# ---- multi_shift_sequencer ----
<file path="src/rtl/multi_shift_sequencer.sv">
// Multi-cycle shifter: loads a word, then shifts it by a run-time amount,
// up to STEP bit positions per clock, tracking last shifted-out bit and a
// sticky OR of everything shifted out. start/busy/done handshake.
module multi_shift_sequencer #(
    parameter int WIDTH   = 16,
    parameter int STEP    = 1,
    parameter int SHAMT_W = 5
) (
    input  logic                      clk,
    input  logic                      reset_n,
    input  logic                      start,
    input  logic signed [WIDTH-1:0]   din,
    input  logic [SHAMT_W-1:0]        shamt,
    input  logic [1:0]                mode,
    output logic signed [WIDTH-1:0]   dout,
    output logic                      busy,
    output logic                      done,
    output logic                      last_out,
    output logic                      sticky
);

    localparam logic [1:0] MODE_ASR = 2'b00;
    localparam logic [1:0] MODE_LSR = 2'b01;
    localparam logic [1:0] MODE_LSL = 2'b10;
    localparam logic [1:0] MODE_ROR = 2'b11;

    typedef enum logic [1:0] {
        IDLE  = 2'd0,
        SHIFT = 2'd1,
        DONE  = 2'd2
    } state_t;

    state_t               state;
    state_t               state_nxt;
    logic [SHAMT_W-1:0]   rem;
    logic [SHAMT_W-1:0]   rem_nxt;
    logic [SHAMT_W-1:0]   step_k;
    logic [1:0]           mode_q;
    logic [WIDTH-1:0]     work;
    logic                 work_last;
    logic                 work_sticky;
    logic [WIDTH:0]       one_res;

    // Single 1-bit shift; the returned MSB is the bit removed from the word.
    function automatic logic [WIDTH:0] shift_one(input logic [WIDTH-1:0] d,
                                                 input logic [1:0]       m);
        case (m)
            MODE_ASR: return {d[0], d[WIDTH-1], d[WIDTH-1:1]};
            MODE_LSR: return {d[0], 1'b0, d[WIDTH-1:1]};
            MODE_LSL: return {d[WIDTH-1], d[WIDTH-2:0], 1'b0};
            default:  return {d[0], d[0], d[WIDTH-1:1]};
        endcase
    endfunction

    // Bits to move this edge: min(STEP, rem); the remainder counts down to zero.
    always_comb begin
        if (int'(rem) < STEP) begin
            step_k = rem;
        end else begin
            step_k = SHAMT_W'(STEP);
        end
        rem_nxt = rem - step_k;
    end

    // Apply step_k chained 1-bit shifts to the working word in one edge.
    always_comb begin
        work        = dout;
        work_last   = last_out;
        work_sticky = sticky;
        one_res     = '0;
        for (int i = 0; i < STEP; i++) begin
            if (i < int'(step_k)) begin
                one_res   = shift_one(work, mode_q);
                work      = one_res[WIDTH-1:0];
                work_last = one_res[WIDTH];
                if (mode_q != MODE_ROR) begin
                    work_sticky = work_sticky | one_res[WIDTH];
                end
            end
        end
    end

    // State register.
    always_ff @(posedge clk) begin
        if (!reset_n) begin
            state <= IDLE;
        end else begin
            state <= state_nxt;
        end
    end

    // Next-state decode; DONE lasts exactly one cycle and start is only seen in IDLE.
    always_comb begin
        state_nxt = state;
        case (state)
            IDLE: begin
                if (start) begin
                    state_nxt = (shamt == '0) ? DONE : SHIFT;
                end
            end
            SHIFT: begin
                if (rem_nxt == '0) begin
                    state_nxt = DONE;
                end
            end
            DONE:    state_nxt = IDLE;
            default: state_nxt = IDLE;
        endcase
    end

    // Operand capture on accepted start, shifting during SHIFT, hold otherwise.
    always_ff @(posedge clk) begin
        if (!reset_n) begin
            dout     <= '0;
            rem      <= '0;
            mode_q   <= MODE_ASR;
            last_out <= 1'b0;
            sticky   <= 1'b0;
        end else begin
            case (state)
                IDLE: begin
                    if (start) begin
                        dout     <= din;
                        rem      <= shamt;
                        mode_q   <= mode;
                        last_out <= 1'b0;
                        sticky   <= 1'b0;
                    end
                end
                SHIFT: begin
                    dout     <= work;
                    rem      <= rem_nxt;
                    last_out <= work_last;
                    sticky   <= work_sticky;
                end
                default: ;
            endcase
        end
    end

    assign busy = (state != IDLE);
    assign done = (state == DONE);

endmodule

</file>
<file path="config.mk">
export PLATFORM = sky130hd
export DESIGN_NAME = multi_shift_sequencer
export DESIGN_NICKNAME = d
export VERILOG_FILES = /design/src/rtl/multi_shift_sequencer.sv
export SDC_FILE = /design/constraint.sdc
export NUM_CORES = 1
export LEC_CHECK = 0
export CORE_MARGIN = 3
export CORE_UTILIZATION = 35
export CTS_BUF_LIST = sky130_fd_sc_hd__clkbuf_8
export DETAILED_ROUTE_END_ITERATION = 16
export SYNTH_ARGS = -nofsm -noshare
export SYNTH_HDL_FRONTEND = slang
export SYNTH_SLANG_ARGS = --single-unit
</file>
<file path="constraint.sdc">
create_clock -name clk -period 5.3 [get_ports clk]
set_clock_uncertainty 0.05 [all_clocks]
set_input_delay 1.325 -clock clk [delete_from_list [all_inputs] [get_ports clk]]
set_output_delay 1.325 -clock clk [all_outputs]
set_load 0.02 [all_outputs]
</file>
# ---- mac_dot_seq_flat ----
--- src/rtl/mac_pkg.sv ---
// Shared constants and state encoding for the mac_8in datapath and its sequencer.
package mac_pkg;
  localparam int MAC_LANES  = 8;
  localparam int MAC_BW     = 8;
  localparam int MAC_PSUM_W = 19;

  typedef enum logic [1:0] {
    IDLE  = 2'd0,
    ACCUM = 2'd1,
    HOLD  = 2'd2
  } state_e;
endpackage

--- src/rtl/mac_dot_seq_if.sv ---
// Chunk-input / result-output handshake bundle of mac_dot_seq.
interface mac_dot_seq_if
  import mac_pkg::*;
#(
  parameter int CNT_W = 4,
  parameter int ACC_W = 23
);
  logic [CNT_W-1:0]            cfg_nchunk;
  logic                        in_valid;
  logic                        in_ready;
  logic [MAC_LANES*MAC_BW-1:0] in_a;
  logic [MAC_LANES*MAC_BW-1:0] in_b;
  logic                        out_valid;
  logic                        out_ready;
  logic [ACC_W-1:0]            out_data;
  logic                        busy;

  modport master (
    output cfg_nchunk, in_valid, in_a, in_b, out_ready,
    input  in_ready, out_valid, out_data, busy
  );

  modport slave (
    input  cfg_nchunk, in_valid, in_a, in_b, out_ready,
    output in_ready, out_valid, out_data, busy
  );
endinterface

--- src/rtl/mac_8in.sv ---
// 8-lane unsigned 8b x 8b multiply with combinational adder tree into a 19b partial sum.
module mac_8in
  import mac_pkg::*;
(
  input  logic [MAC_LANES*MAC_BW-1:0] a,
  input  logic [MAC_LANES*MAC_BW-1:0] b,
  output logic [MAC_PSUM_W-1:0]       psum
);
  always_comb begin
    psum = '0;
    for (int unsigned i = 0; i < MAC_LANES; i++) begin
      psum = psum + MAC_PSUM_W'(a[i*MAC_BW +: MAC_BW]) * MAC_PSUM_W'(b[i*MAC_BW +: MAC_BW]);
    end
  end
endmodule

--- src/rtl/mac_dot_seq.sv ---
// Time-shares one mac_8in over N chunks per dot product, with a 1-deep result buffer.
module mac_dot_seq
  import mac_pkg::*;
#(
  parameter int CNT_W = 4,
  parameter int ACC_W = 23
)(
  input  logic          clk,
  input  logic          reset,
  mac_dot_seq_if.slave  bus
);
  logic [MAC_PSUM_W-1:0] psum;
  logic [ACC_W-1:0]      psum_ext;
  logic [ACC_W-1:0]      acc_sum;
  logic [CNT_W-1:0]      cnt_inc;
  logic [CNT_W-1:0]      nl;
  logic                  accept;

  state_e           state_q, state_d;
  logic [CNT_W-1:0] cnt_q, cnt_d;
  logic [CNT_W-1:0] n_lat_q, n_lat_d;
  logic [ACC_W-1:0] acc_q, acc_d;
  logic [ACC_W-1:0] out_data_q, out_data_d;
  logic             out_valid_q, out_valid_d;

  mac_8in u_mac (
    .a    (bus.in_a),
    .b    (bus.in_b),
    .psum (psum)
  );

  assign psum_ext = ACC_W'(psum);
  assign acc_sum  = acc_q + psum_ext;
  assign cnt_inc  = cnt_q + 1'b1;
  assign nl       = (bus.cfg_nchunk == '0) ? CNT_W'(1) : bus.cfg_nchunk;
  assign accept   = bus.in_valid && bus.in_ready;

  assign bus.in_ready  = (state_q != HOLD) || bus.out_ready;
  assign bus.out_valid = out_valid_q;
  assign bus.out_data  = out_data_q;
  assign bus.busy      = (state_q != IDLE);

  always_comb begin
    state_d     = state_q;
    cnt_d       = cnt_q;
    n_lat_d     = n_lat_q;
    acc_d       = acc_q;
    out_data_d  = out_data_q;
    out_valid_d = out_valid_q;

    // Retiring a result in HOLD falls through to the first-chunk rule, so a
    // chunk accepted in the same cycle starts the next product without a bubble.
    if (state_q == HOLD && bus.out_ready) begin
      out_valid_d = 1'b0;
      state_d     = IDLE;
    end

    if (accept) begin
      if (state_q == ACCUM) begin
        acc_d = acc_sum;
        cnt_d = cnt_inc;
        if (cnt_inc == n_lat_q) begin
          state_d     = HOLD;
          out_data_d  = acc_sum;
          out_valid_d = 1'b1;
          cnt_d       = '0;
        end
      end else begin
        acc_d   = psum_ext;
        cnt_d   = CNT_W'(1);
        n_lat_d = nl;
        if (nl == CNT_W'(1)) begin
          state_d     = HOLD;
          out_data_d  = psum_ext;
          out_valid_d = 1'b1;
        end else begin
          state_d = ACCUM;
        end
      end
    end
  end

  always_ff @(posedge clk) begin
    if (reset) begin
      state_q     <= IDLE;
      cnt_q       <= '0;
      n_lat_q     <= '0;
      acc_q       <= '0;
      out_data_q  <= '0;
      out_valid_q <= 1'b0;
    end else begin
      state_q     <= state_d;
      cnt_q       <= cnt_d;
      n_lat_q     <= n_lat_d;
      acc_q       <= acc_d;
      out_data_q  <= out_data_d;
      out_valid_q <= out_valid_d;
    end
  end
endmodule
--- src/flat_wrapper.sv ---
// flat-port wrapper written by rule: the top's interface ports become plain ports
module mac_dot_seq_flat import mac_pkg::*;
#(
  parameter int CNT_W = 4,
  parameter int ACC_W = 23
)
  (clk, reset, bus_cfg_nchunk, bus_in_valid, bus_in_a, bus_in_b, bus_out_ready, bus_in_ready, bus_out_valid, bus_out_data, bus_busy);
  mac_dot_seq_if #(.CNT_W(CNT_W), .ACC_W(ACC_W)) bus_i ();
  input  logic clk;
  input  logic reset;
  input wire logic [$bits(bus_i.cfg_nchunk)-1:0] bus_cfg_nchunk;
  input wire logic [$bits(bus_i.in_valid)-1:0] bus_in_valid;
  input wire logic [$bits(bus_i.in_a)-1:0] bus_in_a;
  input wire logic [$bits(bus_i.in_b)-1:0] bus_in_b;
  input wire logic [$bits(bus_i.out_ready)-1:0] bus_out_ready;
  output wire logic [$bits(bus_i.in_ready)-1:0] bus_in_ready;
  output wire logic [$bits(bus_i.out_valid)-1:0] bus_out_valid;
  output wire logic [$bits(bus_i.out_data)-1:0] bus_out_data;
  output wire logic [$bits(bus_i.busy)-1:0] bus_busy;
  assign bus_i.cfg_nchunk = bus_cfg_nchunk;
  assign bus_i.in_valid = bus_in_valid;
  assign bus_i.in_a = bus_in_a;
  assign bus_i.in_b = bus_in_b;
  assign bus_i.out_ready = bus_out_ready;
  assign bus_in_ready = bus_i.in_ready;
  assign bus_out_valid = bus_i.out_valid;
  assign bus_out_data = bus_i.out_data;
  assign bus_busy = bus_i.busy;
  mac_dot_seq #(.CNT_W(CNT_W), .ACC_W(ACC_W)) u_core (.clk(clk), .reset(reset), .bus(bus_i));
endmodule
--- config.mk ---
export PLATFORM = sky130hd
export DESIGN_NAME = mac_dot_seq_flat
export DESIGN_NICKNAME = d
export VERILOG_FILES = /design/src/rtl/mac_pkg.sv /design/src/rtl/mac_dot_seq_if.sv /design/src/rtl/mac_8in.sv /design/src/rtl/mac_dot_seq.sv /design/src/flat_wrapper.sv
export SDC_FILE = /design/constraint.sdc
export NUM_CORES = 1
export LEC_CHECK = 0
export ABC_AREA = 1
export CAP_MARGIN = 20
export CORE_MARGIN = 1.5
export CORE_UTILIZATION = 60
export CTS_BUF_LIST = sky130_fd_sc_hd__clkbuf_8
export DETAILED_ROUTE_END_ITERATION = 12
export GPL_TIMING_DRIVEN = 0
export PLACE_DENSITY = 0.81
export SLEW_MARGIN = 20
export SYNTH_ARGS = -nofsm -noshare
export SYNTH_HDL_FRONTEND = slang
export SYNTH_SLANG_ARGS = --single-unit
--- constraint.sdc ---
create_clock -name clk -period 13.9 [get_ports clk]
set_input_delay 2.78 -clock clk [delete_from_list [all_inputs] [get_ports clk]]
set_output_delay 2.78 -clock clk [all_outputs]
set_load 0.01 [all_outputs]

==> gallery <==
Cells colored by class.
Fill, decap, tap and diode cells in gray.
panel A
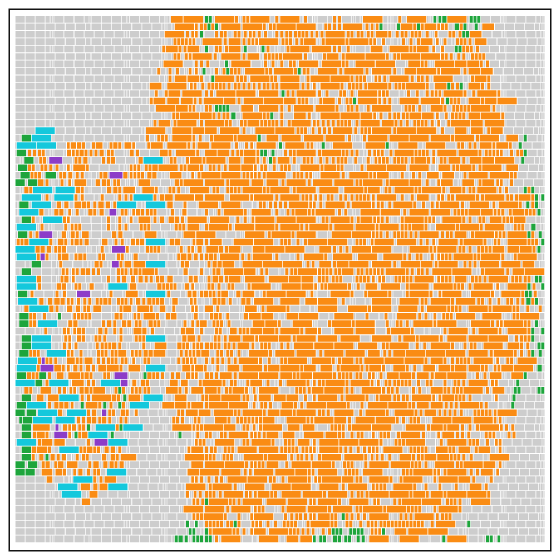
panel B
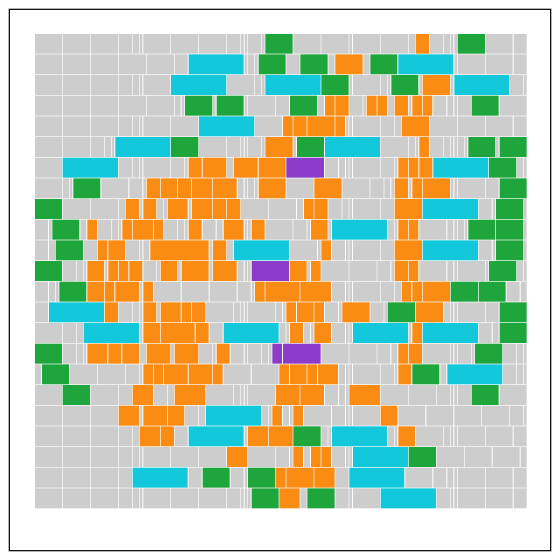
| from | picture |
|---|---|
| mac_dot_seq_flat | panel A |
| multi_shift_sequencer | panel B |
- highest utilization: panel A

Key to panel A:
- sequential cells: cyan (cells 57; share of their area 4.9%)
- clock drivers and dummy loads: purple (cells 16; share of their area 0.70%)
- remaining logic cells: orange (cells 2,826; share of their area 91%)
- remaining buffers and delay cells: green (cells 176; share of their area 3.8%)

==> multi_shift_sequencer/pinout.png <==
Pins as bars across the die edge, other pins in gray.
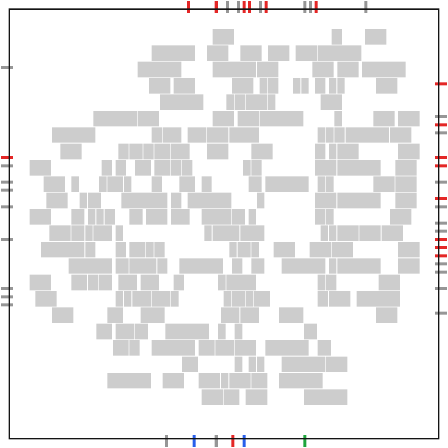
- din: red (pins 16; direction input; edge 8 east, 6 north, 1 west, 1 south)
- sticky: green (pins 1; direction output; edge south)
- mode: blue (pins 2; direction input; edge south)
- all pins by edge: 18 east, 12 north, 10 west, 6 south
horizontal die dimension: 71.1 um
die extent in y: 71.1 um
Port Buf Inserts: 45

==> summary.txt, multi_shift_sequencer <==
Observations from the implementation run.

Status:
- The flow ran to the end, and the final reports show no timing, DRC or antenna violations.

Global routing:
- The run puts the total global-route track usage at 17.0%.

Finish:
- The finished design was reported to have a net count of 242.
- The run gives the layout cell share with drive strength beyond 1 as 5.14%.

Logic synthesis:
- Summing every instance area after synthesis gives 1480 um2.
- The run gives the instance count of the mapped netlist as 178.
- The run puts the sequential area share after synthesis at 36.5%.
- Counting instances in the post-synthesis netlist gives the leading cell types as sky130_fd_sc_hd__nand2_1 (29), sky130_fd_sc_hd__dfxtp_1 (27), sky130_fd_sc_hd__a21oi_1 (20).

STA:
- The run puts the worst hold slack at 0.467 ns.
- The run puts the highest achievable clock rate at 315 MHz.
- Setup repair after global routing left no endpoint under its margin.

Floorplanning:
- The run gives the boundary pin count as 46.

Placement:
- The run gives the HPWL after detailed placement as 3050 um.
- The run gives the cell total after placement as 260.

Critical path:
- The run puts the buffers plus inverters on the worst setup path at 2.
- The run gives the endpoint of the most critical register-to-register path as dout[9].
[multi_shift_sequencer: area by class of cell]
type	instances	area, um2
fill	403	2090
multi-input combinational	134	856
sequential	27	541
timing repair buffer	45	450
tap	50	62.6
clock buffer	3	41.3
inverter	4	15.0
clock inverter	1	3.75
[multi_shift_sequencer: kinds of logic (layout without fill, tap and decap cells)]
family | Yosys count | in the layout | share of synthesized area [%]
and+or+nand+nor | 65 | 65 | 20.9
DFF | 27 | 27 | 36.5
buffers and inverters | 17 | 53 | 5.82
AOI/OAI and AO/OA | 63 | 63 | 32.5
adders and majority gates | 1 | 1 | 0.844
muxes | 5 | 5 | 3.46
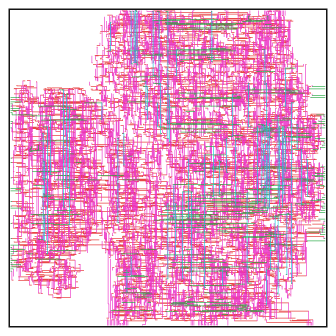
(mac_dot_seq_flat/layers.png)
- M4: cyan (wire length 2,490 um)
- M1: red (wire length 22.2 mm)
- M2: magenta (wire length 27.0 mm)
- M3: green (wire length 3,470 um)
post-detailed-route wirelength per cell: 15.4 um
sum of routed wire length over all layers: 55,200 um

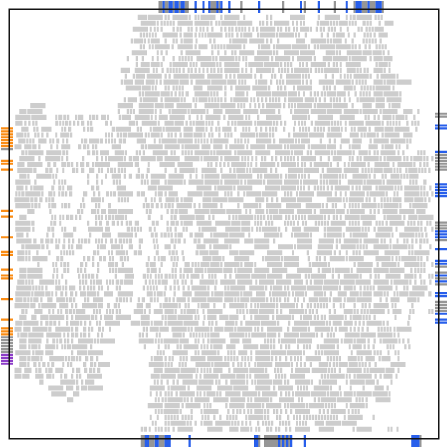
(mac_dot_seq_flat/pinout.png)
Pins as bars across the die edge, other pins in gray.
- bus_cfg_nchunk: purple (pins 4; direction input; edge west)
- bus_in_b: blue (pins 64; direction input; edge 24 north, 21 east, 19 south)
- bus_out_data: orange (pins 23; direction output; edge west)
die extent in y: 198 um
Port Buf Inserts: 32
horizontal die dimension: 198 um

==> summary.txt, mac_dot_seq_flat <==
Observations from the implementation run.

Status:
- The run finished with clean final reports.

Finish:
- The run puts the final antenna diode count at 1.
- The run puts the number of ordinary and repair buffers in the finished layout at 176.
- Per the cell usage report, the commonest logic cell in the layout is sky130_fd_sc_hd__inv_1.
- In the final design, more cell area goes to combinational gates than to any other class.

Logic synthesis:
- The run puts the area of the mapped netlist at 22,800 um2.
- The run gives the post-synthesis adder-cell area fraction as 55.8%.
- The run puts the total cell area reported by yosys after synthesis at 22,800 um2.
- Sequential cells were found to cover 5.01% of the synthesized design area.

Floorplanning:
- The run puts the boundary pin count at 162.

Critical path:
- The run gives the class of the most critical setup path as primary input to flop.
- The run gives the buffers plus inverters on the worst setup path as 7.
- The run gives the setup slack of the worst register-to-register path as 11.46 ns.

Drt:
- The detailed router used layers up to and including met4.

Global routing:
- The run puts the leftover overflow at the end of global routing at 0.

STA:
- The run gives the relative slew slack as 56.9%.
- Setup repair after global routing left no endpoint under its margin.
mac_dot_seq_flat: sequential cells by signal (all words and copies together), names as in the netlist:
name and count:
u_core.state_q 2, u_core.bus.out_valid 1, u_core.bus.out_data 23, u_core.acc_q 23, u_core.n_lat_q 4, u_core.cnt_q 4
mac_dot_seq_flat: tightest hold or removal path, cell delays in order, from the launching register on:
cell and delay, ns:
sky130_fd_sc_hd__dfxtp_1 0.31, sky130_fd_sc_hd__nand2_1 0.06, sky130_fd_sc_hd__nand2_1 0.04

# ---- sram_arbiter ----
==> sram_arbiter/layers.png <==
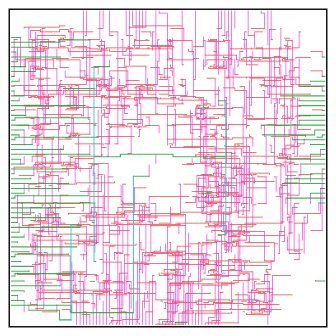

`config.mk`:
```
export PLATFORM = sky130hd
export DESIGN_NAME = sram_arbiter
export DESIGN_NICKNAME = d
export VERILOG_FILES = /design/src/rtl/sram_arbiter.sv
export SDC_FILE = /design/constraint.sdc
export NUM_CORES = 1
export LEC_CHECK = 0
export CORE_MARGIN = 1.5
export CORE_UTILIZATION = 41
export CTS_BUF_LIST = sky130_fd_sc_hd__clkbuf_4
export DETAILED_ROUTE_END_ITERATION = 8
export PLACE_DENSITY_LB_ADDON = 0.25
export SYNTH_ARGS = -nofsm -noshare
export SYNTH_HDL_FRONTEND = slang
export SYNTH_SLANG_ARGS = --single-unit
```
`constraint.sdc`:
```
create_clock -name CLK_48MHZ -period 2.2 [get_ports CLK_48MHZ]
set_input_delay 0.33 -clock CLK_48MHZ [delete_from_list [all_inputs] [get_ports CLK_48MHZ]]
set_output_delay 0.33 -clock CLK_48MHZ [all_outputs]
set_load 0.02 [all_outputs]
```
`src/rtl/sram_arbiter.sv`:
```
// Round-robin arbiter and strobe sequencer sharing one 256K x 16 asynchronous SRAM
// between the logger (port 0) and telemetry (port 1); the D pad tristate lives one level up.
module sram_arbiter #(
    parameter int unsigned WAIT_CYCLES = 2
) (
    input  logic        CLK_48MHZ,
    input  logic        RESET,
    input  logic        REQ0,
    input  logic        REQ1,
    input  logic        WR0,
    input  logic        WR1,
    input  logic [17:0] ADDR0,
    input  logic [17:0] ADDR1,
    input  logic [15:0] WDATA0,
    input  logic [15:0] WDATA1,
    input  logic [1:0]  BE0,
    input  logic [1:0]  BE1,
    output logic        GNT0,
    output logic        GNT1,
    output logic        DONE0,
    output logic        DONE1,
    output logic [15:0] RDATA,
    output logic [17:0] SRAM_A,
    output logic [15:0] SRAM_D_OUT,
    output logic        SRAM_D_OE,
    input  logic [15:0] SRAM_D_IN,
    output logic        SRAM_CE,
    output logic        SRAM_WE,
    output logic        SRAM_OE,
    output logic [3:0]  SRAM_SRBS
);
    typedef enum logic [1:0] {IDLE, SETUP, STROBE, HOLD} state_t;

    state_t      state_q;
    logic [3:0]  cnt_q;
    logic        port_q;
    logic        last_q;
    logic        wr_q;
    logic [1:0]  be_q;
    logic [17:0] addr_q;
    logic [15:0] wdata_q;
    logic [15:0] rdata_q;
    logic        gnt0_q, gnt1_q, done0_q, done1_q;
    logic        ce_q, we_q, oe_q, doe_q;
    logic [3:0]  srbs_q;
    logic        win_d;

    // On a tie the port not served last wins; otherwise the lone requester wins.
    always_comb begin
        win_d = 1'b0;
        if (REQ0 && REQ1) begin
            win_d = ~last_q;
        end else if (REQ1) begin
            win_d = 1'b1;
        end
    end

    always_ff @(posedge CLK_48MHZ) begin
        if (RESET) begin
            state_q <= IDLE;
            cnt_q   <= '0;
            port_q  <= 1'b0;
            last_q  <= 1'b1;
            wr_q    <= 1'b0;
            be_q    <= '0;
            addr_q  <= '0;
            wdata_q <= '0;
            rdata_q <= '0;
            gnt0_q  <= 1'b0;
            gnt1_q  <= 1'b0;
            done0_q <= 1'b0;
            done1_q <= 1'b0;
            ce_q    <= 1'b1;
            we_q    <= 1'b1;
            oe_q    <= 1'b1;
            doe_q   <= 1'b0;
            srbs_q  <= '1;
        end else begin
            gnt0_q  <= 1'b0;
            gnt1_q  <= 1'b0;
            done0_q <= 1'b0;
            done1_q <= 1'b0;
            case (state_q)
                IDLE: begin
                    ce_q   <= 1'b1;
                    we_q   <= 1'b1;
                    oe_q   <= 1'b1;
                    doe_q  <= 1'b0;
                    srbs_q <= '1;
                    if (REQ0 || REQ1) begin
                        gnt0_q  <= ~win_d;
                        gnt1_q  <= win_d;
                        port_q  <= win_d;
                        last_q  <= win_d;
                        wr_q    <= win_d ? WR1 : WR0;
                        addr_q  <= win_d ? ADDR1 : ADDR0;
                        wdata_q <= win_d ? WDATA1 : WDATA0;
                        be_q    <= win_d ? BE1 : BE0;
                        cnt_q   <= 4'(WAIT_CYCLES);
                        state_q <= SETUP;
                    end
                end
                SETUP: begin
                    ce_q    <= 1'b0;
                    srbs_q  <= {2'b11, ~be_q};
                    doe_q   <= wr_q;
                    state_q <= STROBE;
                end
                STROBE: begin
                    we_q  <= ~wr_q;
                    oe_q  <= wr_q;
                    cnt_q <= cnt_q - 4'd1;
                    if (cnt_q == 4'd1) begin
                        state_q <= HOLD;
                    end
                end
                HOLD: begin
                    // OE is still low during this cycle, so the pad data is sampled here.
                    ce_q    <= 1'b1;
                    we_q    <= 1'b1;
                    oe_q    <= 1'b1;
                    srbs_q  <= '1;
                    done0_q <= ~port_q;
                    done1_q <= port_q;
                    if (!wr_q) begin
                        rdata_q <= SRAM_D_IN;
                    end
                    state_q <= IDLE;
                end
                default: state_q <= IDLE;
            endcase
        end
    end

    assign GNT0       = gnt0_q;
    assign GNT1       = gnt1_q;
    assign DONE0      = done0_q;
    assign DONE1      = done1_q;
    assign RDATA      = rdata_q;
    assign SRAM_A     = addr_q;
    assign SRAM_D_OUT = wdata_q;
    assign SRAM_D_OE  = doe_q;
    assign SRAM_CE    = ce_q;
    assign SRAM_WE    = we_q;
    assign SRAM_OE    = oe_q;
    assign SRAM_SRBS  = srbs_q;

endmodule

```
# ---- instruction_fetch_flat ----
--- src/rtl/instruction_fetch_if.sv ---
// rtl/instruction_fetch_if.sv - fetch-to-instruction-memory request/ready bus
//
// Signals:
//   if_mc_en    fetch -> mem  request valid, held until mc_if_ready
//   if_mc_addr  fetch -> mem  request address (stable while if_mc_en)
//   mc_if_ready mem -> fetch  request complete, mc_if_data valid this cycle
//   mc_if_data  mem -> fetch  fetched instruction word
// Modports: master (fetch stage), slave (memory controller).
interface instruction_fetch_if;
    logic        if_mc_en;
    logic [31:0] if_mc_addr;
    logic        mc_if_ready;
    logic [31:0] mc_if_data;

    modport master (
        output if_mc_en,
        output if_mc_addr,
        input  mc_if_ready,
        input  mc_if_data
    );

    modport slave (
        input  if_mc_en,
        input  if_mc_addr,
        output mc_if_ready,
        output mc_if_data
    );
endinterface

--- src/rtl/instruction_fetch.sv ---
// rtl/instruction_fetch.sv - MIPS fetch stage: PC register, single-outstanding imem request, delay-slot redirect
//
// Ports:
//   clock, reset           rising-edge clock, asynchronous active-low reset
//   id_if_selpcsource      redirect requested this cycle (from decode)
//   id_if_selpctype        00 branch, 01 register, 10 jump index, 11 exception
//   id_if_pcimd2ext        branch target
//   id_if_rega             register target (jr/jalr)
//   id_if_pcindex          jump target
//   mc                     instruction memory bus (instruction_fetch_if.master)
//   if_id_instruc          registered instruction to decode, 0 = bubble
//   if_id_nextpc           registered PC+4 of if_id_instruc, 0 with a bubble
//   if_exc_misalign        misaligned redirect target pulse
//
// Optional feature macro: FETCH_ALIGN_CHECK_EN
//   defined:   misaligned redirect targets are replaced by EXC_VECTOR and
//              if_exc_misalign is raised in the cycle the redirect is sampled
//   undefined: target[1:0] is forced to 0 and if_exc_misalign is tied 0
module instruction_fetch #(
    parameter logic [31:0] PC_RESET   = 32'h0000_0000,
    parameter logic [31:0] EXC_VECTOR = 32'h0000_0080
) (
    input  logic                       clock,
    input  logic                       reset,
    input  logic                       id_if_selpcsource,
    input  logic [1:0]                 id_if_selpctype,
    input  logic [31:0]                id_if_pcimd2ext,
    input  logic [31:0]                id_if_rega,
    input  logic [31:0]                id_if_pcindex,
    instruction_fetch_if.master        mc,
    output logic [31:0]                if_id_instruc,
    output logic [31:0]                if_id_nextpc,
    output logic                       if_exc_misalign
);

    typedef enum logic [1:0] {
        S_BOOT  = 2'd0,
        S_FETCH = 2'd1,
        S_REDIR = 2'd2
    } state_t;

    state_t      state_q;
    logic [31:0] pc_q;
    logic [31:0] redirect_pc_q;
    logic        pending_q;
    logic        en_q;
    logic [31:0] instruc_q;
    logic [31:0] nextpc_q;

    logic [31:0] raw_target;
    logic [31:0] target_d;
    logic [31:0] pc_plus4;
    logic        misalign_d;

    assign pc_plus4 = pc_q + 32'd4;

    always_comb begin
        raw_target = EXC_VECTOR;
        case (id_if_selpctype)
            2'b00:   raw_target = id_if_pcimd2ext;
            2'b01:   raw_target = id_if_rega;
            2'b10:   raw_target = id_if_pcindex;
            default: raw_target = EXC_VECTOR;
        endcase
    end

`ifdef FETCH_ALIGN_CHECK_EN
    logic target_bad;
    assign target_bad = (raw_target[1:0] != 2'b00);
    assign target_d   = target_bad ? EXC_VECTOR : raw_target;
    // Only a redirect actually sampled (FETCH) raises the pulse; REDIR ignores decode.
    assign misalign_d = target_bad && id_if_selpcsource && (state_q == S_FETCH);
`else
    assign target_d   = raw_target & ~32'h3;
    assign misalign_d = 1'b0;
`endif

    always_ff @(posedge clock or negedge reset) begin
        if (!reset) begin
            state_q       <= S_BOOT;
            pc_q          <= PC_RESET;
            redirect_pc_q <= 32'h0;
            pending_q     <= 1'b0;
            en_q          <= 1'b0;
            instruc_q     <= 32'h0;
            nextpc_q      <= 32'h0;
        end else begin
            // Default: bubble towards decode unless a fetch completes below.
            instruc_q <= 32'h0;
            nextpc_q  <= 32'h0;
            case (state_q)
                S_BOOT: begin
                    state_q <= S_FETCH;
                    en_q    <= 1'b1;
                end
                S_FETCH: begin
                    if (mc.mc_if_ready) begin
                        instruc_q <= mc.mc_if_data;
                        nextpc_q  <= pc_plus4;
                        pc_q      <= id_if_selpcsource ? target_d : pc_plus4;
                    end else if (id_if_selpcsource) begin
                        // Delay slot still in flight: park the target until it lands.
                        redirect_pc_q <= target_d;
                        pending_q     <= 1'b1;
                        state_q       <= S_REDIR;
                    end
                end
                S_REDIR: begin
                    if (mc.mc_if_ready) begin
                        instruc_q <= mc.mc_if_data;
                        nextpc_q  <= pc_plus4;
                        pc_q      <= pending_q ? redirect_pc_q : pc_plus4;
                        pending_q <= 1'b0;
                        state_q   <= S_FETCH;
                    end
                end
                default: begin
                    state_q <= S_BOOT;
                    en_q    <= 1'b0;
                end
            endcase
        end
    end

    assign mc.if_mc_en    = en_q;
    assign mc.if_mc_addr  = pc_q;
    assign if_id_instruc  = instruc_q;
    assign if_id_nextpc   = nextpc_q;
    assign if_exc_misalign = misalign_d;

endmodule
--- src/flat_wrapper.sv ---
// flat-port wrapper written by rule: the top's interface ports become plain ports
module instruction_fetch_flat 
#(
    parameter logic [31:0] PC_RESET   = 32'h0000_0000,
    parameter logic [31:0] EXC_VECTOR = 32'h0000_0080
)
  (clock, reset, id_if_selpcsource, id_if_selpctype, id_if_pcimd2ext, id_if_rega, id_if_pcindex, if_id_instruc, if_id_nextpc, if_exc_misalign, mc_if_mc_en, mc_if_mc_addr, mc_mc_if_ready, mc_mc_if_data);
  instruction_fetch_if mc_i ();
  input  logic clock;
  input  logic reset;
  input  logic id_if_selpcsource;
  input  logic [1:0] id_if_selpctype;
  input  logic [31:0] id_if_pcimd2ext;
  input  logic [31:0] id_if_rega;
  input  logic [31:0] id_if_pcindex;
  output logic [31:0] if_id_instruc;
  output logic [31:0] if_id_nextpc;
  output logic if_exc_misalign;
  output wire logic [$bits(mc_i.if_mc_en)-1:0] mc_if_mc_en;
  output wire logic [$bits(mc_i.if_mc_addr)-1:0] mc_if_mc_addr;
  input wire logic [$bits(mc_i.mc_if_ready)-1:0] mc_mc_if_ready;
  input wire logic [$bits(mc_i.mc_if_data)-1:0] mc_mc_if_data;
  assign mc_if_mc_en = mc_i.if_mc_en;
  assign mc_if_mc_addr = mc_i.if_mc_addr;
  assign mc_i.mc_if_ready = mc_mc_if_ready;
  assign mc_i.mc_if_data = mc_mc_if_data;
  instruction_fetch #(.PC_RESET(PC_RESET), .EXC_VECTOR(EXC_VECTOR)) u_core (.clock(clock), .reset(reset), .id_if_selpcsource(id_if_selpcsource), .id_if_selpctype(id_if_selpctype), .id_if_pcimd2ext(id_if_pcimd2ext), .id_if_rega(id_if_rega), .id_if_pcindex(id_if_pcindex), .mc(mc_i), .if_id_instruc(if_id_instruc), .if_id_nextpc(if_id_nextpc), .if_exc_misalign(if_exc_misalign));
endmodule
--- config.mk ---
export PLATFORM = sky130hd
export DESIGN_NAME = instruction_fetch_flat
export DESIGN_NICKNAME = d
export VERILOG_FILES = /design/src/rtl/instruction_fetch_if.sv /design/src/rtl/instruction_fetch.sv /design/src/flat_wrapper.sv
export SDC_FILE = /design/constraint.sdc
export NUM_CORES = 1
export LEC_CHECK = 0
export ABC_AREA = 1
export CAP_MARGIN = 40
export CORE_MARGIN = 1
export CORE_UTILIZATION = 42
export CTS_CLUSTER_SIZE = 30
export DETAILED_ROUTE_END_ITERATION = 8
export PLACE_DENSITY = 0.76
export SYNTH_ARGS = -nofsm -noshare
export SYNTH_HDL_FRONTEND = slang
export SYNTH_SLANG_ARGS = --single-unit
--- constraint.sdc ---
create_clock -name clock -period 1.5 [get_ports clock]
set_input_delay 0.3 -clock clock [delete_from_list [all_inputs] [get_ports clock]]
set_output_delay 0.3 -clock clock [all_outputs]
set_load 0.05 [all_outputs]
# ---- alu_bitserial_seq ----
File: src/rtl/alu_pkg.sv
// Shared opcode constants and sequencer state type for the bit-serial ALU.
package alu_pkg;

    localparam logic [1:0] OP_AND = 2'b00;
    localparam logic [1:0] OP_OR  = 2'b01;
    localparam logic [1:0] OP_ADD = 2'b10;
    localparam logic [1:0] OP_SUB = 2'b11;

    typedef enum logic [1:0] {
        IDLE = 2'b00,
        RUN  = 2'b01,
        DONE = 2'b10
    } state_t;

endpackage

File: src/rtl/alu_bit_slice.sv
// Combinational 1-bit ALU slice: AND/OR, full add, and full subtract with borrow out.
module alu_bit_slice
    import alu_pkg::*;
(
    input  logic       A,
    input  logic       B,
    input  logic       Cin,
    input  logic [1:0] sel,
    output logic       Result,
    output logic       Cout
);

    logic [1:0] w_sum;
    logic [1:0] w_diff;

    // Two-bit arithmetic so the upper bit is the carry (add) or borrow (subtract).
    assign w_sum  = {1'b0, A} + {1'b0, B} + {1'b0, Cin};
    assign w_diff = {1'b0, A} - {1'b0, B} - {1'b0, Cin};

    always_comb begin
        Result = 1'b0;
        Cout   = 1'b0;
        case (sel)
            OP_AND: Result = A & B;
            OP_OR:  Result = A | B;
            OP_ADD: {Cout, Result} = w_sum;
            OP_SUB: {Cout, Result} = w_diff;
            default: begin
                Result = 1'b0;
                Cout   = 1'b0;
            end
        endcase
    end

endmodule

File: src/rtl/alu_bitserial_seq.sv
// Bit-serial ALU sequencer: feeds one operand bit pair per clock through the slice,
// LSB first, chaining carry/borrow, then publishes result, carry_out and zero.
module alu_bitserial_seq
    import alu_pkg::*;
#(
    parameter int WIDTH = 8
) (
    input  logic             i_clk,
    input  logic             i_rst,
    input  logic             i_start,
    input  logic [1:0]       i_op,
    input  logic [WIDTH-1:0] i_a,
    input  logic [WIDTH-1:0] i_b,
    input  logic             i_cin,
    output logic             o_busy,
    output logic             o_done,
    output logic [WIDTH-1:0] o_result,
    output logic             o_carry_out,
    output logic             o_zero
);

    localparam int            CW   = $clog2(WIDTH);
    localparam logic [CW-1:0] LAST = CW'(WIDTH - 1);

    state_t           r_state;
    state_t           w_next;
    logic [CW-1:0]    r_cnt;
    logic [WIDTH-1:0] r_aShift;
    logic [WIDTH-1:0] r_bShift;
    logic [WIDTH-1:0] r_resShift;
    logic             r_carry;
    logic [1:0]       r_op;
    logic [WIDTH-1:0] r_result;
    logic             r_carryOut;
    logic             r_zero;

    logic             w_sliceRes;
    logic             w_sliceCout;
    logic             w_accept;
    logic             w_running;
    logic             w_lastBit;
    logic [WIDTH-1:0] w_resNext;

    alu_bit_slice u_slice (
        .A      (r_aShift[0]),
        .B      (r_bShift[0]),
        .Cin    (r_carry),
        .sel    (r_op),
        .Result (w_sliceRes),
        .Cout   (w_sliceCout)
    );

    // A new request is taken in IDLE and in DONE, which gives back-to-back issue.
    assign w_accept  = i_start && (r_state != RUN);
    assign w_running = (r_state == RUN);
    assign w_lastBit = w_running && (r_cnt == LAST);
    assign w_resNext = {w_sliceRes, r_resShift[WIDTH-1:1]};

    always_ff @(posedge i_clk) begin
        if (i_rst) begin
            r_state <= IDLE;
        end else begin
            r_state <= w_next;
        end
    end

    always_comb begin
        w_next = r_state;
        case (r_state)
            IDLE:    w_next = i_start ? RUN : IDLE;
            RUN:     w_next = (r_cnt == LAST) ? DONE : RUN;
            DONE:    w_next = i_start ? RUN : IDLE;
            default: w_next = IDLE;
        endcase
    end

    // Published outputs move only on the final bit, so they hold through the next run.
    always_ff @(posedge i_clk) begin
        if (i_rst) begin
            r_cnt      <= '0;
            r_aShift   <= '0;
            r_bShift   <= '0;
            r_resShift <= '0;
            r_carry    <= 1'b0;
            r_op       <= OP_AND;
            r_result   <= '0;
            r_carryOut <= 1'b0;
            r_zero     <= 1'b1;
        end else if (w_accept) begin
            r_cnt    <= '0;
            r_aShift <= i_a;
            r_bShift <= i_b;
            r_carry  <= i_cin;
            r_op     <= i_op;
        end else if (w_running) begin
            r_aShift   <= r_aShift >> 1;
            r_bShift   <= r_bShift >> 1;
            r_resShift <= w_resNext;
            r_carry    <= w_sliceCout;
            if (w_lastBit) begin
                r_result   <= w_resNext;
                r_carryOut <= w_sliceCout;
                r_zero     <= (w_resNext == '0);
            end else begin
                r_cnt <= r_cnt + CW'(1);
            end
        end
    end

    assign o_busy      = (r_state == RUN);
    assign o_done      = (r_state == DONE);
    assign o_result    = r_result;
    assign o_carry_out = r_carryOut;
    assign o_zero      = r_zero;

endmodule

File: config.mk
export PLATFORM = sky130hd
export DESIGN_NAME = alu_bitserial_seq
export DESIGN_NICKNAME = d
export VERILOG_FILES = /design/src/rtl/alu_pkg.sv /design/src/rtl/alu_bit_slice.sv /design/src/rtl/alu_bitserial_seq.sv
export SDC_FILE = /design/constraint.sdc
export NUM_CORES = 1
export LEC_CHECK = 0
export CORE_ASPECT_RATIO = 1.5
export CORE_MARGIN = 4
export CORE_UTILIZATION = 50
export DETAILED_ROUTE_END_ITERATION = 10
export GPL_ROUTABILITY_DRIVEN = 0
export GPL_TIMING_DRIVEN = 0
export PLACE_DENSITY = 0.85
export SYNTH_ARGS = -nofsm -noshare
export SYNTH_HDL_FRONTEND = slang
export SYNTH_SLANG_ARGS = --single-unit
export TNS_END_PERCENT = 100
File: constraint.sdc
create_clock -name i_clk -period 2.15 [get_ports i_clk]
set_clock_uncertainty 0.1 [all_clocks]
set_input_delay 0.645 -clock i_clk [delete_from_list [all_inputs] [get_ports i_clk]]
set_output_delay 0.645 -clock i_clk [all_outputs]
set_load 0.01 [all_outputs]
==> sram_arbiter/clock_wires.png <==
Scale bar: 20 um.
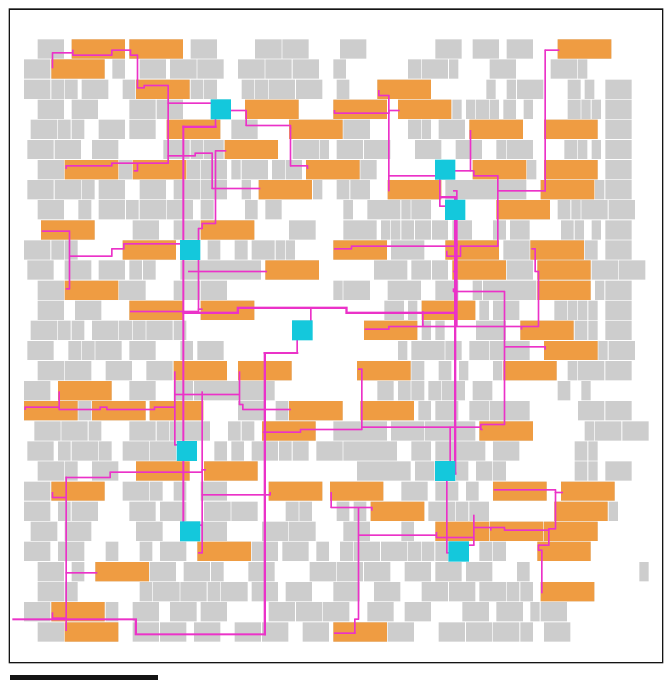
- clock-net drivers: cyan (count 9)
- clock wires: magenta (length 882 um)
- flip-flops: orange (count 71)
- flops lie: all over the die
largest clock skew in the final design: 0.0130 ns
clock network power: 1070 uW

## Picture notes: sram_arbiter/layers.png
- M3: green (wire length 753 um)
- M4: cyan (wire length 156 um)
- M2: magenta (wire length 3,650 um)
- M1: red (wire length 3,120 um)
post-detailed-route wirelength per cell: 13.4 um
global routing usage summed across all routing layers: 20.1%

==> summary.txt, sram_arbiter <==
Observations from the implementation run.

Critical path:
- Along the worst path, the maximum fanout reaches 9.
- The run gives the buffers plus inverters on the worst setup path as 1.
- Data arrives at the worst endpoint at 2.18 ns.

STA:
- The run gives the transition time at the pin with the least slew margin as 0.553 ns.
- The run puts the slack of the critical path at 0.348 ns.
- The final timing report counts setup violations totalling 0.
- For the final routed database, the setup TNS stands at 0 ns.
- Setup repair after global routing left no endpoint under its margin.

Pwr:
- The run puts the share of power burned in combinational logic at 43.3%.

Drt:
- The run puts the via count normalized by instance count at 4.90.

Global routing:
- The run gives the leftover overflow at the end of global routing as 0.
- The initial antenna violation count is 0.

Finish:
- By instance count after routing, the leading logic cell types are sky130_fd_sc_hd__clkdlybuf4s50_1 (153), sky130_fd_sc_hd__dfxtp_1 (71), sky130_fd_sc_hd__a21oi_1 (57).

Logic synthesis:
- Per the synth stats, the proportion of register bits with asynchronous set or reset is 0%.
- The synthesized netlist occupies a cell area of 2980 um2.

Placement:
- The run puts the number of I/O port buffers at 153.

Status:
- The flow ran to the end, and the final reports show no timing, DRC or antenna violations.
## sram_arbiter: layout make-up
class	instances	area, um2	area share [%]
Multi-Input combinational cell	222	1410	29.3
Timing Repair Buffer	160	1630	34.0
Sequential cell	71	1420	29.6
Tap cell	96	120	2.50
Clock inverter	5	106	2.21
Clock buffer	11	82.6	1.72
Inverter	8	30.0	0.625
## sram_arbiter: final timing paths
path         slack [ns]   endpoint
max                0.35   cnt_q[3]
min                0.45   RDATA[7]
max reg2reg        0.35   cnt_q[3]
min reg2reg        0.46  RDATA[10]
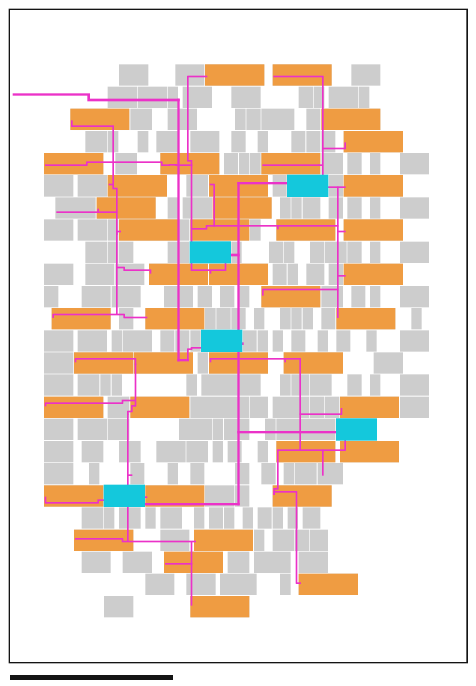
(alu_bitserial_seq/clock_wires.png)
Scale bar: 20 um.
- flip-flops: orange (count 41)
- clock-net drivers: cyan (count 5)
- clock wires: magenta (length 481 um)
- routed clock nets: 6
insertion delay of the later-clocked pin in the worst-skew pair: 0.29 ns
clock network power: 528 uW
share of total power in the clock network: 33.9%

==> summary.txt, alu_bitserial_seq <==
Observations from the implementation run.

STA:
- The run gives the transition time at the pin with the least slew margin as 0.462 ns.
- The run puts the aggregate negative setup slack at 0 ns.
- Setup repair after global routing left no endpoint under its margin.

Global routing:
- The run gives the pin count of the biggest net entering global routing as 20.
- The run gives the most used routing layer in global routing as met2.
- The run puts the initial antenna violation count at 0.
- The number of global-route vias before repair came to 1,314.

Logic synthesis:
- The run gives the fraction of synthesized area in multiplexers as 9.83%.
- The largest total area in the synthesized netlist belongs to sky130_fd_sc_hd__dfxtp_1.
- The run puts the share of Yosys cell area claimed by the top area cell type at 47.4%.
- The run puts the count of distinct cell types in the synthesized netlist at 26.

Drt:
- The run gives the wire length on met1 as 1490 um.
- The run gives the number of optimization iterations in the first detailed-route pass as 4.
- The run gives the routed wire length as 3510 um.

Finish:
- The run puts the clock network area share at 4.36%.
- The net count of the finished layout is 261.
- The count of cells in the finished layout, fillers not included, comes to 276.

Flow run:
- The run puts the OpenROAD warning count at 27.

Placement:
- The run puts the HPWL after detailed placement at 2630 um.

CTS:
- The run puts the post-cts sizing count at 3.

Worst hold path:
- The run gives the end of the worst hold path as o_result[1].

Critical path:
- The run gives the endpoint arrival time on the critical path as 1.32 ns.

Floorplanning:
- The run gives the boundary pin count as 34.
- The run gives the floorplan-stage core utilization as 53.2%.

Status:
- The run finished with clean final reports.

Pwr:
- The run gives the areal power density over the cells as 704 nW/um2.
[alu_bitserial_seq: critical path, stage by stage, from the launching register on]
cell	delay (ns)
sky130_fd_sc_hd__dfxtp_1	0.34
sky130_fd_sc_hd__nand2b_1	0.10
sky130_fd_sc_hd__buf_2	0.18
sky130_fd_sc_hd__inv_2	0.07
sky130_fd_sc_hd__buf_12	0.13
sky130_fd_sc_hd__clkdlybuf4s15_2	0.22
[alu_bitserial_seq: state kept, by name (all words and copies together), names as in the netlist, 2 cells and up]
signal      flops
r_cnt           3
r_op            2
r_aShift        8
r_state         2
o_result        8
r_bShift        8
r_resShift      7
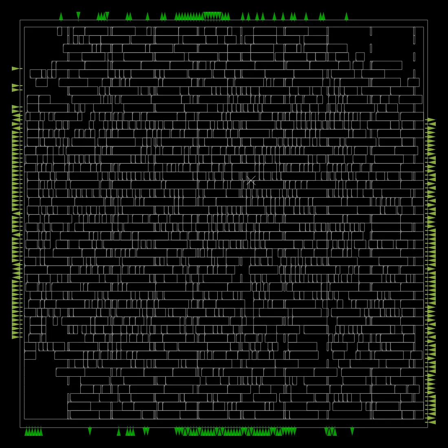
(instruction_fetch_flat/placed.png)
final cell count without fillers: 1,538
end-of-flow core utilization: 79.7%
Floorplan Core Area: 15,900 um2
number of tap cells inserted: 216

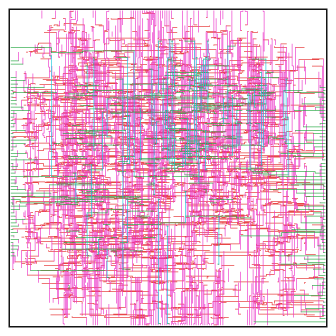
(instruction_fetch_flat/layers.png)
- M2: magenta (wire length 13,700 um)
- M3: green (wire length 2,400 um)
- M4: cyan (wire length 1,390 um)
- M1: red (wire length 9,740 um)
sum of routed wire length over all layers: 27,300 um
post-detailed-route wirelength per cell: 17.7 um

==> summary.txt, instruction_fetch_flat <==
Observations from the implementation run.

Status:
- The final reports fail on design-rule violations, negative setup slack.
- The flow ran to the end, but the final reports show violations.

STA:
- The run gives the count of endpoints failing setup in the final report as 47.
- Once routing completed, OpenROAD measured the worst setup slack at -0.270 ns.

Drt:
- In the log, the iteration count for the first detailed-route pass is 8.
- The run gives the post-route DRC violation count as 1.
- The run gives the met2 wire length as 13,700 um.

Logic synthesis:
- After synthesis, the netlist uses 32 different library cells.
- The main area contributors are sky130_fd_sc_hd__dfrtp_1 (46%), sky130_fd_sc_hd__nand2_1 (20%), sky130_fd_sc_hd__nor2_1 (6.2%).
- The run puts the yosys stat cell total at 975.

Critical path:
- The timing report shows that the slowest cell on the worst path is sky130_fd_sc_hd__dfrtp_2.

Pwr:
- The run puts the power attributed to combinational cells at 14,200 uW.

Global routing:
- The first global-routing pass estimated 38,500 um of wire.
- The global routing report lists met1 layer usage as 33.7%.

Finish:
- The run gives the layout multi-input combinational cell count as 704.
- The run gives the area share of buffers outside the clock network as 35.4%.
- Per the layout report, the design carries 360 non-clock buffers.
instruction_fetch_flat: what timing repair did:
item	in CTS	in global routing
pin swaps	30	52
hold buffers	1	0
buffers inserted	5	34
hold endpoints to repair	127	0
resized	52	124
setup endpoints to repair	40	96
instruction_fetch_flat: kinds of logic after synthesis:
family / count (synthesis) / share of synthesized area, %
multiplexers: 1 / 0.163
AND-OR/OR-AND: 113 / 8.53
other: 1 / 0.0544
XOR/XNOR: 13 / 1.76
flip-flops: 127 / 46.1
AND/OR/NAND/NOR: 569 / 33.7
adder cells (fa/ha/maj): 4 / 0.726
buffers and inverters: 147 / 8.93

# ---- seq_pattern_tx ----
==> seq_pattern_tx/placed.png <==
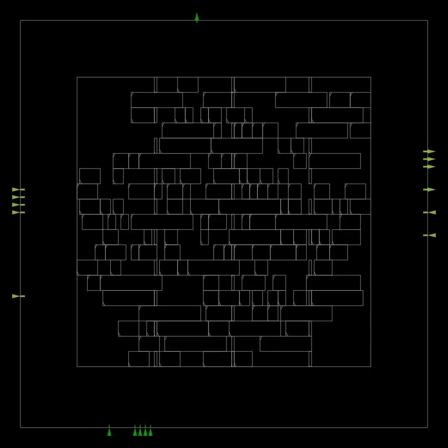

[src/rtl/seq_pkg.sv]
// Shared definitions for the serial sequence link: the default pattern
// (also used by the detector) and the one-hot transmitter state encoding.
package seq_pkg;

  localparam int              SEQ_PAT_W   = 6;
  localparam logic [SEQ_PAT_W-1:0] SEQ_PATTERN = 6'b110101;

  typedef enum logic [3:0] {
    IDLE = 4'b0001,
    SEND = 4'b0010,
    GAP  = 4'b0100,
    DONE = 4'b1000
  } tx_state_t;

endpackage

[src/rtl/seq_dn_counter.sv]
// Loadable down-counter with a zero flag; load takes priority over decrement.
module seq_dn_counter #(
  parameter int W = 4
) (
  input  logic         clk,
  input  logic         reset,
  input  logic         load,
  input  logic [W-1:0] load_val,
  input  logic         dec,
  output logic [W-1:0] count,
  output logic         zero
);

  always_ff @(posedge clk or posedge reset) begin
    if (reset)     count <= '0;
    else if (load) count <= load_val;
    else if (dec)  count <= count - 1'b1;
  end

  assign zero = (count == '0);

endmodule

[src/rtl/seq_pattern_tx.sv]
// Serial pattern transmitter: sends PATTERN MSB-first for a programmable
// number of repetitions, optionally separated by gap_len zero bits.
module seq_pattern_tx
  import seq_pkg::*;
#(
  parameter int                   PATTERN_W = SEQ_PAT_W,
  parameter logic [PATTERN_W-1:0] PATTERN   = SEQ_PATTERN,
  parameter int                   REP_W     = 4,
  parameter int                   GAP_W     = 4
) (
  input  logic             clk,
  input  logic             reset,
  input  logic             start,
  input  logic [REP_W-1:0] repeat_cnt,
  input  logic [GAP_W-1:0] gap_len,
  input  logic             abort,
  output logic             x_out,
  output logic             x_valid,
  output logic             frame_start,
  output logic             busy,
  output logic             done
);

  localparam int IDX_W = (PATTERN_W > 2) ? $clog2(PATTERN_W) : 1;

  tx_state_t        state, state_nxt;
  logic [IDX_W-1:0] bit_idx, idx_m1;
  logic [REP_W-1:0] rep_rem, rep_load_val;
  logic [GAP_W-1:0] gap_cnt, gap_q;
  logic             idx_zero, rep_zero, gap_zero;
  logic             idx_load, idx_dec, rep_load, rep_dec, gap_load, gap_dec;
  logic             x_nxt, vld_nxt, fs_nxt, busy_nxt, done_nxt;

  // bit_idx holds the index of the bit currently on x_out; rep_rem counts
  // repetitions still to send after the current one.
  seq_dn_counter #(.W(IDX_W)) u_idx (
    .clk(clk), .reset(reset), .load(idx_load), .load_val(IDX_W'(PATTERN_W - 1)),
    .dec(idx_dec), .count(bit_idx), .zero(idx_zero)
  );

  seq_dn_counter #(.W(REP_W)) u_rep (
    .clk(clk), .reset(reset), .load(rep_load), .load_val(rep_load_val),
    .dec(rep_dec), .count(rep_rem), .zero(rep_zero)
  );

  seq_dn_counter #(.W(GAP_W)) u_gap (
    .clk(clk), .reset(reset), .load(gap_load), .load_val(gap_q - 1'b1),
    .dec(gap_dec), .count(gap_cnt), .zero(gap_zero)
  );

  assign rep_load_val = (repeat_cnt == '0) ? '0 : repeat_cnt - 1'b1;
  assign idx_m1       = bit_idx - 1'b1;

  always_ff @(posedge clk) begin
    if (state == IDLE && start) gap_q <= gap_len;
  end

  always_ff @(posedge clk or posedge reset) begin
    if (reset) begin
      state       <= IDLE;
      x_out       <= 1'b0;
      x_valid     <= 1'b0;
      frame_start <= 1'b0;
      busy        <= 1'b0;
      done        <= 1'b0;
    end else begin
      state       <= state_nxt;
      x_out       <= x_nxt;
      x_valid     <= vld_nxt;
      frame_start <= fs_nxt;
      busy        <= busy_nxt;
      done        <= done_nxt;
    end
  end

  always_comb begin
    state_nxt = state;
    idx_load  = 1'b0;
    idx_dec   = 1'b0;
    rep_load  = 1'b0;
    rep_dec   = 1'b0;
    gap_load  = 1'b0;
    gap_dec   = 1'b0;
    x_nxt     = 1'b0;
    vld_nxt   = 1'b0;
    fs_nxt    = 1'b0;
    busy_nxt  = 1'b0;
    done_nxt  = 1'b0;
    unique case (state)
      IDLE: begin
        if (start) begin
          state_nxt = SEND;
          idx_load  = 1'b1;
          rep_load  = 1'b1;
          x_nxt     = PATTERN[PATTERN_W-1];
          vld_nxt   = 1'b1;
          fs_nxt    = 1'b1;
          busy_nxt  = 1'b1;
        end
      end
      SEND: begin
        if (abort) begin
          state_nxt = IDLE;
        end else if (!idx_zero) begin
          idx_dec  = 1'b1;
          x_nxt    = PATTERN[idx_m1];
          vld_nxt  = 1'b1;
          busy_nxt = 1'b1;
        end else if (rep_zero) begin
          state_nxt = DONE;
          done_nxt  = 1'b1;
        end else if (gap_q != '0) begin
          state_nxt = GAP;
          gap_load  = 1'b1;
          busy_nxt  = 1'b1;
        end else begin
          // back-to-back repetition: restart the pattern without a gap
          idx_load = 1'b1;
          rep_dec  = 1'b1;
          x_nxt    = PATTERN[PATTERN_W-1];
          vld_nxt  = 1'b1;
          fs_nxt   = 1'b1;
          busy_nxt = 1'b1;
        end
      end
      GAP: begin
        if (abort) begin
          state_nxt = IDLE;
        end else if (gap_zero) begin
          state_nxt = SEND;
          idx_load  = 1'b1;
          rep_dec   = 1'b1;
          x_nxt     = PATTERN[PATTERN_W-1];
          vld_nxt   = 1'b1;
          fs_nxt    = 1'b1;
          busy_nxt  = 1'b1;
        end else begin
          gap_dec  = 1'b1;
          busy_nxt = 1'b1;
        end
      end
      DONE: state_nxt = IDLE;
      default: state_nxt = IDLE;
    endcase
  end

endmodule

[config.mk]
export PLATFORM = sky130hd
export DESIGN_NAME = seq_pattern_tx
export DESIGN_NICKNAME = d
export VERILOG_FILES = /design/src/rtl/seq_pkg.sv /design/src/rtl/seq_dn_counter.sv /design/src/rtl/seq_pattern_tx.sv
export SDC_FILE = /design/constraint.sdc
export NUM_CORES = 1
export LEC_CHECK = 0
export CORE_MARGIN = 10
export CORE_UTILIZATION = 46
export CTS_BUF_LIST = sky130_fd_sc_hd__clkbuf_8
export DETAILED_ROUTE_END_ITERATION = 8
export GPL_TIMING_DRIVEN = 1
export HOLD_SLACK_MARGIN = 0.05
export PLACE_DENSITY = 0.69
export SETUP_SLACK_MARGIN = 0.1
export SYNTH_ARGS = -nofsm -noshare
export SYNTH_HDL_FRONTEND = slang
export SYNTH_SLANG_ARGS = --single-unit
[constraint.sdc]
create_clock -name clk -period 6.91 [get_ports clk]
set_input_delay 0.691 -clock clk [delete_from_list [all_inputs] [get_ports clk]]
set_output_delay 0.691 -clock clk [all_outputs]
set_load 0.01 [all_outputs]
# ---- enqueue_agent ----
--- config.mk ---
export PLATFORM = sky130hd
export DESIGN_NAME = enqueue_agent
export DESIGN_NICKNAME = d
export VERILOG_FILES = /design/src/rtl/enqueue_agent.sv
export SDC_FILE = /design/constraint.sdc
export NUM_CORES = 1
export LEC_CHECK = 0
export CAP_MARGIN = 20
export CORE_AREA = 4 4 478 480
export CTS_BUF_LIST = sky130_fd_sc_hd__clkbuf_8
export DETAILED_ROUTE_END_ITERATION = 12
export DIE_AREA = 0 0 482 484
export PLACE_DENSITY_LB_ADDON = 0.3
export SLEW_MARGIN = 10
export SYNTH_ARGS = -nofsm -noshare
export SYNTH_HDL_FRONTEND = slang
export SYNTH_SLANG_ARGS = --single-unit
--- constraint.sdc ---
create_clock -name clk -period 39.1 [get_ports clk]
set_clock_uncertainty 0.2 [all_clocks]
set_input_delay 11.73 -clock clk [delete_from_list [all_inputs] [get_ports clk]]
set_output_delay 11.73 -clock clk [all_outputs]
set_load 0.005 [all_outputs]
--- src/rtl/enqueue_agent.sv ---
`timescale 1ns / 1ps
// enqueue_agent
// Ingress front-end of the PIFO scheduler. The accept/drop decision is made once per
// packet, on its first beat, from the destination mask and the buffer/PIFO almost-full
// status. The design then forwards the beat, metadata and descriptors with a one-cycle
// registered latency, together with write/enqueue strobes for the downstream stores.
//
// Ports
//   clk, rstn                            clock; asynchronous reset, active-high despite its name
//   s_axis_pkt_data/keep/last            incoming packet beat
//   s_axis_sume_meta                     {pifo0..pifo4, meta}; pifo0 occupies the MSBs
//   s_axis_valid                         beat valid (valid=0 is a stall)
//   s_axis_buffer_almost_full_bit_array  per-queue packet buffer almost full
//   s_axis_pifo_almost_full_bit_array    per-PIFO almost full
//   m_axis_pkt_info                      {data, keep, last} of the last valid beat
//   m_axis_sume_meta, m_axis_pifo_info   latched on every accepted SOP
//   m_axis_output_port_bit_array         destination mask, latched on every accepted SOP
//   m_axis_ctl_*                         one-cycle strobes for accepted beats and packets
module enqueue_agent #(
    parameter int unsigned DATA_W         = 256,
    parameter int unsigned KEEP_W         = 32,
    parameter int unsigned META_W         = 128,
    parameter int unsigned PIFO_W         = 37,
    parameter int unsigned NUM_Q          = 5,   // port mask decode below assumes 5 queues
    parameter int unsigned DST_POS        = 24,
    parameter int unsigned PIFO_VALID_POS = 36
) (
    input  logic                            clk,
    input  logic                            rstn,
    input  logic [DATA_W-1:0]               s_axis_pkt_data,
    input  logic [KEEP_W-1:0]               s_axis_pkt_keep,
    input  logic                            s_axis_pkt_last,
    input  logic [NUM_Q*PIFO_W+META_W-1:0]  s_axis_sume_meta,
    input  logic                            s_axis_valid,
    input  logic [NUM_Q-1:0]                s_axis_buffer_almost_full_bit_array,
    input  logic [NUM_Q-1:0]                s_axis_pifo_almost_full_bit_array,
    output logic [DATA_W+KEEP_W:0]          m_axis_pkt_info,
    output logic [META_W-1:0]               m_axis_sume_meta,
    output logic [NUM_Q*PIFO_W-1:0]         m_axis_pifo_info,
    output logic [NUM_Q-1:0]                m_axis_output_port_bit_array,
    output logic                            m_axis_ctl_pkt_wr_en,
    output logic                            m_axis_ctl_meta_wr_en,
    output logic                            m_axis_ctl_pifo_enq,
    output logic                            m_axis_ctl_pkt_addr_update,
    output logic                            m_axis_ctl_meta_addr_update
);

    typedef enum logic [1:0] {
        StIdle,
        StAccept,
        StDrop
    } state_e;

    state_e state;

    logic [META_W-1:0]       meta_in;
    logic [NUM_Q*PIFO_W-1:0] pifo_in;
    logic [7:0]              dst;
    logic [NUM_Q-1:0]        port;
    logic [NUM_Q-1:0]        pifo_valid;
    logic                    drop;

    assign meta_in = s_axis_sume_meta[META_W-1:0];
    assign pifo_in = s_axis_sume_meta[NUM_Q*PIFO_W+META_W-1:META_W];
    assign dst     = meta_in[DST_POS+7:DST_POS];

    // Even dst bits map to queues 0..3; all odd bits fold onto queue 4.
    assign port[0] = dst[0];
    assign port[1] = dst[2];
    assign port[2] = dst[4];
    assign port[3] = dst[6];
    assign port[4] = dst[1] | dst[3] | dst[5] | dst[7];

    // Descriptor k sits at slot (NUM_Q-1-k) so that pifo0 lands in the MSBs.
    for (genvar k = 0; k < NUM_Q; k++) begin : g_pifo_valid
        assign pifo_valid[k] = pifo_in[PIFO_W*(NUM_Q-1-k) + PIFO_VALID_POS];
    end

    assign drop = (|(port & s_axis_buffer_almost_full_bit_array))
                | (|(pifo_valid & s_axis_pifo_almost_full_bit_array))
                | (port == '0);

    always_ff @(posedge clk or posedge rstn) begin
        if (rstn) begin
            state                        <= StIdle;
            m_axis_pkt_info              <= '0;
            m_axis_sume_meta             <= '0;
            m_axis_pifo_info             <= '0;
            m_axis_output_port_bit_array <= '0;
            m_axis_ctl_pkt_wr_en         <= 1'b0;
            m_axis_ctl_meta_wr_en        <= 1'b0;
            m_axis_ctl_pifo_enq          <= 1'b0;
            m_axis_ctl_pkt_addr_update   <= 1'b0;
            m_axis_ctl_meta_addr_update  <= 1'b0;
        end else begin
            // Strobes are single-cycle pulses unless re-asserted below.
            m_axis_ctl_pkt_wr_en        <= 1'b0;
            m_axis_ctl_meta_wr_en       <= 1'b0;
            m_axis_ctl_pifo_enq         <= 1'b0;
            m_axis_ctl_pkt_addr_update  <= 1'b0;
            m_axis_ctl_meta_addr_update <= 1'b0;

            if (s_axis_valid) begin
                m_axis_pkt_info <= {s_axis_pkt_data, s_axis_pkt_keep, s_axis_pkt_last};
            end

            unique case (state)
                StIdle: begin
                    if (s_axis_valid) begin
                        if (drop) begin
                            state <= s_axis_pkt_last ? StIdle : StDrop;
                        end else begin
                            m_axis_sume_meta             <= meta_in;
                            m_axis_pifo_info             <= pifo_in;
                            m_axis_output_port_bit_array <= port;
                            m_axis_ctl_pkt_wr_en         <= 1'b1;
                            m_axis_ctl_pkt_addr_update   <= 1'b1;
                            if (s_axis_pkt_last) begin
                                m_axis_ctl_meta_wr_en       <= 1'b1;
                                m_axis_ctl_meta_addr_update <= 1'b1;
                                m_axis_ctl_pifo_enq         <= 1'b1;
                                state                       <= StIdle;
                            end else begin
                                state <= StAccept;
                            end
                        end
                    end
                end
                StAccept: begin
                    if (s_axis_valid) begin
                        m_axis_ctl_pkt_wr_en       <= 1'b1;
                        m_axis_ctl_pkt_addr_update <= 1'b1;
                        if (s_axis_pkt_last) begin
                            m_axis_ctl_meta_wr_en       <= 1'b1;
                            m_axis_ctl_meta_addr_update <= 1'b1;
                            m_axis_ctl_pifo_enq         <= 1'b1;
                            state                       <= StIdle;
                        end
                    end
                end
                StDrop: begin
                    if (s_axis_valid && s_axis_pkt_last) begin
                        state <= StIdle;
                    end
                end
                default: begin
                    state <= StIdle;
                end
            endcase
        end
    end

endmodule


==> gallery <==
Metal layers overlaid.
(a)
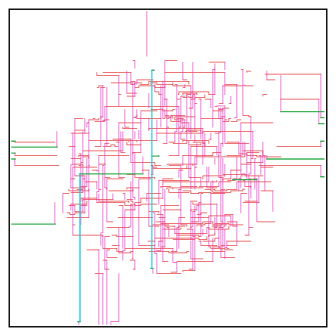
(b)
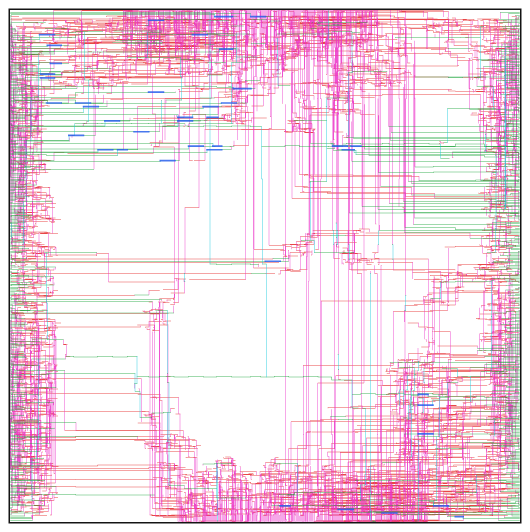
| picture | from |
|---|---|
| (b) | enqueue_agent |
| (a) | seq_pattern_tx |
- most wire: (b)

==> seq_pattern_tx/pinout.png <==
Pins as bars across the die edge, other pins in gray.
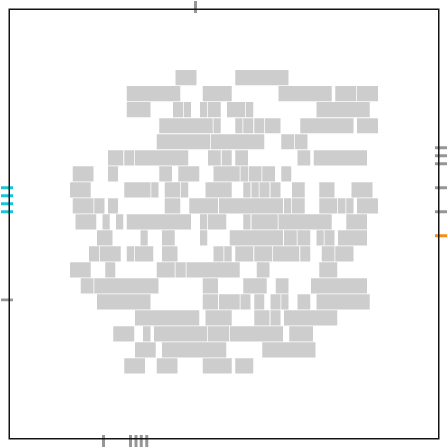
- repeat_cnt: cyan (pins 4; direction input; edge west)
- abort: orange (pins 1; direction input; edge east)
- all pins by edge: 6 east, 5 south, 5 west, 1 north
die extent in y: 72.7 um
horizontal die dimension: 72.7 um

## Picture notes: seq_pattern_tx/placed.png
number of placement rows: 19
end-of-flow core utilization: 56.5%
fill count: 240

==> summary.txt, seq_pattern_tx <==
Observations from the implementation run.

Status:
- The flow ran to the end, and the final reports show no timing, DRC or antenna violations.

CTS:
- In the CTS report, the clock slew at the register clock pins of the worst setup and hold paths is listed as 0.09 ns.
- The run gives the number of buffers inserted by hold repair at cts as 0.
- The run gives the maximum number of buffers from clock root to sink as 2.
- Clock tree synthesis selected as its root buffer the cell sky130_fd_sc_hd__clkbuf_8.

Global routing:
- Global routing consumed, on the met3 layer, 1.22% of the routing resources.
- Entering global routing, the biggest net connects 21 pins.

Placement:
- Note, the detailed placer reported a final HPWL of 1940 um.
- The run gives the number of I/O port buffers as 16.

STA:
- The run puts the post-route fraction of the period consumed by the critical path at 38.9%.

Finish:
- The run puts the layout inverter count without the clock tree at 9.
- The run gives the number of ordinary and repair buffers in the finished layout as 16.

Critical path:
- The report lists the cells along the critical path as clkdlybuf4s50_1, nor2_1, and3_1, and4_1, mux2i_1, ha_1, a21oi_1, a31oi_1, mux2_2.
- On the critical path the data arrives at 2.85 ns.
- The timing report attributes the biggest portion of critical-path delay to simple AND/OR/NAND/NOR gates.
- The slowest stage of the critical path belongs to the cell sky130_fd_sc_hd__clkdlybuf4s50_1.

Pwr:
- For this design the static power due to leakage is 0.000637 uW.

Flow run:
- The run reported a max-capacitance violation count of 0.

Logic synthesis:
- The run gives the biggest combinational cell group after synthesis as simple AND/OR/NAND/NOR gates.

Drt:
- The run gives the met2 wire length as 1240 um.
- The run puts the wire length on met1 at 1080 um.
- Nets still carrying antenna violations after routing amount to 0.
- The run puts the routed via count at 982.
- After the first detailed-routing iteration, the DRC count stood at 45.

Floorplanning:
- Before placement the cells fill 47.1% of the core.
- The run gives the core outline area as 2710 um2.
- The floorplan step defined a die boundary enclosing 5290 um2.
## seq_pattern_tx: worst paths after layout
check	to	cells after the start	from
setup reg to reg	u_gap.count[2]	7	gap_q[0]
setup / recovery	u_gap.count[2]	9	abort
min in group asynchronous	u_rep.count[3]	2	reset
hold / removal	u_gap.count[0]	1	gap_q[0]
hold reg to reg	u_gap.count[0]	1	gap_q[0]
max in group asynchronous	frame_start	2	reset
## seq_pattern_tx: flip-flops by register name, indices dropped and copies added (netlist names), 3 cells and up
| signal | flops |
|---|---|
| u_idx.count | 3 |
| gap_q | 4 |
| state | 4 |
| u_rep.count | 4 |
| u_gap.count | 4 |
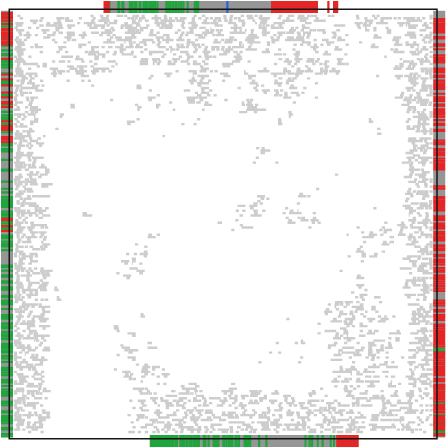
(enqueue_agent/pinout.png)
Pins as bars across the die edge, other pins in gray.
- s_axis_pkt_data: green (pins 256; direction input; edge 128 west, 77 south, 41 north, 10 east)
- s_axis_sume_meta: red (pins 313; direction input; edge 185 east, 65 north, 37 west, 26 south)
- m_axis_ctl_meta_wr_en: blue (pins 1; direction output; edge north)
- all pins by edge: 354 west, 354 east, 266 north, 253 south
Port Buf Inserts: 1,226
horizontal die dimension: 482 um

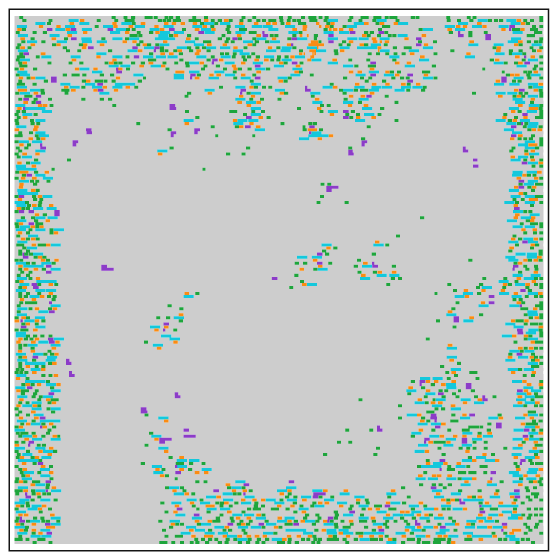
(enqueue_agent/class_map.png)
Fill, decap, tap and diode cells in gray.
- remaining buffers and delay cells: green (cells 1,246; share of their area 33%)
- clock drivers and dummy loads: purple (cells 223; share of their area 7.3%)
- sequential cells: cyan (cells 607; share of their area 41%)
- remaining logic cells: orange (cells 627; share of their area 19%)
end-of-flow core utilization: 18.3%
number of placement rows: 174
sequential portion of the cell area: 36.9%
Final Instance Area: 41,100 um2
Floorplan Core Area: 224,000 um2

==> summary.txt, enqueue_agent <==
Observations from the implementation run.

Status:
- The flow ran to the end, and the final reports show no timing, DRC or antenna violations.

STA:
- The run puts the worst hold slack at 0.281 ns.
- The run puts the final hold violation count at 0.
- The run gives the slack of the critical path as 23.23 ns.

Flow run:
- Per the run summary, max-cap violations total 0.
- Summing over the stages, the warning tally comes to 29.

Placement:
- The run gives the routability-driven placement congestion ratio as 0.862.

Finish:
- The class occupying the most area after layout is reported as sequential cells.
- The run gives the logic share of the area as 16.9%.
- The run puts the layout multi-input combinational cell count at 622.
- The run gives the area taken by multi-input logic gates as 6940 um2.
- The run gives the final antenna diode count as 19.
- The layout has 163 clock buffers.
- Leaving out filler cells and counting taps, the final layout contains 5,714.

Worst hold path:
- The run gives the end of the worst hold path as m_axis_pifo_info[58].
- Per the hold report, the tightest min-delay path originates at m_axis_pifo_info[58].

Pwr:
- Combinational cells consume a total of 452 uW.
- The run gives the clock network power share as 37.3%.
- The run gives the switching power as 567 uW.
- VDD sags by at most 0.0307 mV.
- The run puts the sequential share of power at 39.9%.

Global routing:
- The run gives the initial antenna violation count as 97.
- The run puts the total global-route track usage at 11.5%.

Drt:
- The run gives the number of optimization iterations in the first detailed-route pass as 4.

CTS:
- As reported, the later end of the worst-skew pair has a clock insertion delay of 0.82 ns.
- The H-tree was split into 4 levels.
- The run gives the number of buffers inserted by hold repair at cts as 0.

Critical path:
- For this design, the slowest cell found on the critical path is sky130_fd_sc_hd__buf_4.
- The arrival time of data at the worst endpoint is listed as 16.31 ns.
- OpenSTA lists the critical path startpoint as s_axis_sume_meta[27].
## enqueue_agent: per-layer routing
layer / up-vias / global-route usage [%] / routed length (um)
met4: 82 / 2.85 / 3450
met5: - / 0 / 526
li1: 7309 / - / -
met2: 1021 / 18.1 / 61900
met1: 8625 / 12.4 / 52000
met3: 280 / 8.23 / 21000
## enqueue_agent: cell families after synthesis
| logic type | Yosys count | share of synthesized area [%] |
|---|---|---|
| AND-OR/OR-AND | 10 | 0.366 |
| buffers and inverters | 79 | 1.93 |
| flip-flops | 607 | 67.3 |
| multiplexers | 603 | 30.1 |
| AND/OR/NAND/NOR | 9 | 0.283 |

# ---- muldiv_unit ----
[config.mk]
export PLATFORM = sky130hd
export DESIGN_NAME = muldiv_unit
export DESIGN_NICKNAME = d
export VERILOG_FILES = /design/src/rtl/muldiv_unit.sv
export SDC_FILE = /design/constraint.sdc
export NUM_CORES = 1
export LEC_CHECK = 0
export CELL_PAD_IN_SITES_DETAIL_PLACEMENT = 0
export CELL_PAD_IN_SITES_GLOBAL_PLACEMENT = 1
export CORE_MARGIN = 2
export CORE_UTILIZATION = 44
export CTS_CLUSTER_SIZE = 30
export DETAILED_ROUTE_END_ITERATION = 12
export PLACE_DENSITY = 0.8
export SETUP_SLACK_MARGIN = 0.4
export SLEW_MARGIN = 20
export SYNTH_ARGS = -nofsm -noshare
export SYNTH_HDL_FRONTEND = slang
export SYNTH_SLANG_ARGS = --single-unit
[constraint.sdc]
create_clock -name clk -period 6.75 [get_ports clk]
set_input_delay 1.35 -clock clk [delete_from_list [all_inputs] [get_ports clk]]
set_output_delay 1.35 -clock clk [all_outputs]
set_load 0.02 [all_outputs]
[src/rtl/muldiv_unit.sv]
// muldiv_unit: iterative RV32M multiply/divide execute unit.
// Shift-add multiply and restoring divide, one bit per cycle, with a
// start/busy/done handshake and a direct write port into the register bank.
module muldiv_unit #(
    parameter int WIDTH = 32
) (
    input  logic             clk,
    input  logic             reset,
    input  logic             start,
    input  logic [2:0]       funct3,
    input  logic [WIDTH-1:0] busA,
    input  logic [WIDTH-1:0] busB,
    input  logic [4:0]       rdIn,
    output logic             busy,
    output logic             done,
    output logic [WIDTH-1:0] result,
    output logic [4:0]       writePort,
    output logic             regWrite
);

    typedef enum logic [1:0] {IDLE, CALC, DONE} state_t;

    state_t             state_q;
    logic [2:0]         op_q;
    logic [4:0]         rd_q;
    logic [4:0]         cnt_q;
    logic               negA_q, negB_q;
    logic [WIDTH-1:0]   const_q;
    logic [2*WIDTH-1:0] work_q;
    logic [WIDTH-1:0]   res_q;
    logic [WIDTH-1:0]   result_q;
    logic [4:0]         writePort_q;
    logic               busy_q, done_q, regWrite_q;

    logic               signedA, signedB, negA, negB;
    logic               isDiv, divZero, divOvf, special;
    logic [WIDTH-1:0]   magA, magB, specialRes;

    logic [WIDTH:0]     mulSum;
    logic [2*WIDTH-1:0] mulNext, divNext, workNext_d, prodFix;
    logic [WIDTH:0]     remShift;
    logic               divGe;
    logic [WIDTH-1:0]   divDiff, quoFix, remFix, final_d;

    localparam logic [WIDTH-1:0] MinInt = {1'b1, {(WIDTH-1){1'b0}}};

    // Operand conditioning: which sources are treated as signed, their magnitudes,
    // and the divide cases that bypass iteration entirely.
    assign signedA    = (funct3 == 3'b001) || (funct3 == 3'b010) ||
                        (funct3 == 3'b100) || (funct3 == 3'b110);
    assign signedB    = (funct3 == 3'b001) || (funct3 == 3'b100) || (funct3 == 3'b110);
    assign negA       = signedA & busA[WIDTH-1];
    assign negB       = signedB & busB[WIDTH-1];
    assign magA       = negA ? -busA : busA;
    assign magB       = negB ? -busB : busB;
    assign isDiv      = funct3[2];
    assign divZero    = isDiv && (busB == '0);
    assign divOvf     = isDiv && !funct3[0] && (busA == MinInt) && (busB == '1);
    assign special    = divZero || divOvf;
    assign specialRes = divZero ? (funct3[1] ? busA : '1) : (funct3[1] ? '0 : MinInt);

    // One iteration of either shift-add multiply or restoring divide, plus the
    // sign-corrected, op-selected result that is captured when iteration ends.
    always_comb begin
        mulSum     = {1'b0, work_q[2*WIDTH-1:WIDTH]} + (work_q[0] ? {1'b0, const_q} : '0);
        mulNext    = {mulSum, work_q[WIDTH-1:1]};
        remShift   = work_q[2*WIDTH-1:WIDTH-1];
        divGe      = remShift >= {1'b0, const_q};
        divDiff    = remShift[WIDTH-1:0] - const_q;
        divNext    = divGe ? {divDiff, work_q[WIDTH-2:0], 1'b1}
                           : {work_q[2*WIDTH-2:0], 1'b0};
        workNext_d = op_q[2] ? divNext : mulNext;
        prodFix    = (negA_q ^ negB_q) ? -workNext_d : workNext_d;
        quoFix     = (negA_q ^ negB_q) ? -workNext_d[WIDTH-1:0] : workNext_d[WIDTH-1:0];
        remFix     = negA_q ? -workNext_d[2*WIDTH-1:WIDTH] : workNext_d[2*WIDTH-1:WIDTH];
        final_d    = remFix;
        case (op_q)
            3'b000:                 final_d = prodFix[WIDTH-1:0];
            3'b001, 3'b010, 3'b011: final_d = prodFix[2*WIDTH-1:WIDTH];
            3'b100, 3'b101:         final_d = quoFix;
            default:                final_d = remFix;
        endcase
    end

    // Control FSM with registered handshake and write-port outputs; busy stays
    // high through the done cycle so a start there is ignored.
    always_ff @(posedge clk) begin
        if (reset) begin
            state_q     <= IDLE;
            op_q        <= '0;
            rd_q        <= '0;
            cnt_q       <= '0;
            negA_q      <= 1'b0;
            negB_q      <= 1'b0;
            const_q     <= '0;
            work_q      <= '0;
            res_q       <= '0;
            result_q    <= '0;
            writePort_q <= '0;
            busy_q      <= 1'b0;
            done_q      <= 1'b0;
            regWrite_q  <= 1'b0;
        end else begin
            done_q     <= 1'b0;
            regWrite_q <= 1'b0;
            unique case (state_q)
                IDLE: begin
                    if (start && !busy_q) begin
                        op_q    <= funct3;
                        rd_q    <= rdIn;
                        cnt_q   <= '0;
                        negA_q  <= negA;
                        negB_q  <= negB;
                        busy_q  <= 1'b1;
                        const_q <= isDiv ? magB : magA;
                        work_q  <= {{WIDTH{1'b0}}, (isDiv ? magA : magB)};
                        if (special) begin
                            res_q   <= specialRes;
                            state_q <= DONE;
                        end else begin
                            state_q <= CALC;
                        end
                    end else begin
                        busy_q <= 1'b0;
                    end
                end
                CALC: begin
                    work_q <= workNext_d;
                    cnt_q  <= cnt_q + 5'd1;
                    if (cnt_q == 5'(WIDTH-1)) begin
                        res_q   <= final_d;
                        state_q <= DONE;
                    end
                end
                DONE: begin
                    state_q     <= IDLE;
                    result_q    <= res_q;
                    writePort_q <= rd_q;
                    done_q      <= 1'b1;
                    regWrite_q  <= (rd_q != 5'd0);
                end
                default: state_q <= IDLE;
            endcase
        end
    end

    assign busy      = busy_q;
    assign done      = done_q;
    assign result    = result_q;
    assign writePort = writePort_q;
    assign regWrite  = regWrite_q;

endmodule

# ---- hazard_ctrl ----
### src/rtl/hazard_ctrl_pkg.sv
// Purpose: shared types and constants for the decode-stage hazard/bypass controller.
//   stage_tag_t : destination tag tracked for the EX shadow stage {v, rd, we, ld}
//   dst_tag_t   : destination tag tracked for MEM/WB, where load-ness no longer matters
//   BP_RA/BP_RB : bit positions of the {ra, rb} bypass/match vectors
//   ZERO_REG    : hard-wired zero register, never a forwarding source
package hazard_ctrl_pkg;

    // Tag storage width; register IDs up to this width are zero-extended into it.
    localparam int unsigned TAG_RD_W = 16;

    localparam int unsigned BP_RA = 1;
    localparam int unsigned BP_RB = 0;

    localparam logic [TAG_RD_W-1:0] ZERO_REG = '0;

    typedef struct packed {
        logic                v;
        logic [TAG_RD_W-1:0] rd;
        logic                we;
        logic                ld;
    } stage_tag_t;

    typedef struct packed {
        logic                v;
        logic [TAG_RD_W-1:0] rd;
        logic                we;
    } dst_tag_t;

endpackage : hazard_ctrl_pkg

### src/rtl/hazard_ctrl_cmp.sv
// Purpose: compare one shadow-stage destination tag against the decode sources.
// Ports:
//   valid_i        decode holds a valid instruction
//   tag_v_i/we_i   stage tag valid / writes rd
//   tag_rd_i       stage destination ID (zero-extended)
//   ra_i, rb_i     decode source IDs (zero-extended)
//   use_ra_i/rb_i  decode instruction reads ra / rb
//   match_o        {ra_match, rb_match}
module hazard_cmp
    import hazard_ctrl_pkg::*;
(
    input  logic                valid_i,
    input  logic                tag_v_i,
    input  logic                tag_we_i,
    input  logic [TAG_RD_W-1:0] tag_rd_i,
    input  logic [TAG_RD_W-1:0] ra_i,
    input  logic [TAG_RD_W-1:0] rb_i,
    input  logic                use_ra_i,
    input  logic                use_rb_i,
    output logic [1:0]          match_o
);

    // A stage is a candidate producer only if it writes a non-zero register.
    always_comb begin
        match_o = 2'b00;
        if (valid_i && tag_v_i && tag_we_i && (tag_rd_i != ZERO_REG)) begin
            match_o[BP_RA] = use_ra_i && (tag_rd_i == ra_i);
            match_o[BP_RB] = use_rb_i && (tag_rd_i == rb_i);
        end
    end

endmodule : hazard_cmp

### src/rtl/hazard_ctrl.sv
// Purpose: hazard and bypass controller beside the decode stage. Tracks EX/MEM/WB
//   destination tags, drives {ra, rb} bypass enables per stage, inserts a single
//   bubble on load-use, freezes on mem_stall and kills wrong-path decode on flush.
// Ports:
//   clk, rst                     clock (rising), async active-high reset
//   D_valid, D_ra, D_rb          decode valid and source IDs
//   D_use_ra, D_use_rb           decode reads ra / rb
//   D_rd, D_we, D_ld             decode destination, writes rd, is a load
//   mem_stall, flush             freeze whole pipeline / kill decode instruction
//   EX_D_bp, MEM_D_bp, WB_D_bp   combinational {ra, rb} forward enables
//   stall_D, bubble_EX           combinational decode hold / EX NOP insert
//   stall_cnt                    registered saturating count of stall_D cycles
module hazard_ctrl
    import hazard_ctrl_pkg::*;
#(
    parameter int unsigned ADDR_SIZE = 5,
    parameter int unsigned CNT_W     = 16
) (
    input  logic                 clk,
    input  logic                 rst,
    input  logic                 D_valid,
    input  logic [ADDR_SIZE-1:0] D_ra,
    input  logic [ADDR_SIZE-1:0] D_rb,
    input  logic                 D_use_ra,
    input  logic                 D_use_rb,
    input  logic [ADDR_SIZE-1:0] D_rd,
    input  logic                 D_we,
    input  logic                 D_ld,
    input  logic                 mem_stall,
    input  logic                 flush,
    output logic [1:0]           EX_D_bp,
    output logic [1:0]           MEM_D_bp,
    output logic [1:0]           WB_D_bp,
    output logic                 stall_D,
    output logic                 bubble_EX,
    output logic [CNT_W-1:0]     stall_cnt
);

    localparam logic [CNT_W-1:0] CNT_MAX = {CNT_W{1'b1}};

    stage_tag_t ex_q,  ex_d;
    dst_tag_t   mem_q, mem_d;
    dst_tag_t   wb_q,  wb_d;
    logic       flush_pend_q, flush_pend_d;
    logic [CNT_W-1:0] stall_cnt_q, stall_cnt_d;

    logic [TAG_RD_W-1:0] ra_ext, rb_ext, rd_ext;
    logic [1:0] match_ex, match_mem, match_wb;
    logic       load_use_c, kill_c;

    assign ra_ext = TAG_RD_W'(D_ra);
    assign rb_ext = TAG_RD_W'(D_rb);
    assign rd_ext = TAG_RD_W'(D_rd);

    hazard_cmp u_cmp_ex (
        .valid_i  (D_valid),
        .tag_v_i  (ex_q.v),
        .tag_we_i (ex_q.we),
        .tag_rd_i (ex_q.rd),
        .ra_i     (ra_ext),
        .rb_i     (rb_ext),
        .use_ra_i (D_use_ra),
        .use_rb_i (D_use_rb),
        .match_o  (match_ex)
    );

    hazard_cmp u_cmp_mem (
        .valid_i  (D_valid),
        .tag_v_i  (mem_q.v),
        .tag_we_i (mem_q.we),
        .tag_rd_i (mem_q.rd),
        .ra_i     (ra_ext),
        .rb_i     (rb_ext),
        .use_ra_i (D_use_ra),
        .use_rb_i (D_use_rb),
        .match_o  (match_mem)
    );

    hazard_cmp u_cmp_wb (
        .valid_i  (D_valid),
        .tag_v_i  (wb_q.v),
        .tag_we_i (wb_q.we),
        .tag_rd_i (wb_q.rd),
        .ra_i     (ra_ext),
        .rb_i     (rb_ext),
        .use_ra_i (D_use_ra),
        .use_rb_i (D_use_rb),
        .match_o  (match_wb)
    );

    // Load results are not available in EX, so an EX load match stalls instead of forwarding.
    assign load_use_c = ex_q.ld && (match_ex != 2'b00);
    assign kill_c     = flush || flush_pend_q;

    assign EX_D_bp   = ex_q.ld ? 2'b00 : match_ex;
    assign MEM_D_bp  = match_mem;
    assign WB_D_bp   = match_wb;
    assign stall_D   = mem_stall || (load_use_c && !kill_c);
    assign bubble_EX = !mem_stall && load_use_c && !kill_c;
    assign stall_cnt = stall_cnt_q;

    // Next-state: freeze on mem_stall (remembering any flush), otherwise advance.
    always_comb begin
        ex_d         = ex_q;
        mem_d        = mem_q;
        wb_d         = wb_q;
        flush_pend_d = flush_pend_q;
        stall_cnt_d  = stall_cnt_q;

        if (mem_stall) begin
            flush_pend_d = flush_pend_q || flush;
        end else begin
            wb_d         = mem_q;
            mem_d.v      = ex_q.v;
            mem_d.rd     = ex_q.rd;
            mem_d.we     = ex_q.we;
            flush_pend_d = 1'b0;
            if (bubble_EX || kill_c || !D_valid) begin
                ex_d = '0;
            end else begin
                ex_d.v  = 1'b1;
                ex_d.rd = rd_ext;
                ex_d.we = D_we;
                ex_d.ld = D_ld;
            end
        end

        if (stall_D && (stall_cnt_q != CNT_MAX)) begin
            stall_cnt_d = stall_cnt_q + CNT_W'(1);
        end
    end

    // State registers; reset drops all in-flight tags so nothing forwards across it.
    always_ff @(posedge clk or posedge rst) begin
        if (rst) begin
            ex_q         <= '0;
            mem_q        <= '0;
            wb_q         <= '0;
            flush_pend_q <= 1'b0;
            stall_cnt_q  <= '0;
        end else begin
            ex_q         <= ex_d;
            mem_q        <= mem_d;
            wb_q         <= wb_d;
            flush_pend_q <= flush_pend_d;
            stall_cnt_q  <= stall_cnt_d;
        end
    end

endmodule : hazard_ctrl

### config.mk
export PLATFORM = sky130hd
export DESIGN_NAME = hazard_ctrl
export DESIGN_NICKNAME = d
export VERILOG_FILES = /design/src/rtl/hazard_ctrl_pkg.sv /design/src/rtl/hazard_ctrl_cmp.sv /design/src/rtl/hazard_ctrl.sv
export SDC_FILE = /design/constraint.sdc
export NUM_CORES = 1
export LEC_CHECK = 0
export ABC_CLOCK_PERIOD_IN_PS = 3800
export CELL_PAD_IN_SITES_DETAIL_PLACEMENT = 0
export CELL_PAD_IN_SITES_GLOBAL_PLACEMENT = 2
export CORE_UTILIZATION = 35
export DETAILED_ROUTE_END_ITERATION = 12
export GPL_ROUTABILITY_DRIVEN = 0
export PLACE_DENSITY_LB_ADDON = 0.12
export SKIP_LAST_GASP = 1
export SYNTH_ARGS = -nofsm -noshare
export SYNTH_HDL_FRONTEND = slang
export SYNTH_SLANG_ARGS = --single-unit
### constraint.sdc
create_clock -name clk -period 3.8 [get_ports clk]
set_input_delay 0.76 -clock clk [delete_from_list [all_inputs] [get_ports clk]]
set_output_delay 0.76 -clock clk [all_outputs]
set_load 0.005 [all_outputs]
# ---- fetch_unit_flat ----
File: src/rtl/fetch_unit_if.sv
// Instruction-memory bus between the fetch stage and the caches.
//   ihit     : cache returned imemload this cycle
//   imemload : instruction data
//   imemREN  : read request from the fetch stage
//   imemaddr : fetch address
// master = fetch stage side, slave = cache side.
interface fetch_unit_if #(
  parameter int WORD_W = 32
);
  logic              ihit;
  logic [WORD_W-1:0] imemload;
  logic              imemREN;
  logic [WORD_W-1:0] imemaddr;

  modport master (input ihit, input imemload, output imemREN, output imemaddr);
  modport slave  (output ihit, output imemload, input imemREN, input imemaddr);
endinterface

File: src/rtl/fetch_unit.sv
// Instruction-fetch stage of the pipelined MIPS core. Owns the PC, issues
// instruction reads, and feeds the IF/ID latch, absorbing cache wait states,
// hazard stalls (one-entry hold buffer), downstream redirects and halt.
// Ports:
//   CLK, RST       : clock, synchronous active-high reset
//   imem           : instruction-memory bus (master side)
//   stall          : hazard unit says IF/ID must not load
//   redirect_valid : taken branch/jump resolved downstream
//   redirect_pc    : redirect target (low two bits ignored)
//   halt           : halt decoded
//   instr_out      : instruction to IF/ID
//   pcp4_out       : PC+4 to IF/ID
//   fetch_valid    : IF/ID load enable
//   ifid_flush     : IF/ID squash
//   pc_out         : current PC
module fetch_unit #(
  parameter int                WORD_W  = 32,
  parameter logic [WORD_W-1:0] PC_INIT = {WORD_W{1'b0}}
) (
  input  logic                CLK,
  input  logic                RST,
  fetch_unit_if.master        imem,
  input  logic                stall,
  input  logic                redirect_valid,
  input  logic [WORD_W-1:0]   redirect_pc,
  input  logic                halt,
  output logic [WORD_W-1:0]   instr_out,
  output logic [WORD_W-1:0]   pcp4_out,
  output logic                fetch_valid,
  output logic                ifid_flush,
  output logic [WORD_W-1:0]   pc_out
);

  typedef enum logic [1:0] {
    FETCH  = 2'b00,
    HOLD   = 2'b01,
    HALTED = 2'b10
  } state_t;

  localparam logic [WORD_W-1:0] PC_STEP    = {{(WORD_W-3){1'b0}}, 3'b100};
  localparam logic [WORD_W-1:0] ALIGN_MASK = {{(WORD_W-2){1'b1}}, 2'b00};

  state_t              state_r;
  state_t              state_next_s;
  logic [WORD_W-1:0]   pc_r;
  logic [WORD_W-1:0]   pc_next_s;
  logic [WORD_W-1:0]   hold_instr_r;
  logic [WORD_W-1:0]   hold_next_s;
  logic [WORD_W-1:0]   pcp4_s;
  logic [WORD_W-1:0]   redirect_aligned_s;
  logic                imem_ren_s;

  // Wraps modulo 2^WORD_W naturally.
  assign pcp4_s             = pc_r + PC_STEP;
  assign redirect_aligned_s = redirect_pc & ALIGN_MASK;

  assign imem.imemREN  = imem_ren_s;
  assign imem.imemaddr = pc_r;
  assign pcp4_out      = pcp4_s;
  assign pc_out        = pc_r;

  // State, PC and hold-buffer registers.
  always_ff @(posedge CLK) begin
    if (RST) begin
      state_r      <= FETCH;
      pc_r         <= PC_INIT;
      hold_instr_r <= {WORD_W{1'b0}};
    end else begin
      state_r      <= state_next_s;
      pc_r         <= pc_next_s;
      hold_instr_r <= hold_next_s;
    end
  end

  // Next-state and output decode; priority redirect > halt > stall > ihit.
  always_comb begin
    state_next_s = state_r;
    pc_next_s    = pc_r;
    hold_next_s  = hold_instr_r;
    imem_ren_s   = 1'b0;
    fetch_valid  = 1'b0;
    ifid_flush   = 1'b0;
    instr_out    = {WORD_W{1'b0}};

    case (state_r)
      FETCH: begin
        imem_ren_s = 1'b1;
        if (redirect_valid) begin
          // Same-cycle ihit is wrong-path and dropped.
          ifid_flush = 1'b1;
          pc_next_s  = redirect_aligned_s;
        end else if (halt) begin
          state_next_s = HALTED;
        end else if (imem.ihit && stall) begin
          hold_next_s  = imem.imemload;
          state_next_s = HOLD;
        end else if (imem.ihit) begin
          fetch_valid = 1'b1;
          instr_out   = imem.imemload;
          pc_next_s   = pcp4_s;
        end else begin
          // Waiting on the cache: address stays put.
          pc_next_s = pc_r;
        end
      end

      HOLD: begin
        if (redirect_valid) begin
          ifid_flush   = 1'b1;
          hold_next_s  = {WORD_W{1'b0}};
          pc_next_s    = redirect_aligned_s;
          state_next_s = FETCH;
        end else if (halt) begin
          state_next_s = HALTED;
        end else if (stall) begin
          state_next_s = HOLD;
        end else begin
          fetch_valid  = 1'b1;
          instr_out    = hold_instr_r;
          pc_next_s    = pcp4_s;
          state_next_s = FETCH;
        end
      end

      HALTED: begin
        if (redirect_valid) begin
          // The halt itself was fetched down a mispredicted path.
          ifid_flush   = 1'b1;
          pc_next_s    = redirect_aligned_s;
          state_next_s = FETCH;
        end else begin
          state_next_s = HALTED;
        end
      end

      default: begin
        // Unused encoding: recover to a clean fetch.
        state_next_s = FETCH;
      end
    endcase
  end

endmodule

File: src/flat_wrapper.sv
// flat-port wrapper written by rule: the top's interface ports become plain ports
module fetch_unit_flat 
#(
  parameter int                WORD_W  = 32,
  parameter logic [WORD_W-1:0] PC_INIT = {WORD_W{1'b0}}
)
  (CLK, RST, stall, redirect_valid, redirect_pc, halt, instr_out, pcp4_out, fetch_valid, ifid_flush, pc_out, imem_ihit, imem_imemload, imem_imemREN, imem_imemaddr);
  fetch_unit_if #(.WORD_W(WORD_W)) imem_i ();
  input  logic CLK;
  input  logic RST;
  input  logic stall;
  input  logic redirect_valid;
  input  logic [WORD_W-1:0] redirect_pc;
  input  logic halt;
  output logic [WORD_W-1:0] instr_out;
  output logic [WORD_W-1:0] pcp4_out;
  output logic fetch_valid;
  output logic ifid_flush;
  output logic [WORD_W-1:0] pc_out;
  input wire logic [$bits(imem_i.ihit)-1:0] imem_ihit;
  input wire logic [$bits(imem_i.imemload)-1:0] imem_imemload;
  output wire logic [$bits(imem_i.imemREN)-1:0] imem_imemREN;
  output wire logic [$bits(imem_i.imemaddr)-1:0] imem_imemaddr;
  assign imem_i.ihit = imem_ihit;
  assign imem_i.imemload = imem_imemload;
  assign imem_imemREN = imem_i.imemREN;
  assign imem_imemaddr = imem_i.imemaddr;
  fetch_unit #(.WORD_W(WORD_W), .PC_INIT(PC_INIT)) u_core (.CLK(CLK), .RST(RST), .imem(imem_i), .stall(stall), .redirect_valid(redirect_valid), .redirect_pc(redirect_pc), .halt(halt), .instr_out(instr_out), .pcp4_out(pcp4_out), .fetch_valid(fetch_valid), .ifid_flush(ifid_flush), .pc_out(pc_out));
endmodule
File: config.mk
export PLATFORM = sky130hd
export DESIGN_NAME = fetch_unit_flat
export DESIGN_NICKNAME = d
export VERILOG_FILES = /design/src/rtl/fetch_unit_if.sv /design/src/rtl/fetch_unit.sv /design/src/flat_wrapper.sv
export SDC_FILE = /design/constraint.sdc
export NUM_CORES = 1
export LEC_CHECK = 0
export ABC_AREA = 1
export CORE_MARGIN = 2
export CORE_UTILIZATION = 46
export CTS_CLUSTER_DIAMETER = 50
export CTS_CLUSTER_SIZE = 25
export DETAILED_ROUTE_END_ITERATION = 8
export PLACE_DENSITY = 0.87
export SYNTH_ARGS = -nofsm -noshare
export SYNTH_HDL_FRONTEND = slang
export SYNTH_SLANG_ARGS = --single-unit
File: constraint.sdc
create_clock -name CLK -period 2.7 [get_ports CLK]
set_input_delay 0.54 -clock CLK [delete_from_list [all_inputs] [get_ports CLK]]
set_output_delay 0.54 -clock CLK [all_outputs]
set_load 0.02 [all_outputs]
# ---- regfile_wb_arb ----
`src/rtl/regfile_wb_arb.sv`:
```
// regfile_wb_arb: merges the pipeline result (port A) and the mul/div result
// (port B, buffered in a 2-entry in-order FIFO) into a single registered
// GPR write port. Port A has priority. The FIFO head is protected from
// starvation by a_stall. pend reports GPRs that have a write in flight.
// Optional feature macro: REGFILE_WB_BYPASS_EN. When it is defined, a B
// transfer goes straight to the output register if the FIFO is empty and
// port A is idle.
module regfile_wb_arb #(
   parameter int STARVE_LIMIT = 3
) (
   input  logic        clk,
   input  logic        reset,
   input  logic        a_valid,
   input  logic [4:0]  a_reg,
   input  logic [31:0] a_data,
   output logic        a_stall,
   input  logic        b_valid,
   output logic        b_ready,
   input  logic [4:0]  b_reg,
   input  logic [31:0] b_data,
   output logic        wen,
   output logic [4:0]  wreg,
   output logic [31:0] wdata,
   output logic [31:0] pend
);

   localparam int AGE_W = (STARVE_LIMIT < 1) ? 1 : $clog2(STARVE_LIMIT + 1);
   localparam logic [AGE_W-1:0] AGE_LIMIT = AGE_W'(STARVE_LIMIT);

   // FIFO storage. Entry 0 is always the head.
   logic [4:0]       fifo_reg  [2];
   logic [31:0]      fifo_data [2];
   logic [1:0]       count;
   logic [AGE_W-1:0] age;

   logic        b_fire;
   logic        a_sel;
   logic        head_sel;
   logic        byp_sel;
   logic        push;
   logic        sel_en;
   logic [4:0]  sel_reg;
   logic [31:0] sel_data;

   // The FIFO head loses only to a live A write, and never once it has
   // aged out. A same-cycle pop does not reopen b_ready.
   assign a_stall = !reset && (count != 2'd0) && (age >= AGE_LIMIT);
   assign b_ready = !reset && (count < 2'd2);
   assign b_fire  = b_valid && b_ready;

   // Write-source arbitration: A, then FIFO head, then (optionally) bypass.
   always_comb begin
      // NOTE: every signal written here gets a default first, so no path
      // leaves one unassigned and no latch is inferred.
      a_sel    = a_valid && (a_reg != 5'd0) && !a_stall;
      head_sel = !a_sel && (count != 2'd0);
      byp_sel  = 1'b0;
`ifdef REGFILE_WB_BYPASS_EN
      byp_sel  = !a_sel && (count == 2'd0) && b_fire && (b_reg != 5'd0);
`endif
      push     = b_fire && (b_reg != 5'd0) && !byp_sel;
      sel_en   = 1'b0;
      sel_reg  = 5'd0;
      sel_data = 32'd0;
      if (a_sel) begin
         sel_en   = 1'b1;
         sel_reg  = a_reg;
         sel_data = a_data;
      end else if (head_sel) begin
         sel_en   = 1'b1;
         sel_reg  = fifo_reg[0];
         sel_data = fifo_data[0];
      end else if (byp_sel) begin
         sel_en   = 1'b1;
         sel_reg  = b_reg;
         sel_data = b_data;
      end
   end

   // FIFO payload: shift on pop, write the new entry behind the survivors.
   always_ff @(posedge clk) begin
      // NOTE: payload is not reset; count alone decides which entries are
      // valid, so stale contents are never observed.
      if (head_sel && (count == 2'd2)) begin
         fifo_reg[0]  <= fifo_reg[1];
         fifo_data[0] <= fifo_data[1];
      end
      if (push) begin
         if ((count == 2'd0) || head_sel) begin
            fifo_reg[0]  <= b_reg;
            fifo_data[0] <= b_data;
         end else begin
            fifo_reg[1]  <= b_reg;
            fifo_data[1] <= b_data;
         end
      end
   end

   // FIFO occupancy and head age.
   always_ff @(posedge clk) begin
      // NOTE: state registers use non-blocking assignments so every
      // register in this block samples the pre-edge values.
      if (reset) begin
         count <= 2'd0;
         age   <= '0;
      end else begin
         case ({push, head_sel})
            2'b10:   count <= count + 2'd1;
            2'b01:   count <= count - 2'd1;
            default: count <= count;
         endcase
         if ((count == 2'd0) || head_sel) begin
            age <= '0;
         end else if (a_sel) begin
            age <= age + 1'b1;
         end
      end
   end

   // Registered GPR write port. wreg and wdata hold their value when idle.
   always_ff @(posedge clk) begin
      if (reset) begin
         wen   <= 1'b0;
         wreg  <= 5'd0;
         wdata <= 32'd0;
      end else begin
         wen <= sel_en;
         if (sel_en) begin
            wreg  <= sel_reg;
            wdata <= sel_data;
         end
      end
   end

   // Pending-write scoreboard: the output register plus valid FIFO entries.
   always_comb begin
      pend = 32'd0;
      if (wen) pend[wreg] = 1'b1;
      if (count != 2'd0) pend[fifo_reg[0]] = 1'b1;
      if (count == 2'd2) pend[fifo_reg[1]] = 1'b1;
      pend[0] = 1'b0;
      if (reset) pend = 32'd0;
   end

endmodule

```
`config.mk`:
```
export PLATFORM = sky130hd
export DESIGN_NAME = regfile_wb_arb
export DESIGN_NICKNAME = d
export VERILOG_FILES = /design/src/rtl/regfile_wb_arb.sv
export SDC_FILE = /design/constraint.sdc
export NUM_CORES = 1
export LEC_CHECK = 0
export ABC_AREA = 1
export CAP_MARGIN = 10
export CORE_UTILIZATION = 50
export DETAILED_ROUTE_END_ITERATION = 8
export PLACE_DENSITY = 0.83
export SLEW_MARGIN = 20
export SYNTH_ARGS = -nofsm -noshare
export SYNTH_HDL_FRONTEND = slang
export SYNTH_SLANG_ARGS = --single-unit
```
`constraint.sdc`:
```
create_clock -name clk -period 3.74 [get_ports clk]
set_input_delay 0.374 -clock clk [delete_from_list [all_inputs] [get_ports clk]]
set_output_delay 0.374 -clock clk [all_outputs]
set_load 0.02 [all_outputs]
```
==> muldiv_unit/placed.png <==
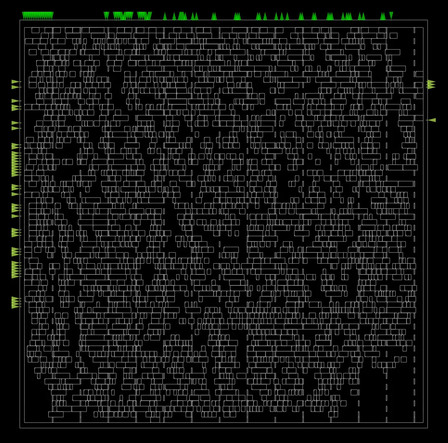
sequential portion of the cell area: 19.0%
FFs & Latches: 185

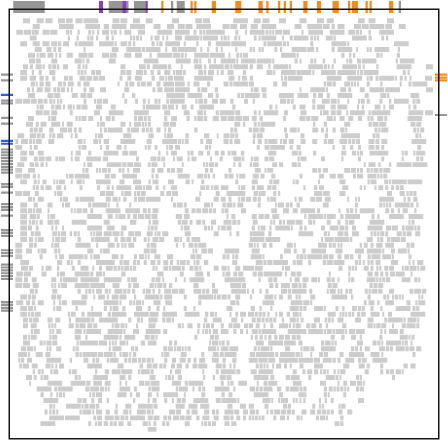
(muldiv_unit/pinout.png)
Pins as bars across the die edge, other pins in gray.
- funct3: blue (pins 3; direction input; edge west)
- rdIn: purple (pins 5; direction input; edge north)
- result: orange (pins 32; direction output; edge 29 north, 3 east)
die extent in y: 202 um
horizontal die dimension: 202 um
Port Buf Inserts: 114

==> summary.txt, muldiv_unit <==
Observations from the implementation run.

Logic synthesis:
- The run puts the count of distinct cell types in the synthesized netlist at 92.

Critical path:
- The critical path is of the flop to flop type.
- The run gives the path depth of the worst reg2reg path as 16.
- The run gives the timing endpoint of the critical path as res_q[21].
- The worst setup path is launched from a flop.

STA:
- Setup total negative slack on the finished layout was measured at 0 ns.
- The final timing report lists a hold violation count of 0.
- The run puts the worst hold slack at 0.457 ns.

CTS:
- The run gives the maximum number of buffers from clock root to sink as 2.
- In this run, post-CTS hold repair placed 0 buffers.
- CTS placed an instance of sky130_fd_sc_hd__clkbuf_16 at the clock tree root.

Status:
- The run finished with clean final reports.

Finish:
- Leaving out fill and tap cells, the most frequent cell in the layout is sky130_fd_sc_hd__nand2_1.
- The most common logic cells in the final layout are sky130_fd_sc_hd__nand2_1 (351), sky130_fd_sc_hd__a21oi_1 (287), sky130_fd_sc_hd__nor2_1 (236).

Drt:
- The run puts the residual antenna-violating net count after detailed routing at 0.
[muldiv_unit: metrics by stage]
step / power, uW / instance area (um2) / setup WS [ns]
after floorplan: 2820 / 17300 / 1.38
after global placement: 3620 / 18900 / 0.894
after detailed placement: 3630 / 18900 / 0.882
after CTS: 4670 / 19500 / 0.980
after global routing: 4970 / 19500 / 0.406
final: 4760 / 19500 / 0.763
[muldiv_unit: cell families (layout without fill, tap and decap cells)]
family,Yosys count,in the layout
compound gates,830,830
other cells,0,3
simple gates,965,965
fa+ha+maj,73,73
mux,51,51
buf+inv,240,269
xor+xnor,147,147
flops,185,185
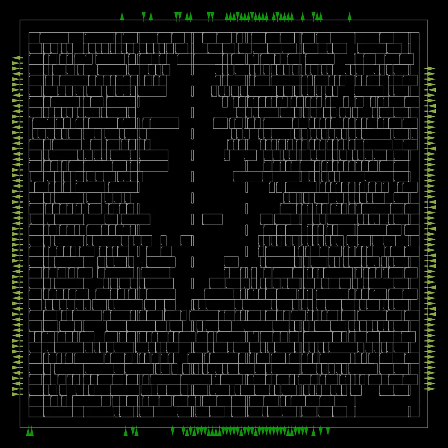
(fetch_unit_flat/placed.png)
final cell count without fillers: 1,070
sequential portion of the cell area: 19.1%

==> summary.txt, fetch_unit_flat <==
Observations from the implementation run.

Status:
- The flow ran to the end, and the final reports show no timing, DRC or antenna violations.

STA:
- The run puts the worst hold slack at 0.466 ns.
- The run puts the count of endpoints failing setup in the final report at 0.

Floorplanning:
- The run gives the tap cell count as 133.

Drt:
- The run gives the post-route DRC violation count as 0.

Pwr:
- The leakage power in the latest report is 0.00313 uW.

CTS:
- The run gives the number of buffers inserted by hold repair at cts as 0.

Critical path:
- At the worst endpoint, the required time is 2.16 ns.

Finish:
- The run gives the layout multi-input combinational cell count as 524.
- The run puts the layout cell share with drive strength beyond 1 at 9.61%.
- The run gives the flip-flop and latch area as 1290 um2.
- After the last flow step, the layout net total stands at 1,004.

Logic synthesis:
- The run puts the share of Yosys cell area claimed by the top area cell type at 28.0%.
- During synthesis, Yosys emitted a total of 0 warnings.

Worst hold path:
- The run gives the worst min-delay path startpoint as u_core.hold_instr_r[6].
-- fetch_unit_flat: where the power goes --
| group | internal, uW | switching, uW |
|---|---|---|
| logic | 517 | 622 |
| registers | 1020 | 78.3 |
| clock network | 372 | 378 |
-- fetch_unit_flat: cell families (layout without fill, tap and decap cells) --
family          Yosys count  count (layout)  share of synthesized area [%]
other cells               1               6                         0.0818
simple gates            398             398                           37.4
xor+xnor                 15              15                           2.87
fa+ha+maj                 1               1                          0.273
flops                    64              64                           28.0
compound gates          104             104                           12.0
buf+inv                 175             349                           19.5
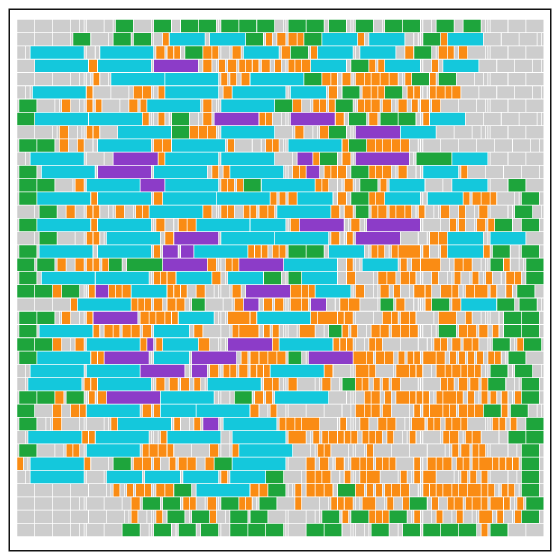
(regfile_wb_arb/class_map.png)
Fill, decap, tap and diode cells in gray.
- remaining buffers and delay cells: green (cells 159; share of their area 20%)
- sequential cells: cyan (cells 116; share of their area 39%)
- remaining logic cells: orange (cells 593; share of their area 33%)
- clock drivers and dummy loads: purple (cells 32; share of their area 8.1%)
Final Instance Area: 8100 um2
end-of-flow core utilization: 70.7%
number of placement rows: 39
Floorplan Core Area: 11,500 um2

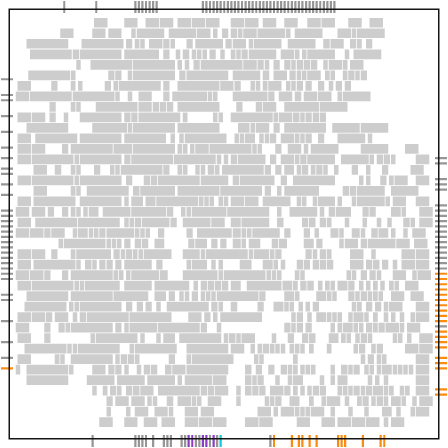
(regfile_wb_arb/pinout.png)
Pins as bars across the die edge, other pins in gray.
- pend: orange (pins 32; direction output; edge 19 east, 12 south, 1 west)
- b_ready: cyan (pins 1; direction output; edge south)
- b_reg: purple (pins 5; direction input; edge south)
- all pins by edge: 47 north, 38 east, 34 south, 31 west
Port Buf Inserts: 148
die extent in y: 111 um
horizontal die dimension: 111 um

==> summary.txt, regfile_wb_arb <==
Observations from the implementation run.

Status:
- The run finished with clean final reports.

Logic synthesis:
- The synthesis run shows multiplexers occupying 0% of the cell area.
- The run puts the simple logic cell fraction of the synthesized area at 32.3%.
- The run gives the xor and xnor area share after synthesis as 0.148%.
- The run puts the instance count of the mapped netlist at 748.

Finish:
- The run gives the count of non-filler cells in the finished layout as 1,043.
- The run puts the flip-flop count of the largest register after layout at 64.
- Ranking logic cells in the layout by count gives the top entries sky130_fd_sc_hd__nand2_1 (214), sky130_fd_sc_hd__nand3_1 (164), sky130_fd_sc_hd__clkdlybuf4s50_1 (148).

Drt:
- The run puts the post-route DRC violation count at 0.
- Nets still carrying antenna violations after routing amount to 0.
- The run puts the number of optimization iterations in the first detailed-route pass at 6.

Critical path:
- The run gives the setup slack of the worst register-to-register path as 1.08 ns.
- Grouping stages by cell kind, the critical path spends the most delay in simple AND/OR/NAND/NOR gates.
- The cell sequence reported for the critical path is inv_1, nor3_1, nand2_1, o211ai_1, nand2_1, inv_1, clkdlybuf4s50_1.
- The run puts the endpoint arrival time on the critical path at 2.78 ns.
- The critical path's slowest stage uses the library cell sky130_fd_sc_hd__nor3_1.

Pwr:
- The run gives the power attributed to the clock group as 1740 uW.
- Per report_power, the top consumer among the power groups is the clock network.

STA:
- The run puts the count of endpoints failing setup in the final report at 0.
- The run gives the final number of max-transition violations as 0.
- Setup repair after global routing left no endpoint under its margin.

CTS:
- The run gives the number of buffers created by CTS as 17.

Global routing:
- The run gives the wire length of the first global-routing pass as 26,900 um.
- The run gives the most used routing layer in global routing as met2.
- Routing resource usage on met2 recorded by global route was 44.2%.

Floorplanning:
- The run gives the boundary pin count as 150.
regfile_wb_arb: kinds of logic after synthesis:
family                   count (synthesis)
buffers and inverters                  136
AND-OR/OR-AND                           53
adder cells (fa/ha/maj)                  2
other                                    1
AND/OR/NAND/NOR                        439
XOR/XNOR                                 1
flip-flops                             116
regfile_wb_arb: stage by stage:
stage | power [uW] | instance area [um2]
2_1_floorplan | 2230 | 5910
3_3_place_gp | 2590 | 7460
3_5_place_dp | 2610 | 7460
4_1_cts | 4360 | 8100
5_1_grt | 4520 | 8100
6_report | 4350 | 8100
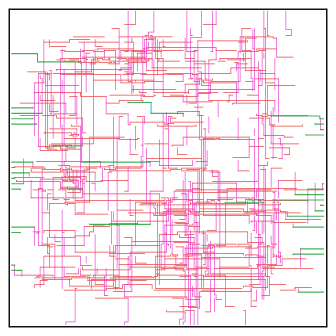
(hazard_ctrl/layers.png)
- M4: cyan (wire length 27.9 um)
- M2: magenta (wire length 2,210 um)
- M3: green (wire length 224 um)
- M1: red (wire length 2,570 um)
post-detailed-route wirelength per cell: 16.8 um
global routing usage summed across all routing layers: 17.8%

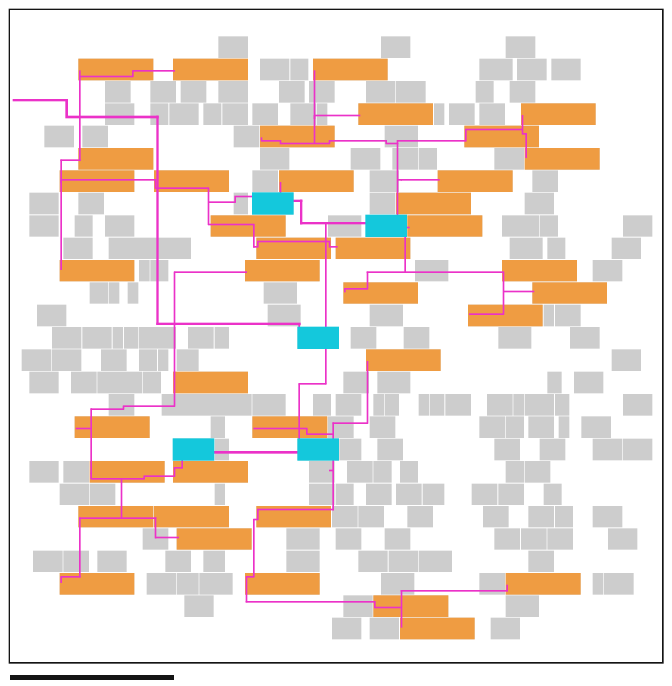
(hazard_ctrl/clock_wires.png)
Scale bar: 20 um.
- clock-net drivers: cyan (count 5)
- clock wires: magenta (length 518 um)
- flip-flops: orange (count 39)
- routed clock nets: 6
largest clock skew in the final design: 0.00488 ns
clock network power: 347 uW
share of total power in the clock network: 30.3%
insertion delay of the later-clocked pin in the worst-skew pair: 0.29 ns

==> summary.txt, hazard_ctrl <==
Observations from the implementation run.

Finish:
- Counting the clock-network buffers in the layout gives 5.
- Registers represent a cell area share of 35.5%.
- The run gives the number of flip-flops and latches as 39.
- The layout report lists the clock-cell share of area as 4.10%.
- In the final layout, multi-input gates take up 39.2% of the cell area.
- The run gives the count of non-filler cells in the finished layout as 300.

Critical path:
- Listed in order, past its start point the critical path passes clkdlybuf4s50_1, xor2_1, nor4_1, and3_1, or2_2, nand4_1, nor2_1, clkdlybuf4s50_1.
- The run gives the slowest stage cell on the critical path as sky130_fd_sc_hd__clkdlybuf4s50_1.
- The run puts the peak per-stage delay on the critical path at 0.52 ns.
- The run gives the worst reg2reg path startpoint as ex_q[5].

Status:
- The flow ran to the end, and the final reports show no timing, DRC or antenna violations.

Global routing:
- The run gives the wire length of the first global-routing pass as 8420 um.
- The run gives the leftover overflow at the end of global routing as 0.

Logic synthesis:
- The run gives the post-synthesis adder-cell area fraction as 0.598%.
- The run puts the warning count from the yosys run at 0.
- Dividing the synthesized area by the synthesized cell count gives 11.8 um2.

Pwr:
- Power comes to 1150 uW.

STA:
- Looking at the max-slew report, the worst-margin pin has a slew of 0.794 ns.

Drt:
- Per the detailed-route log, wirelength across all metal layers totals 5030 um.
-- hazard_ctrl: sequential cells by signal, indices dropped and copies added, names as in the netlist --
name          flops
stall_cnt        16
wb_q              7
mem_q             7
flush_pend_q      1
ex_q              8
-- hazard_ctrl: routing by layer --
layer | vias to the layer above | part of all wire [%] | track usage [%]
met5 | - | 0 | 0
met4 | 0 | 0.54 | 4.91
met3 | 4 | 4.4 | 3.79
met2 | 44 | 44 | 26.2
met1 | 796 | 51 | 26.1
li1 | 736 | - | -


## Gallery

Cells colored by class.
Fill, decap, tap and diode cells in gray.
shot_01.png
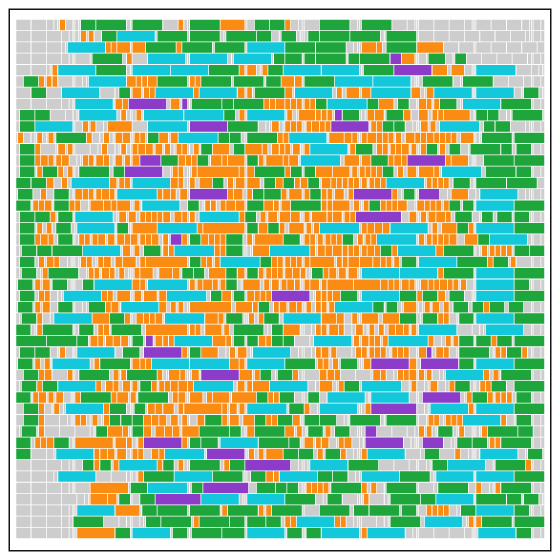
shot_02.png
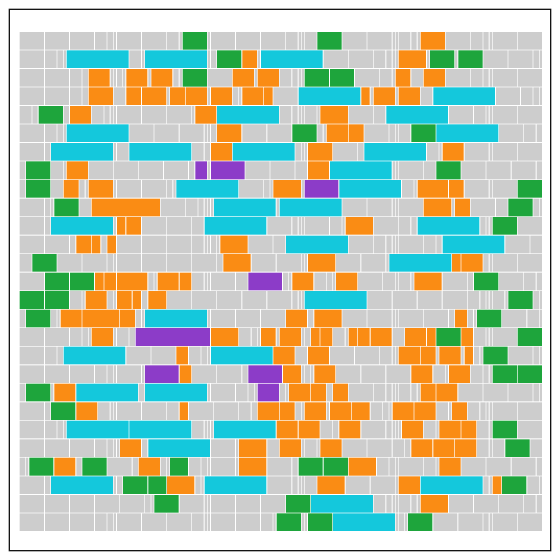
shot_03.png
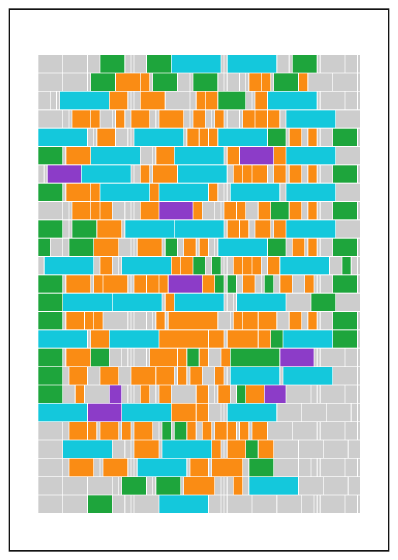
shot_04.png
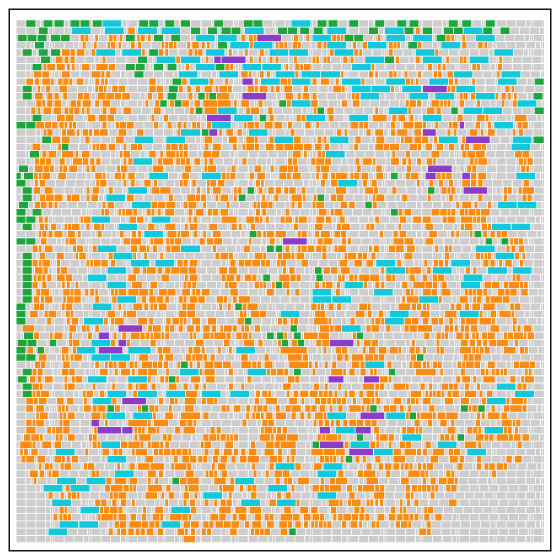
shot_05.png
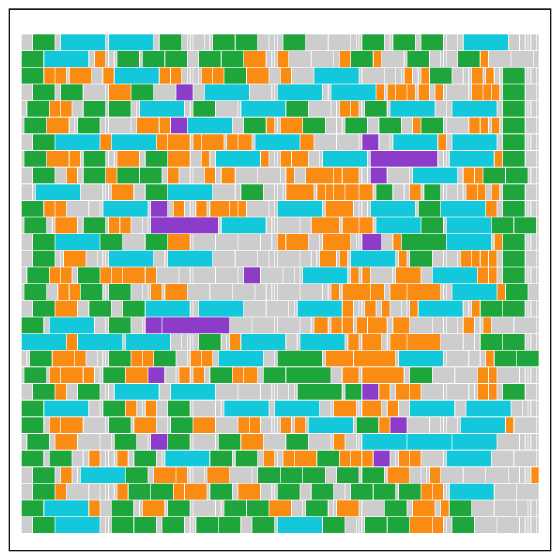
shot_06.png
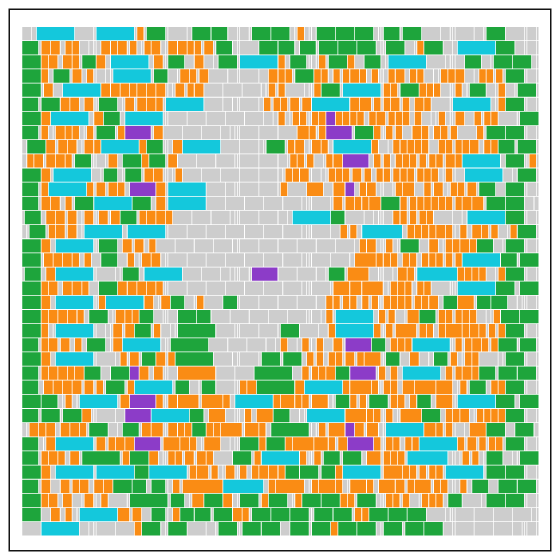
Of these, most cells: shot_04.png
Of these, most sequential cells: shot_04.png
shot_04.png comes from muldiv_unit.
shot_02.png comes from hazard_ctrl.
shot_05.png comes from sram_arbiter.
shot_06.png comes from fetch_unit_flat.
shot_03.png comes from alu_bitserial_seq.
shot_01.png comes from instruction_fetch_flat.

Key to shot_04.png:
- remaining buffers and delay cells: green (cells 170; share of their area 8.3%)
- clock drivers and dummy loads: purple (cells 32; share of their area 3.1%)
- sequential cells: cyan (cells 185; share of their area 20%)
- remaining logic cells: orange (cells 2,133; share of their area 69%)


## Gallery

Clock network drawn from the DEF.
image #1
Scale bar: 20 um.
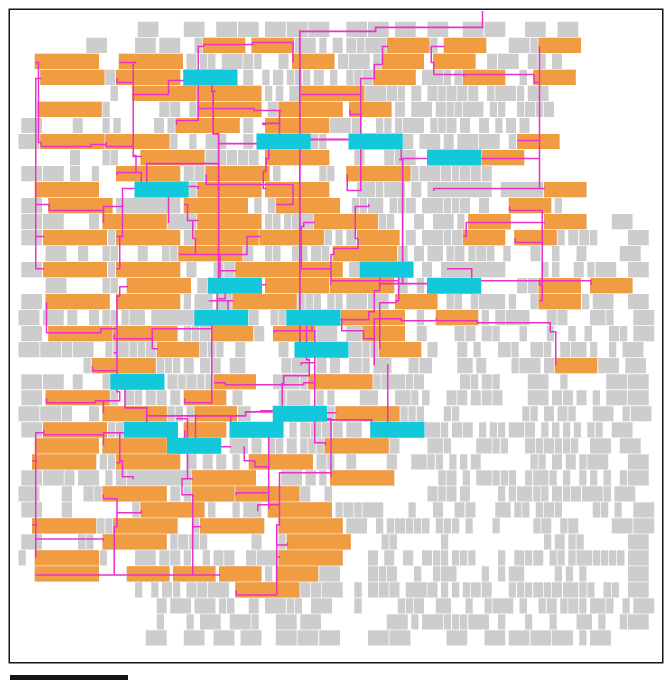
image #2
Scale bar: 20 um.
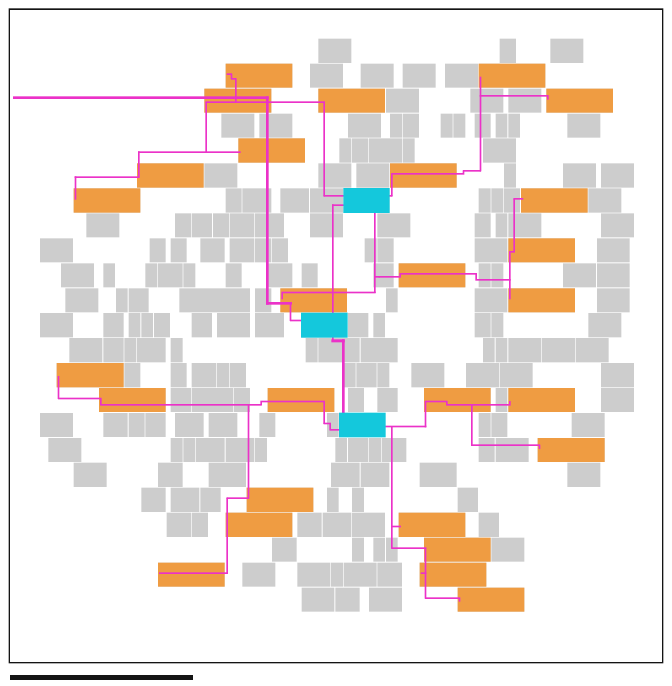
image #3
Scale bar: 100 um.
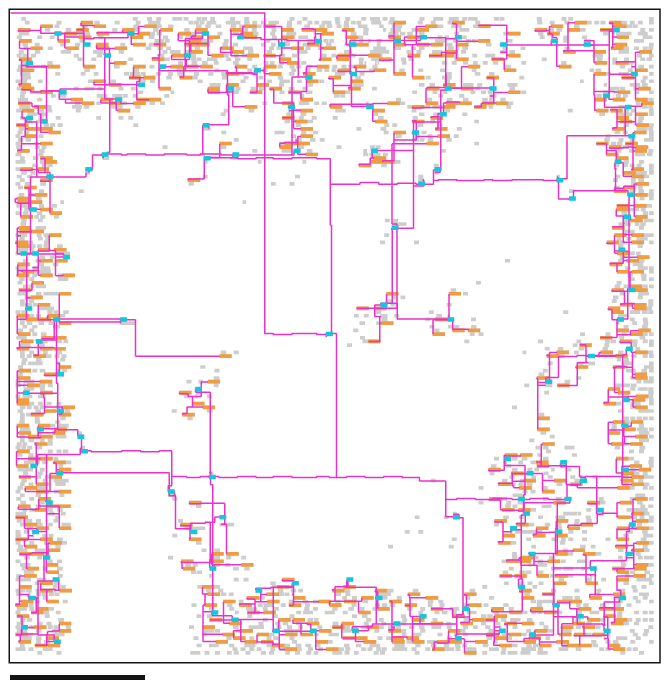
image #4
Scale bar: 50 um.
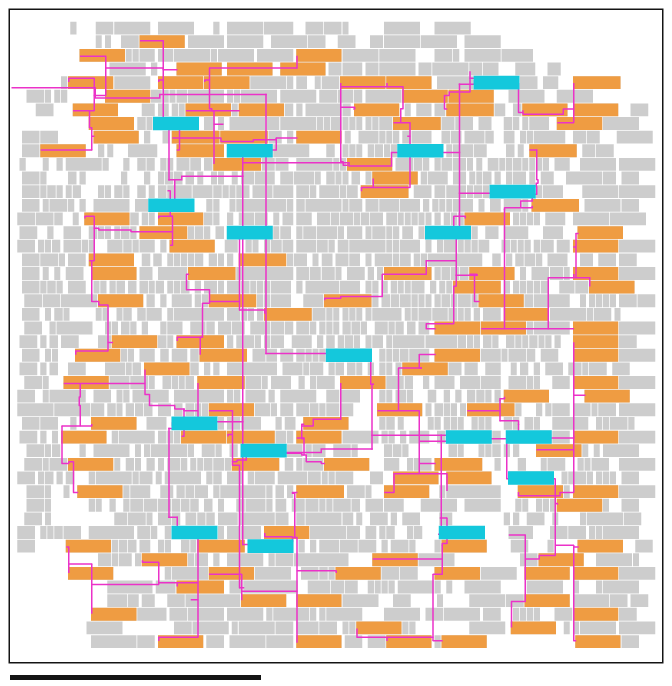
image #5
Scale bar: 20 um.
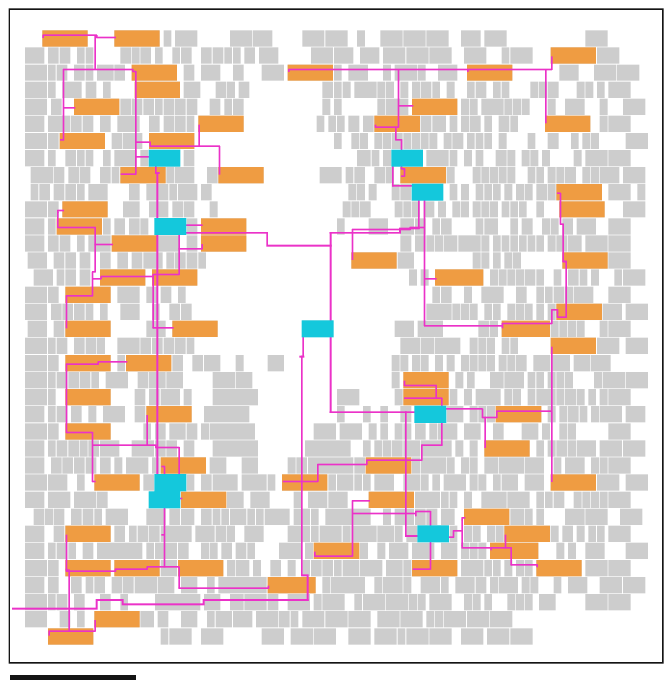
image #6
Scale bar: 50 um.
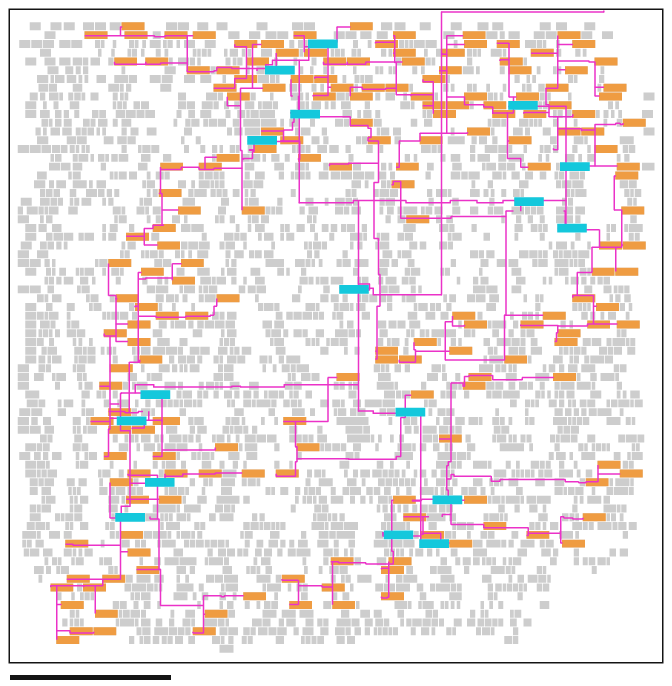
- fewest sequential cells: image #2
- largest die: image #3
instruction_fetch_flat is image #4.
multi_shift_sequencer is image #2.
regfile_wb_arb is image #1.
muldiv_unit is image #6.
fetch_unit_flat is image #5.
enqueue_agent is image #3.

Key to image #5:
- clock wires: magenta (length 931 um)
- clock-net drivers: cyan (count 9)
- flip-flops: orange (count 64)
- flops lie: all over the die
- routed clock nets: 10

No activity file was given, so power comes from the tool's default toggle rates.
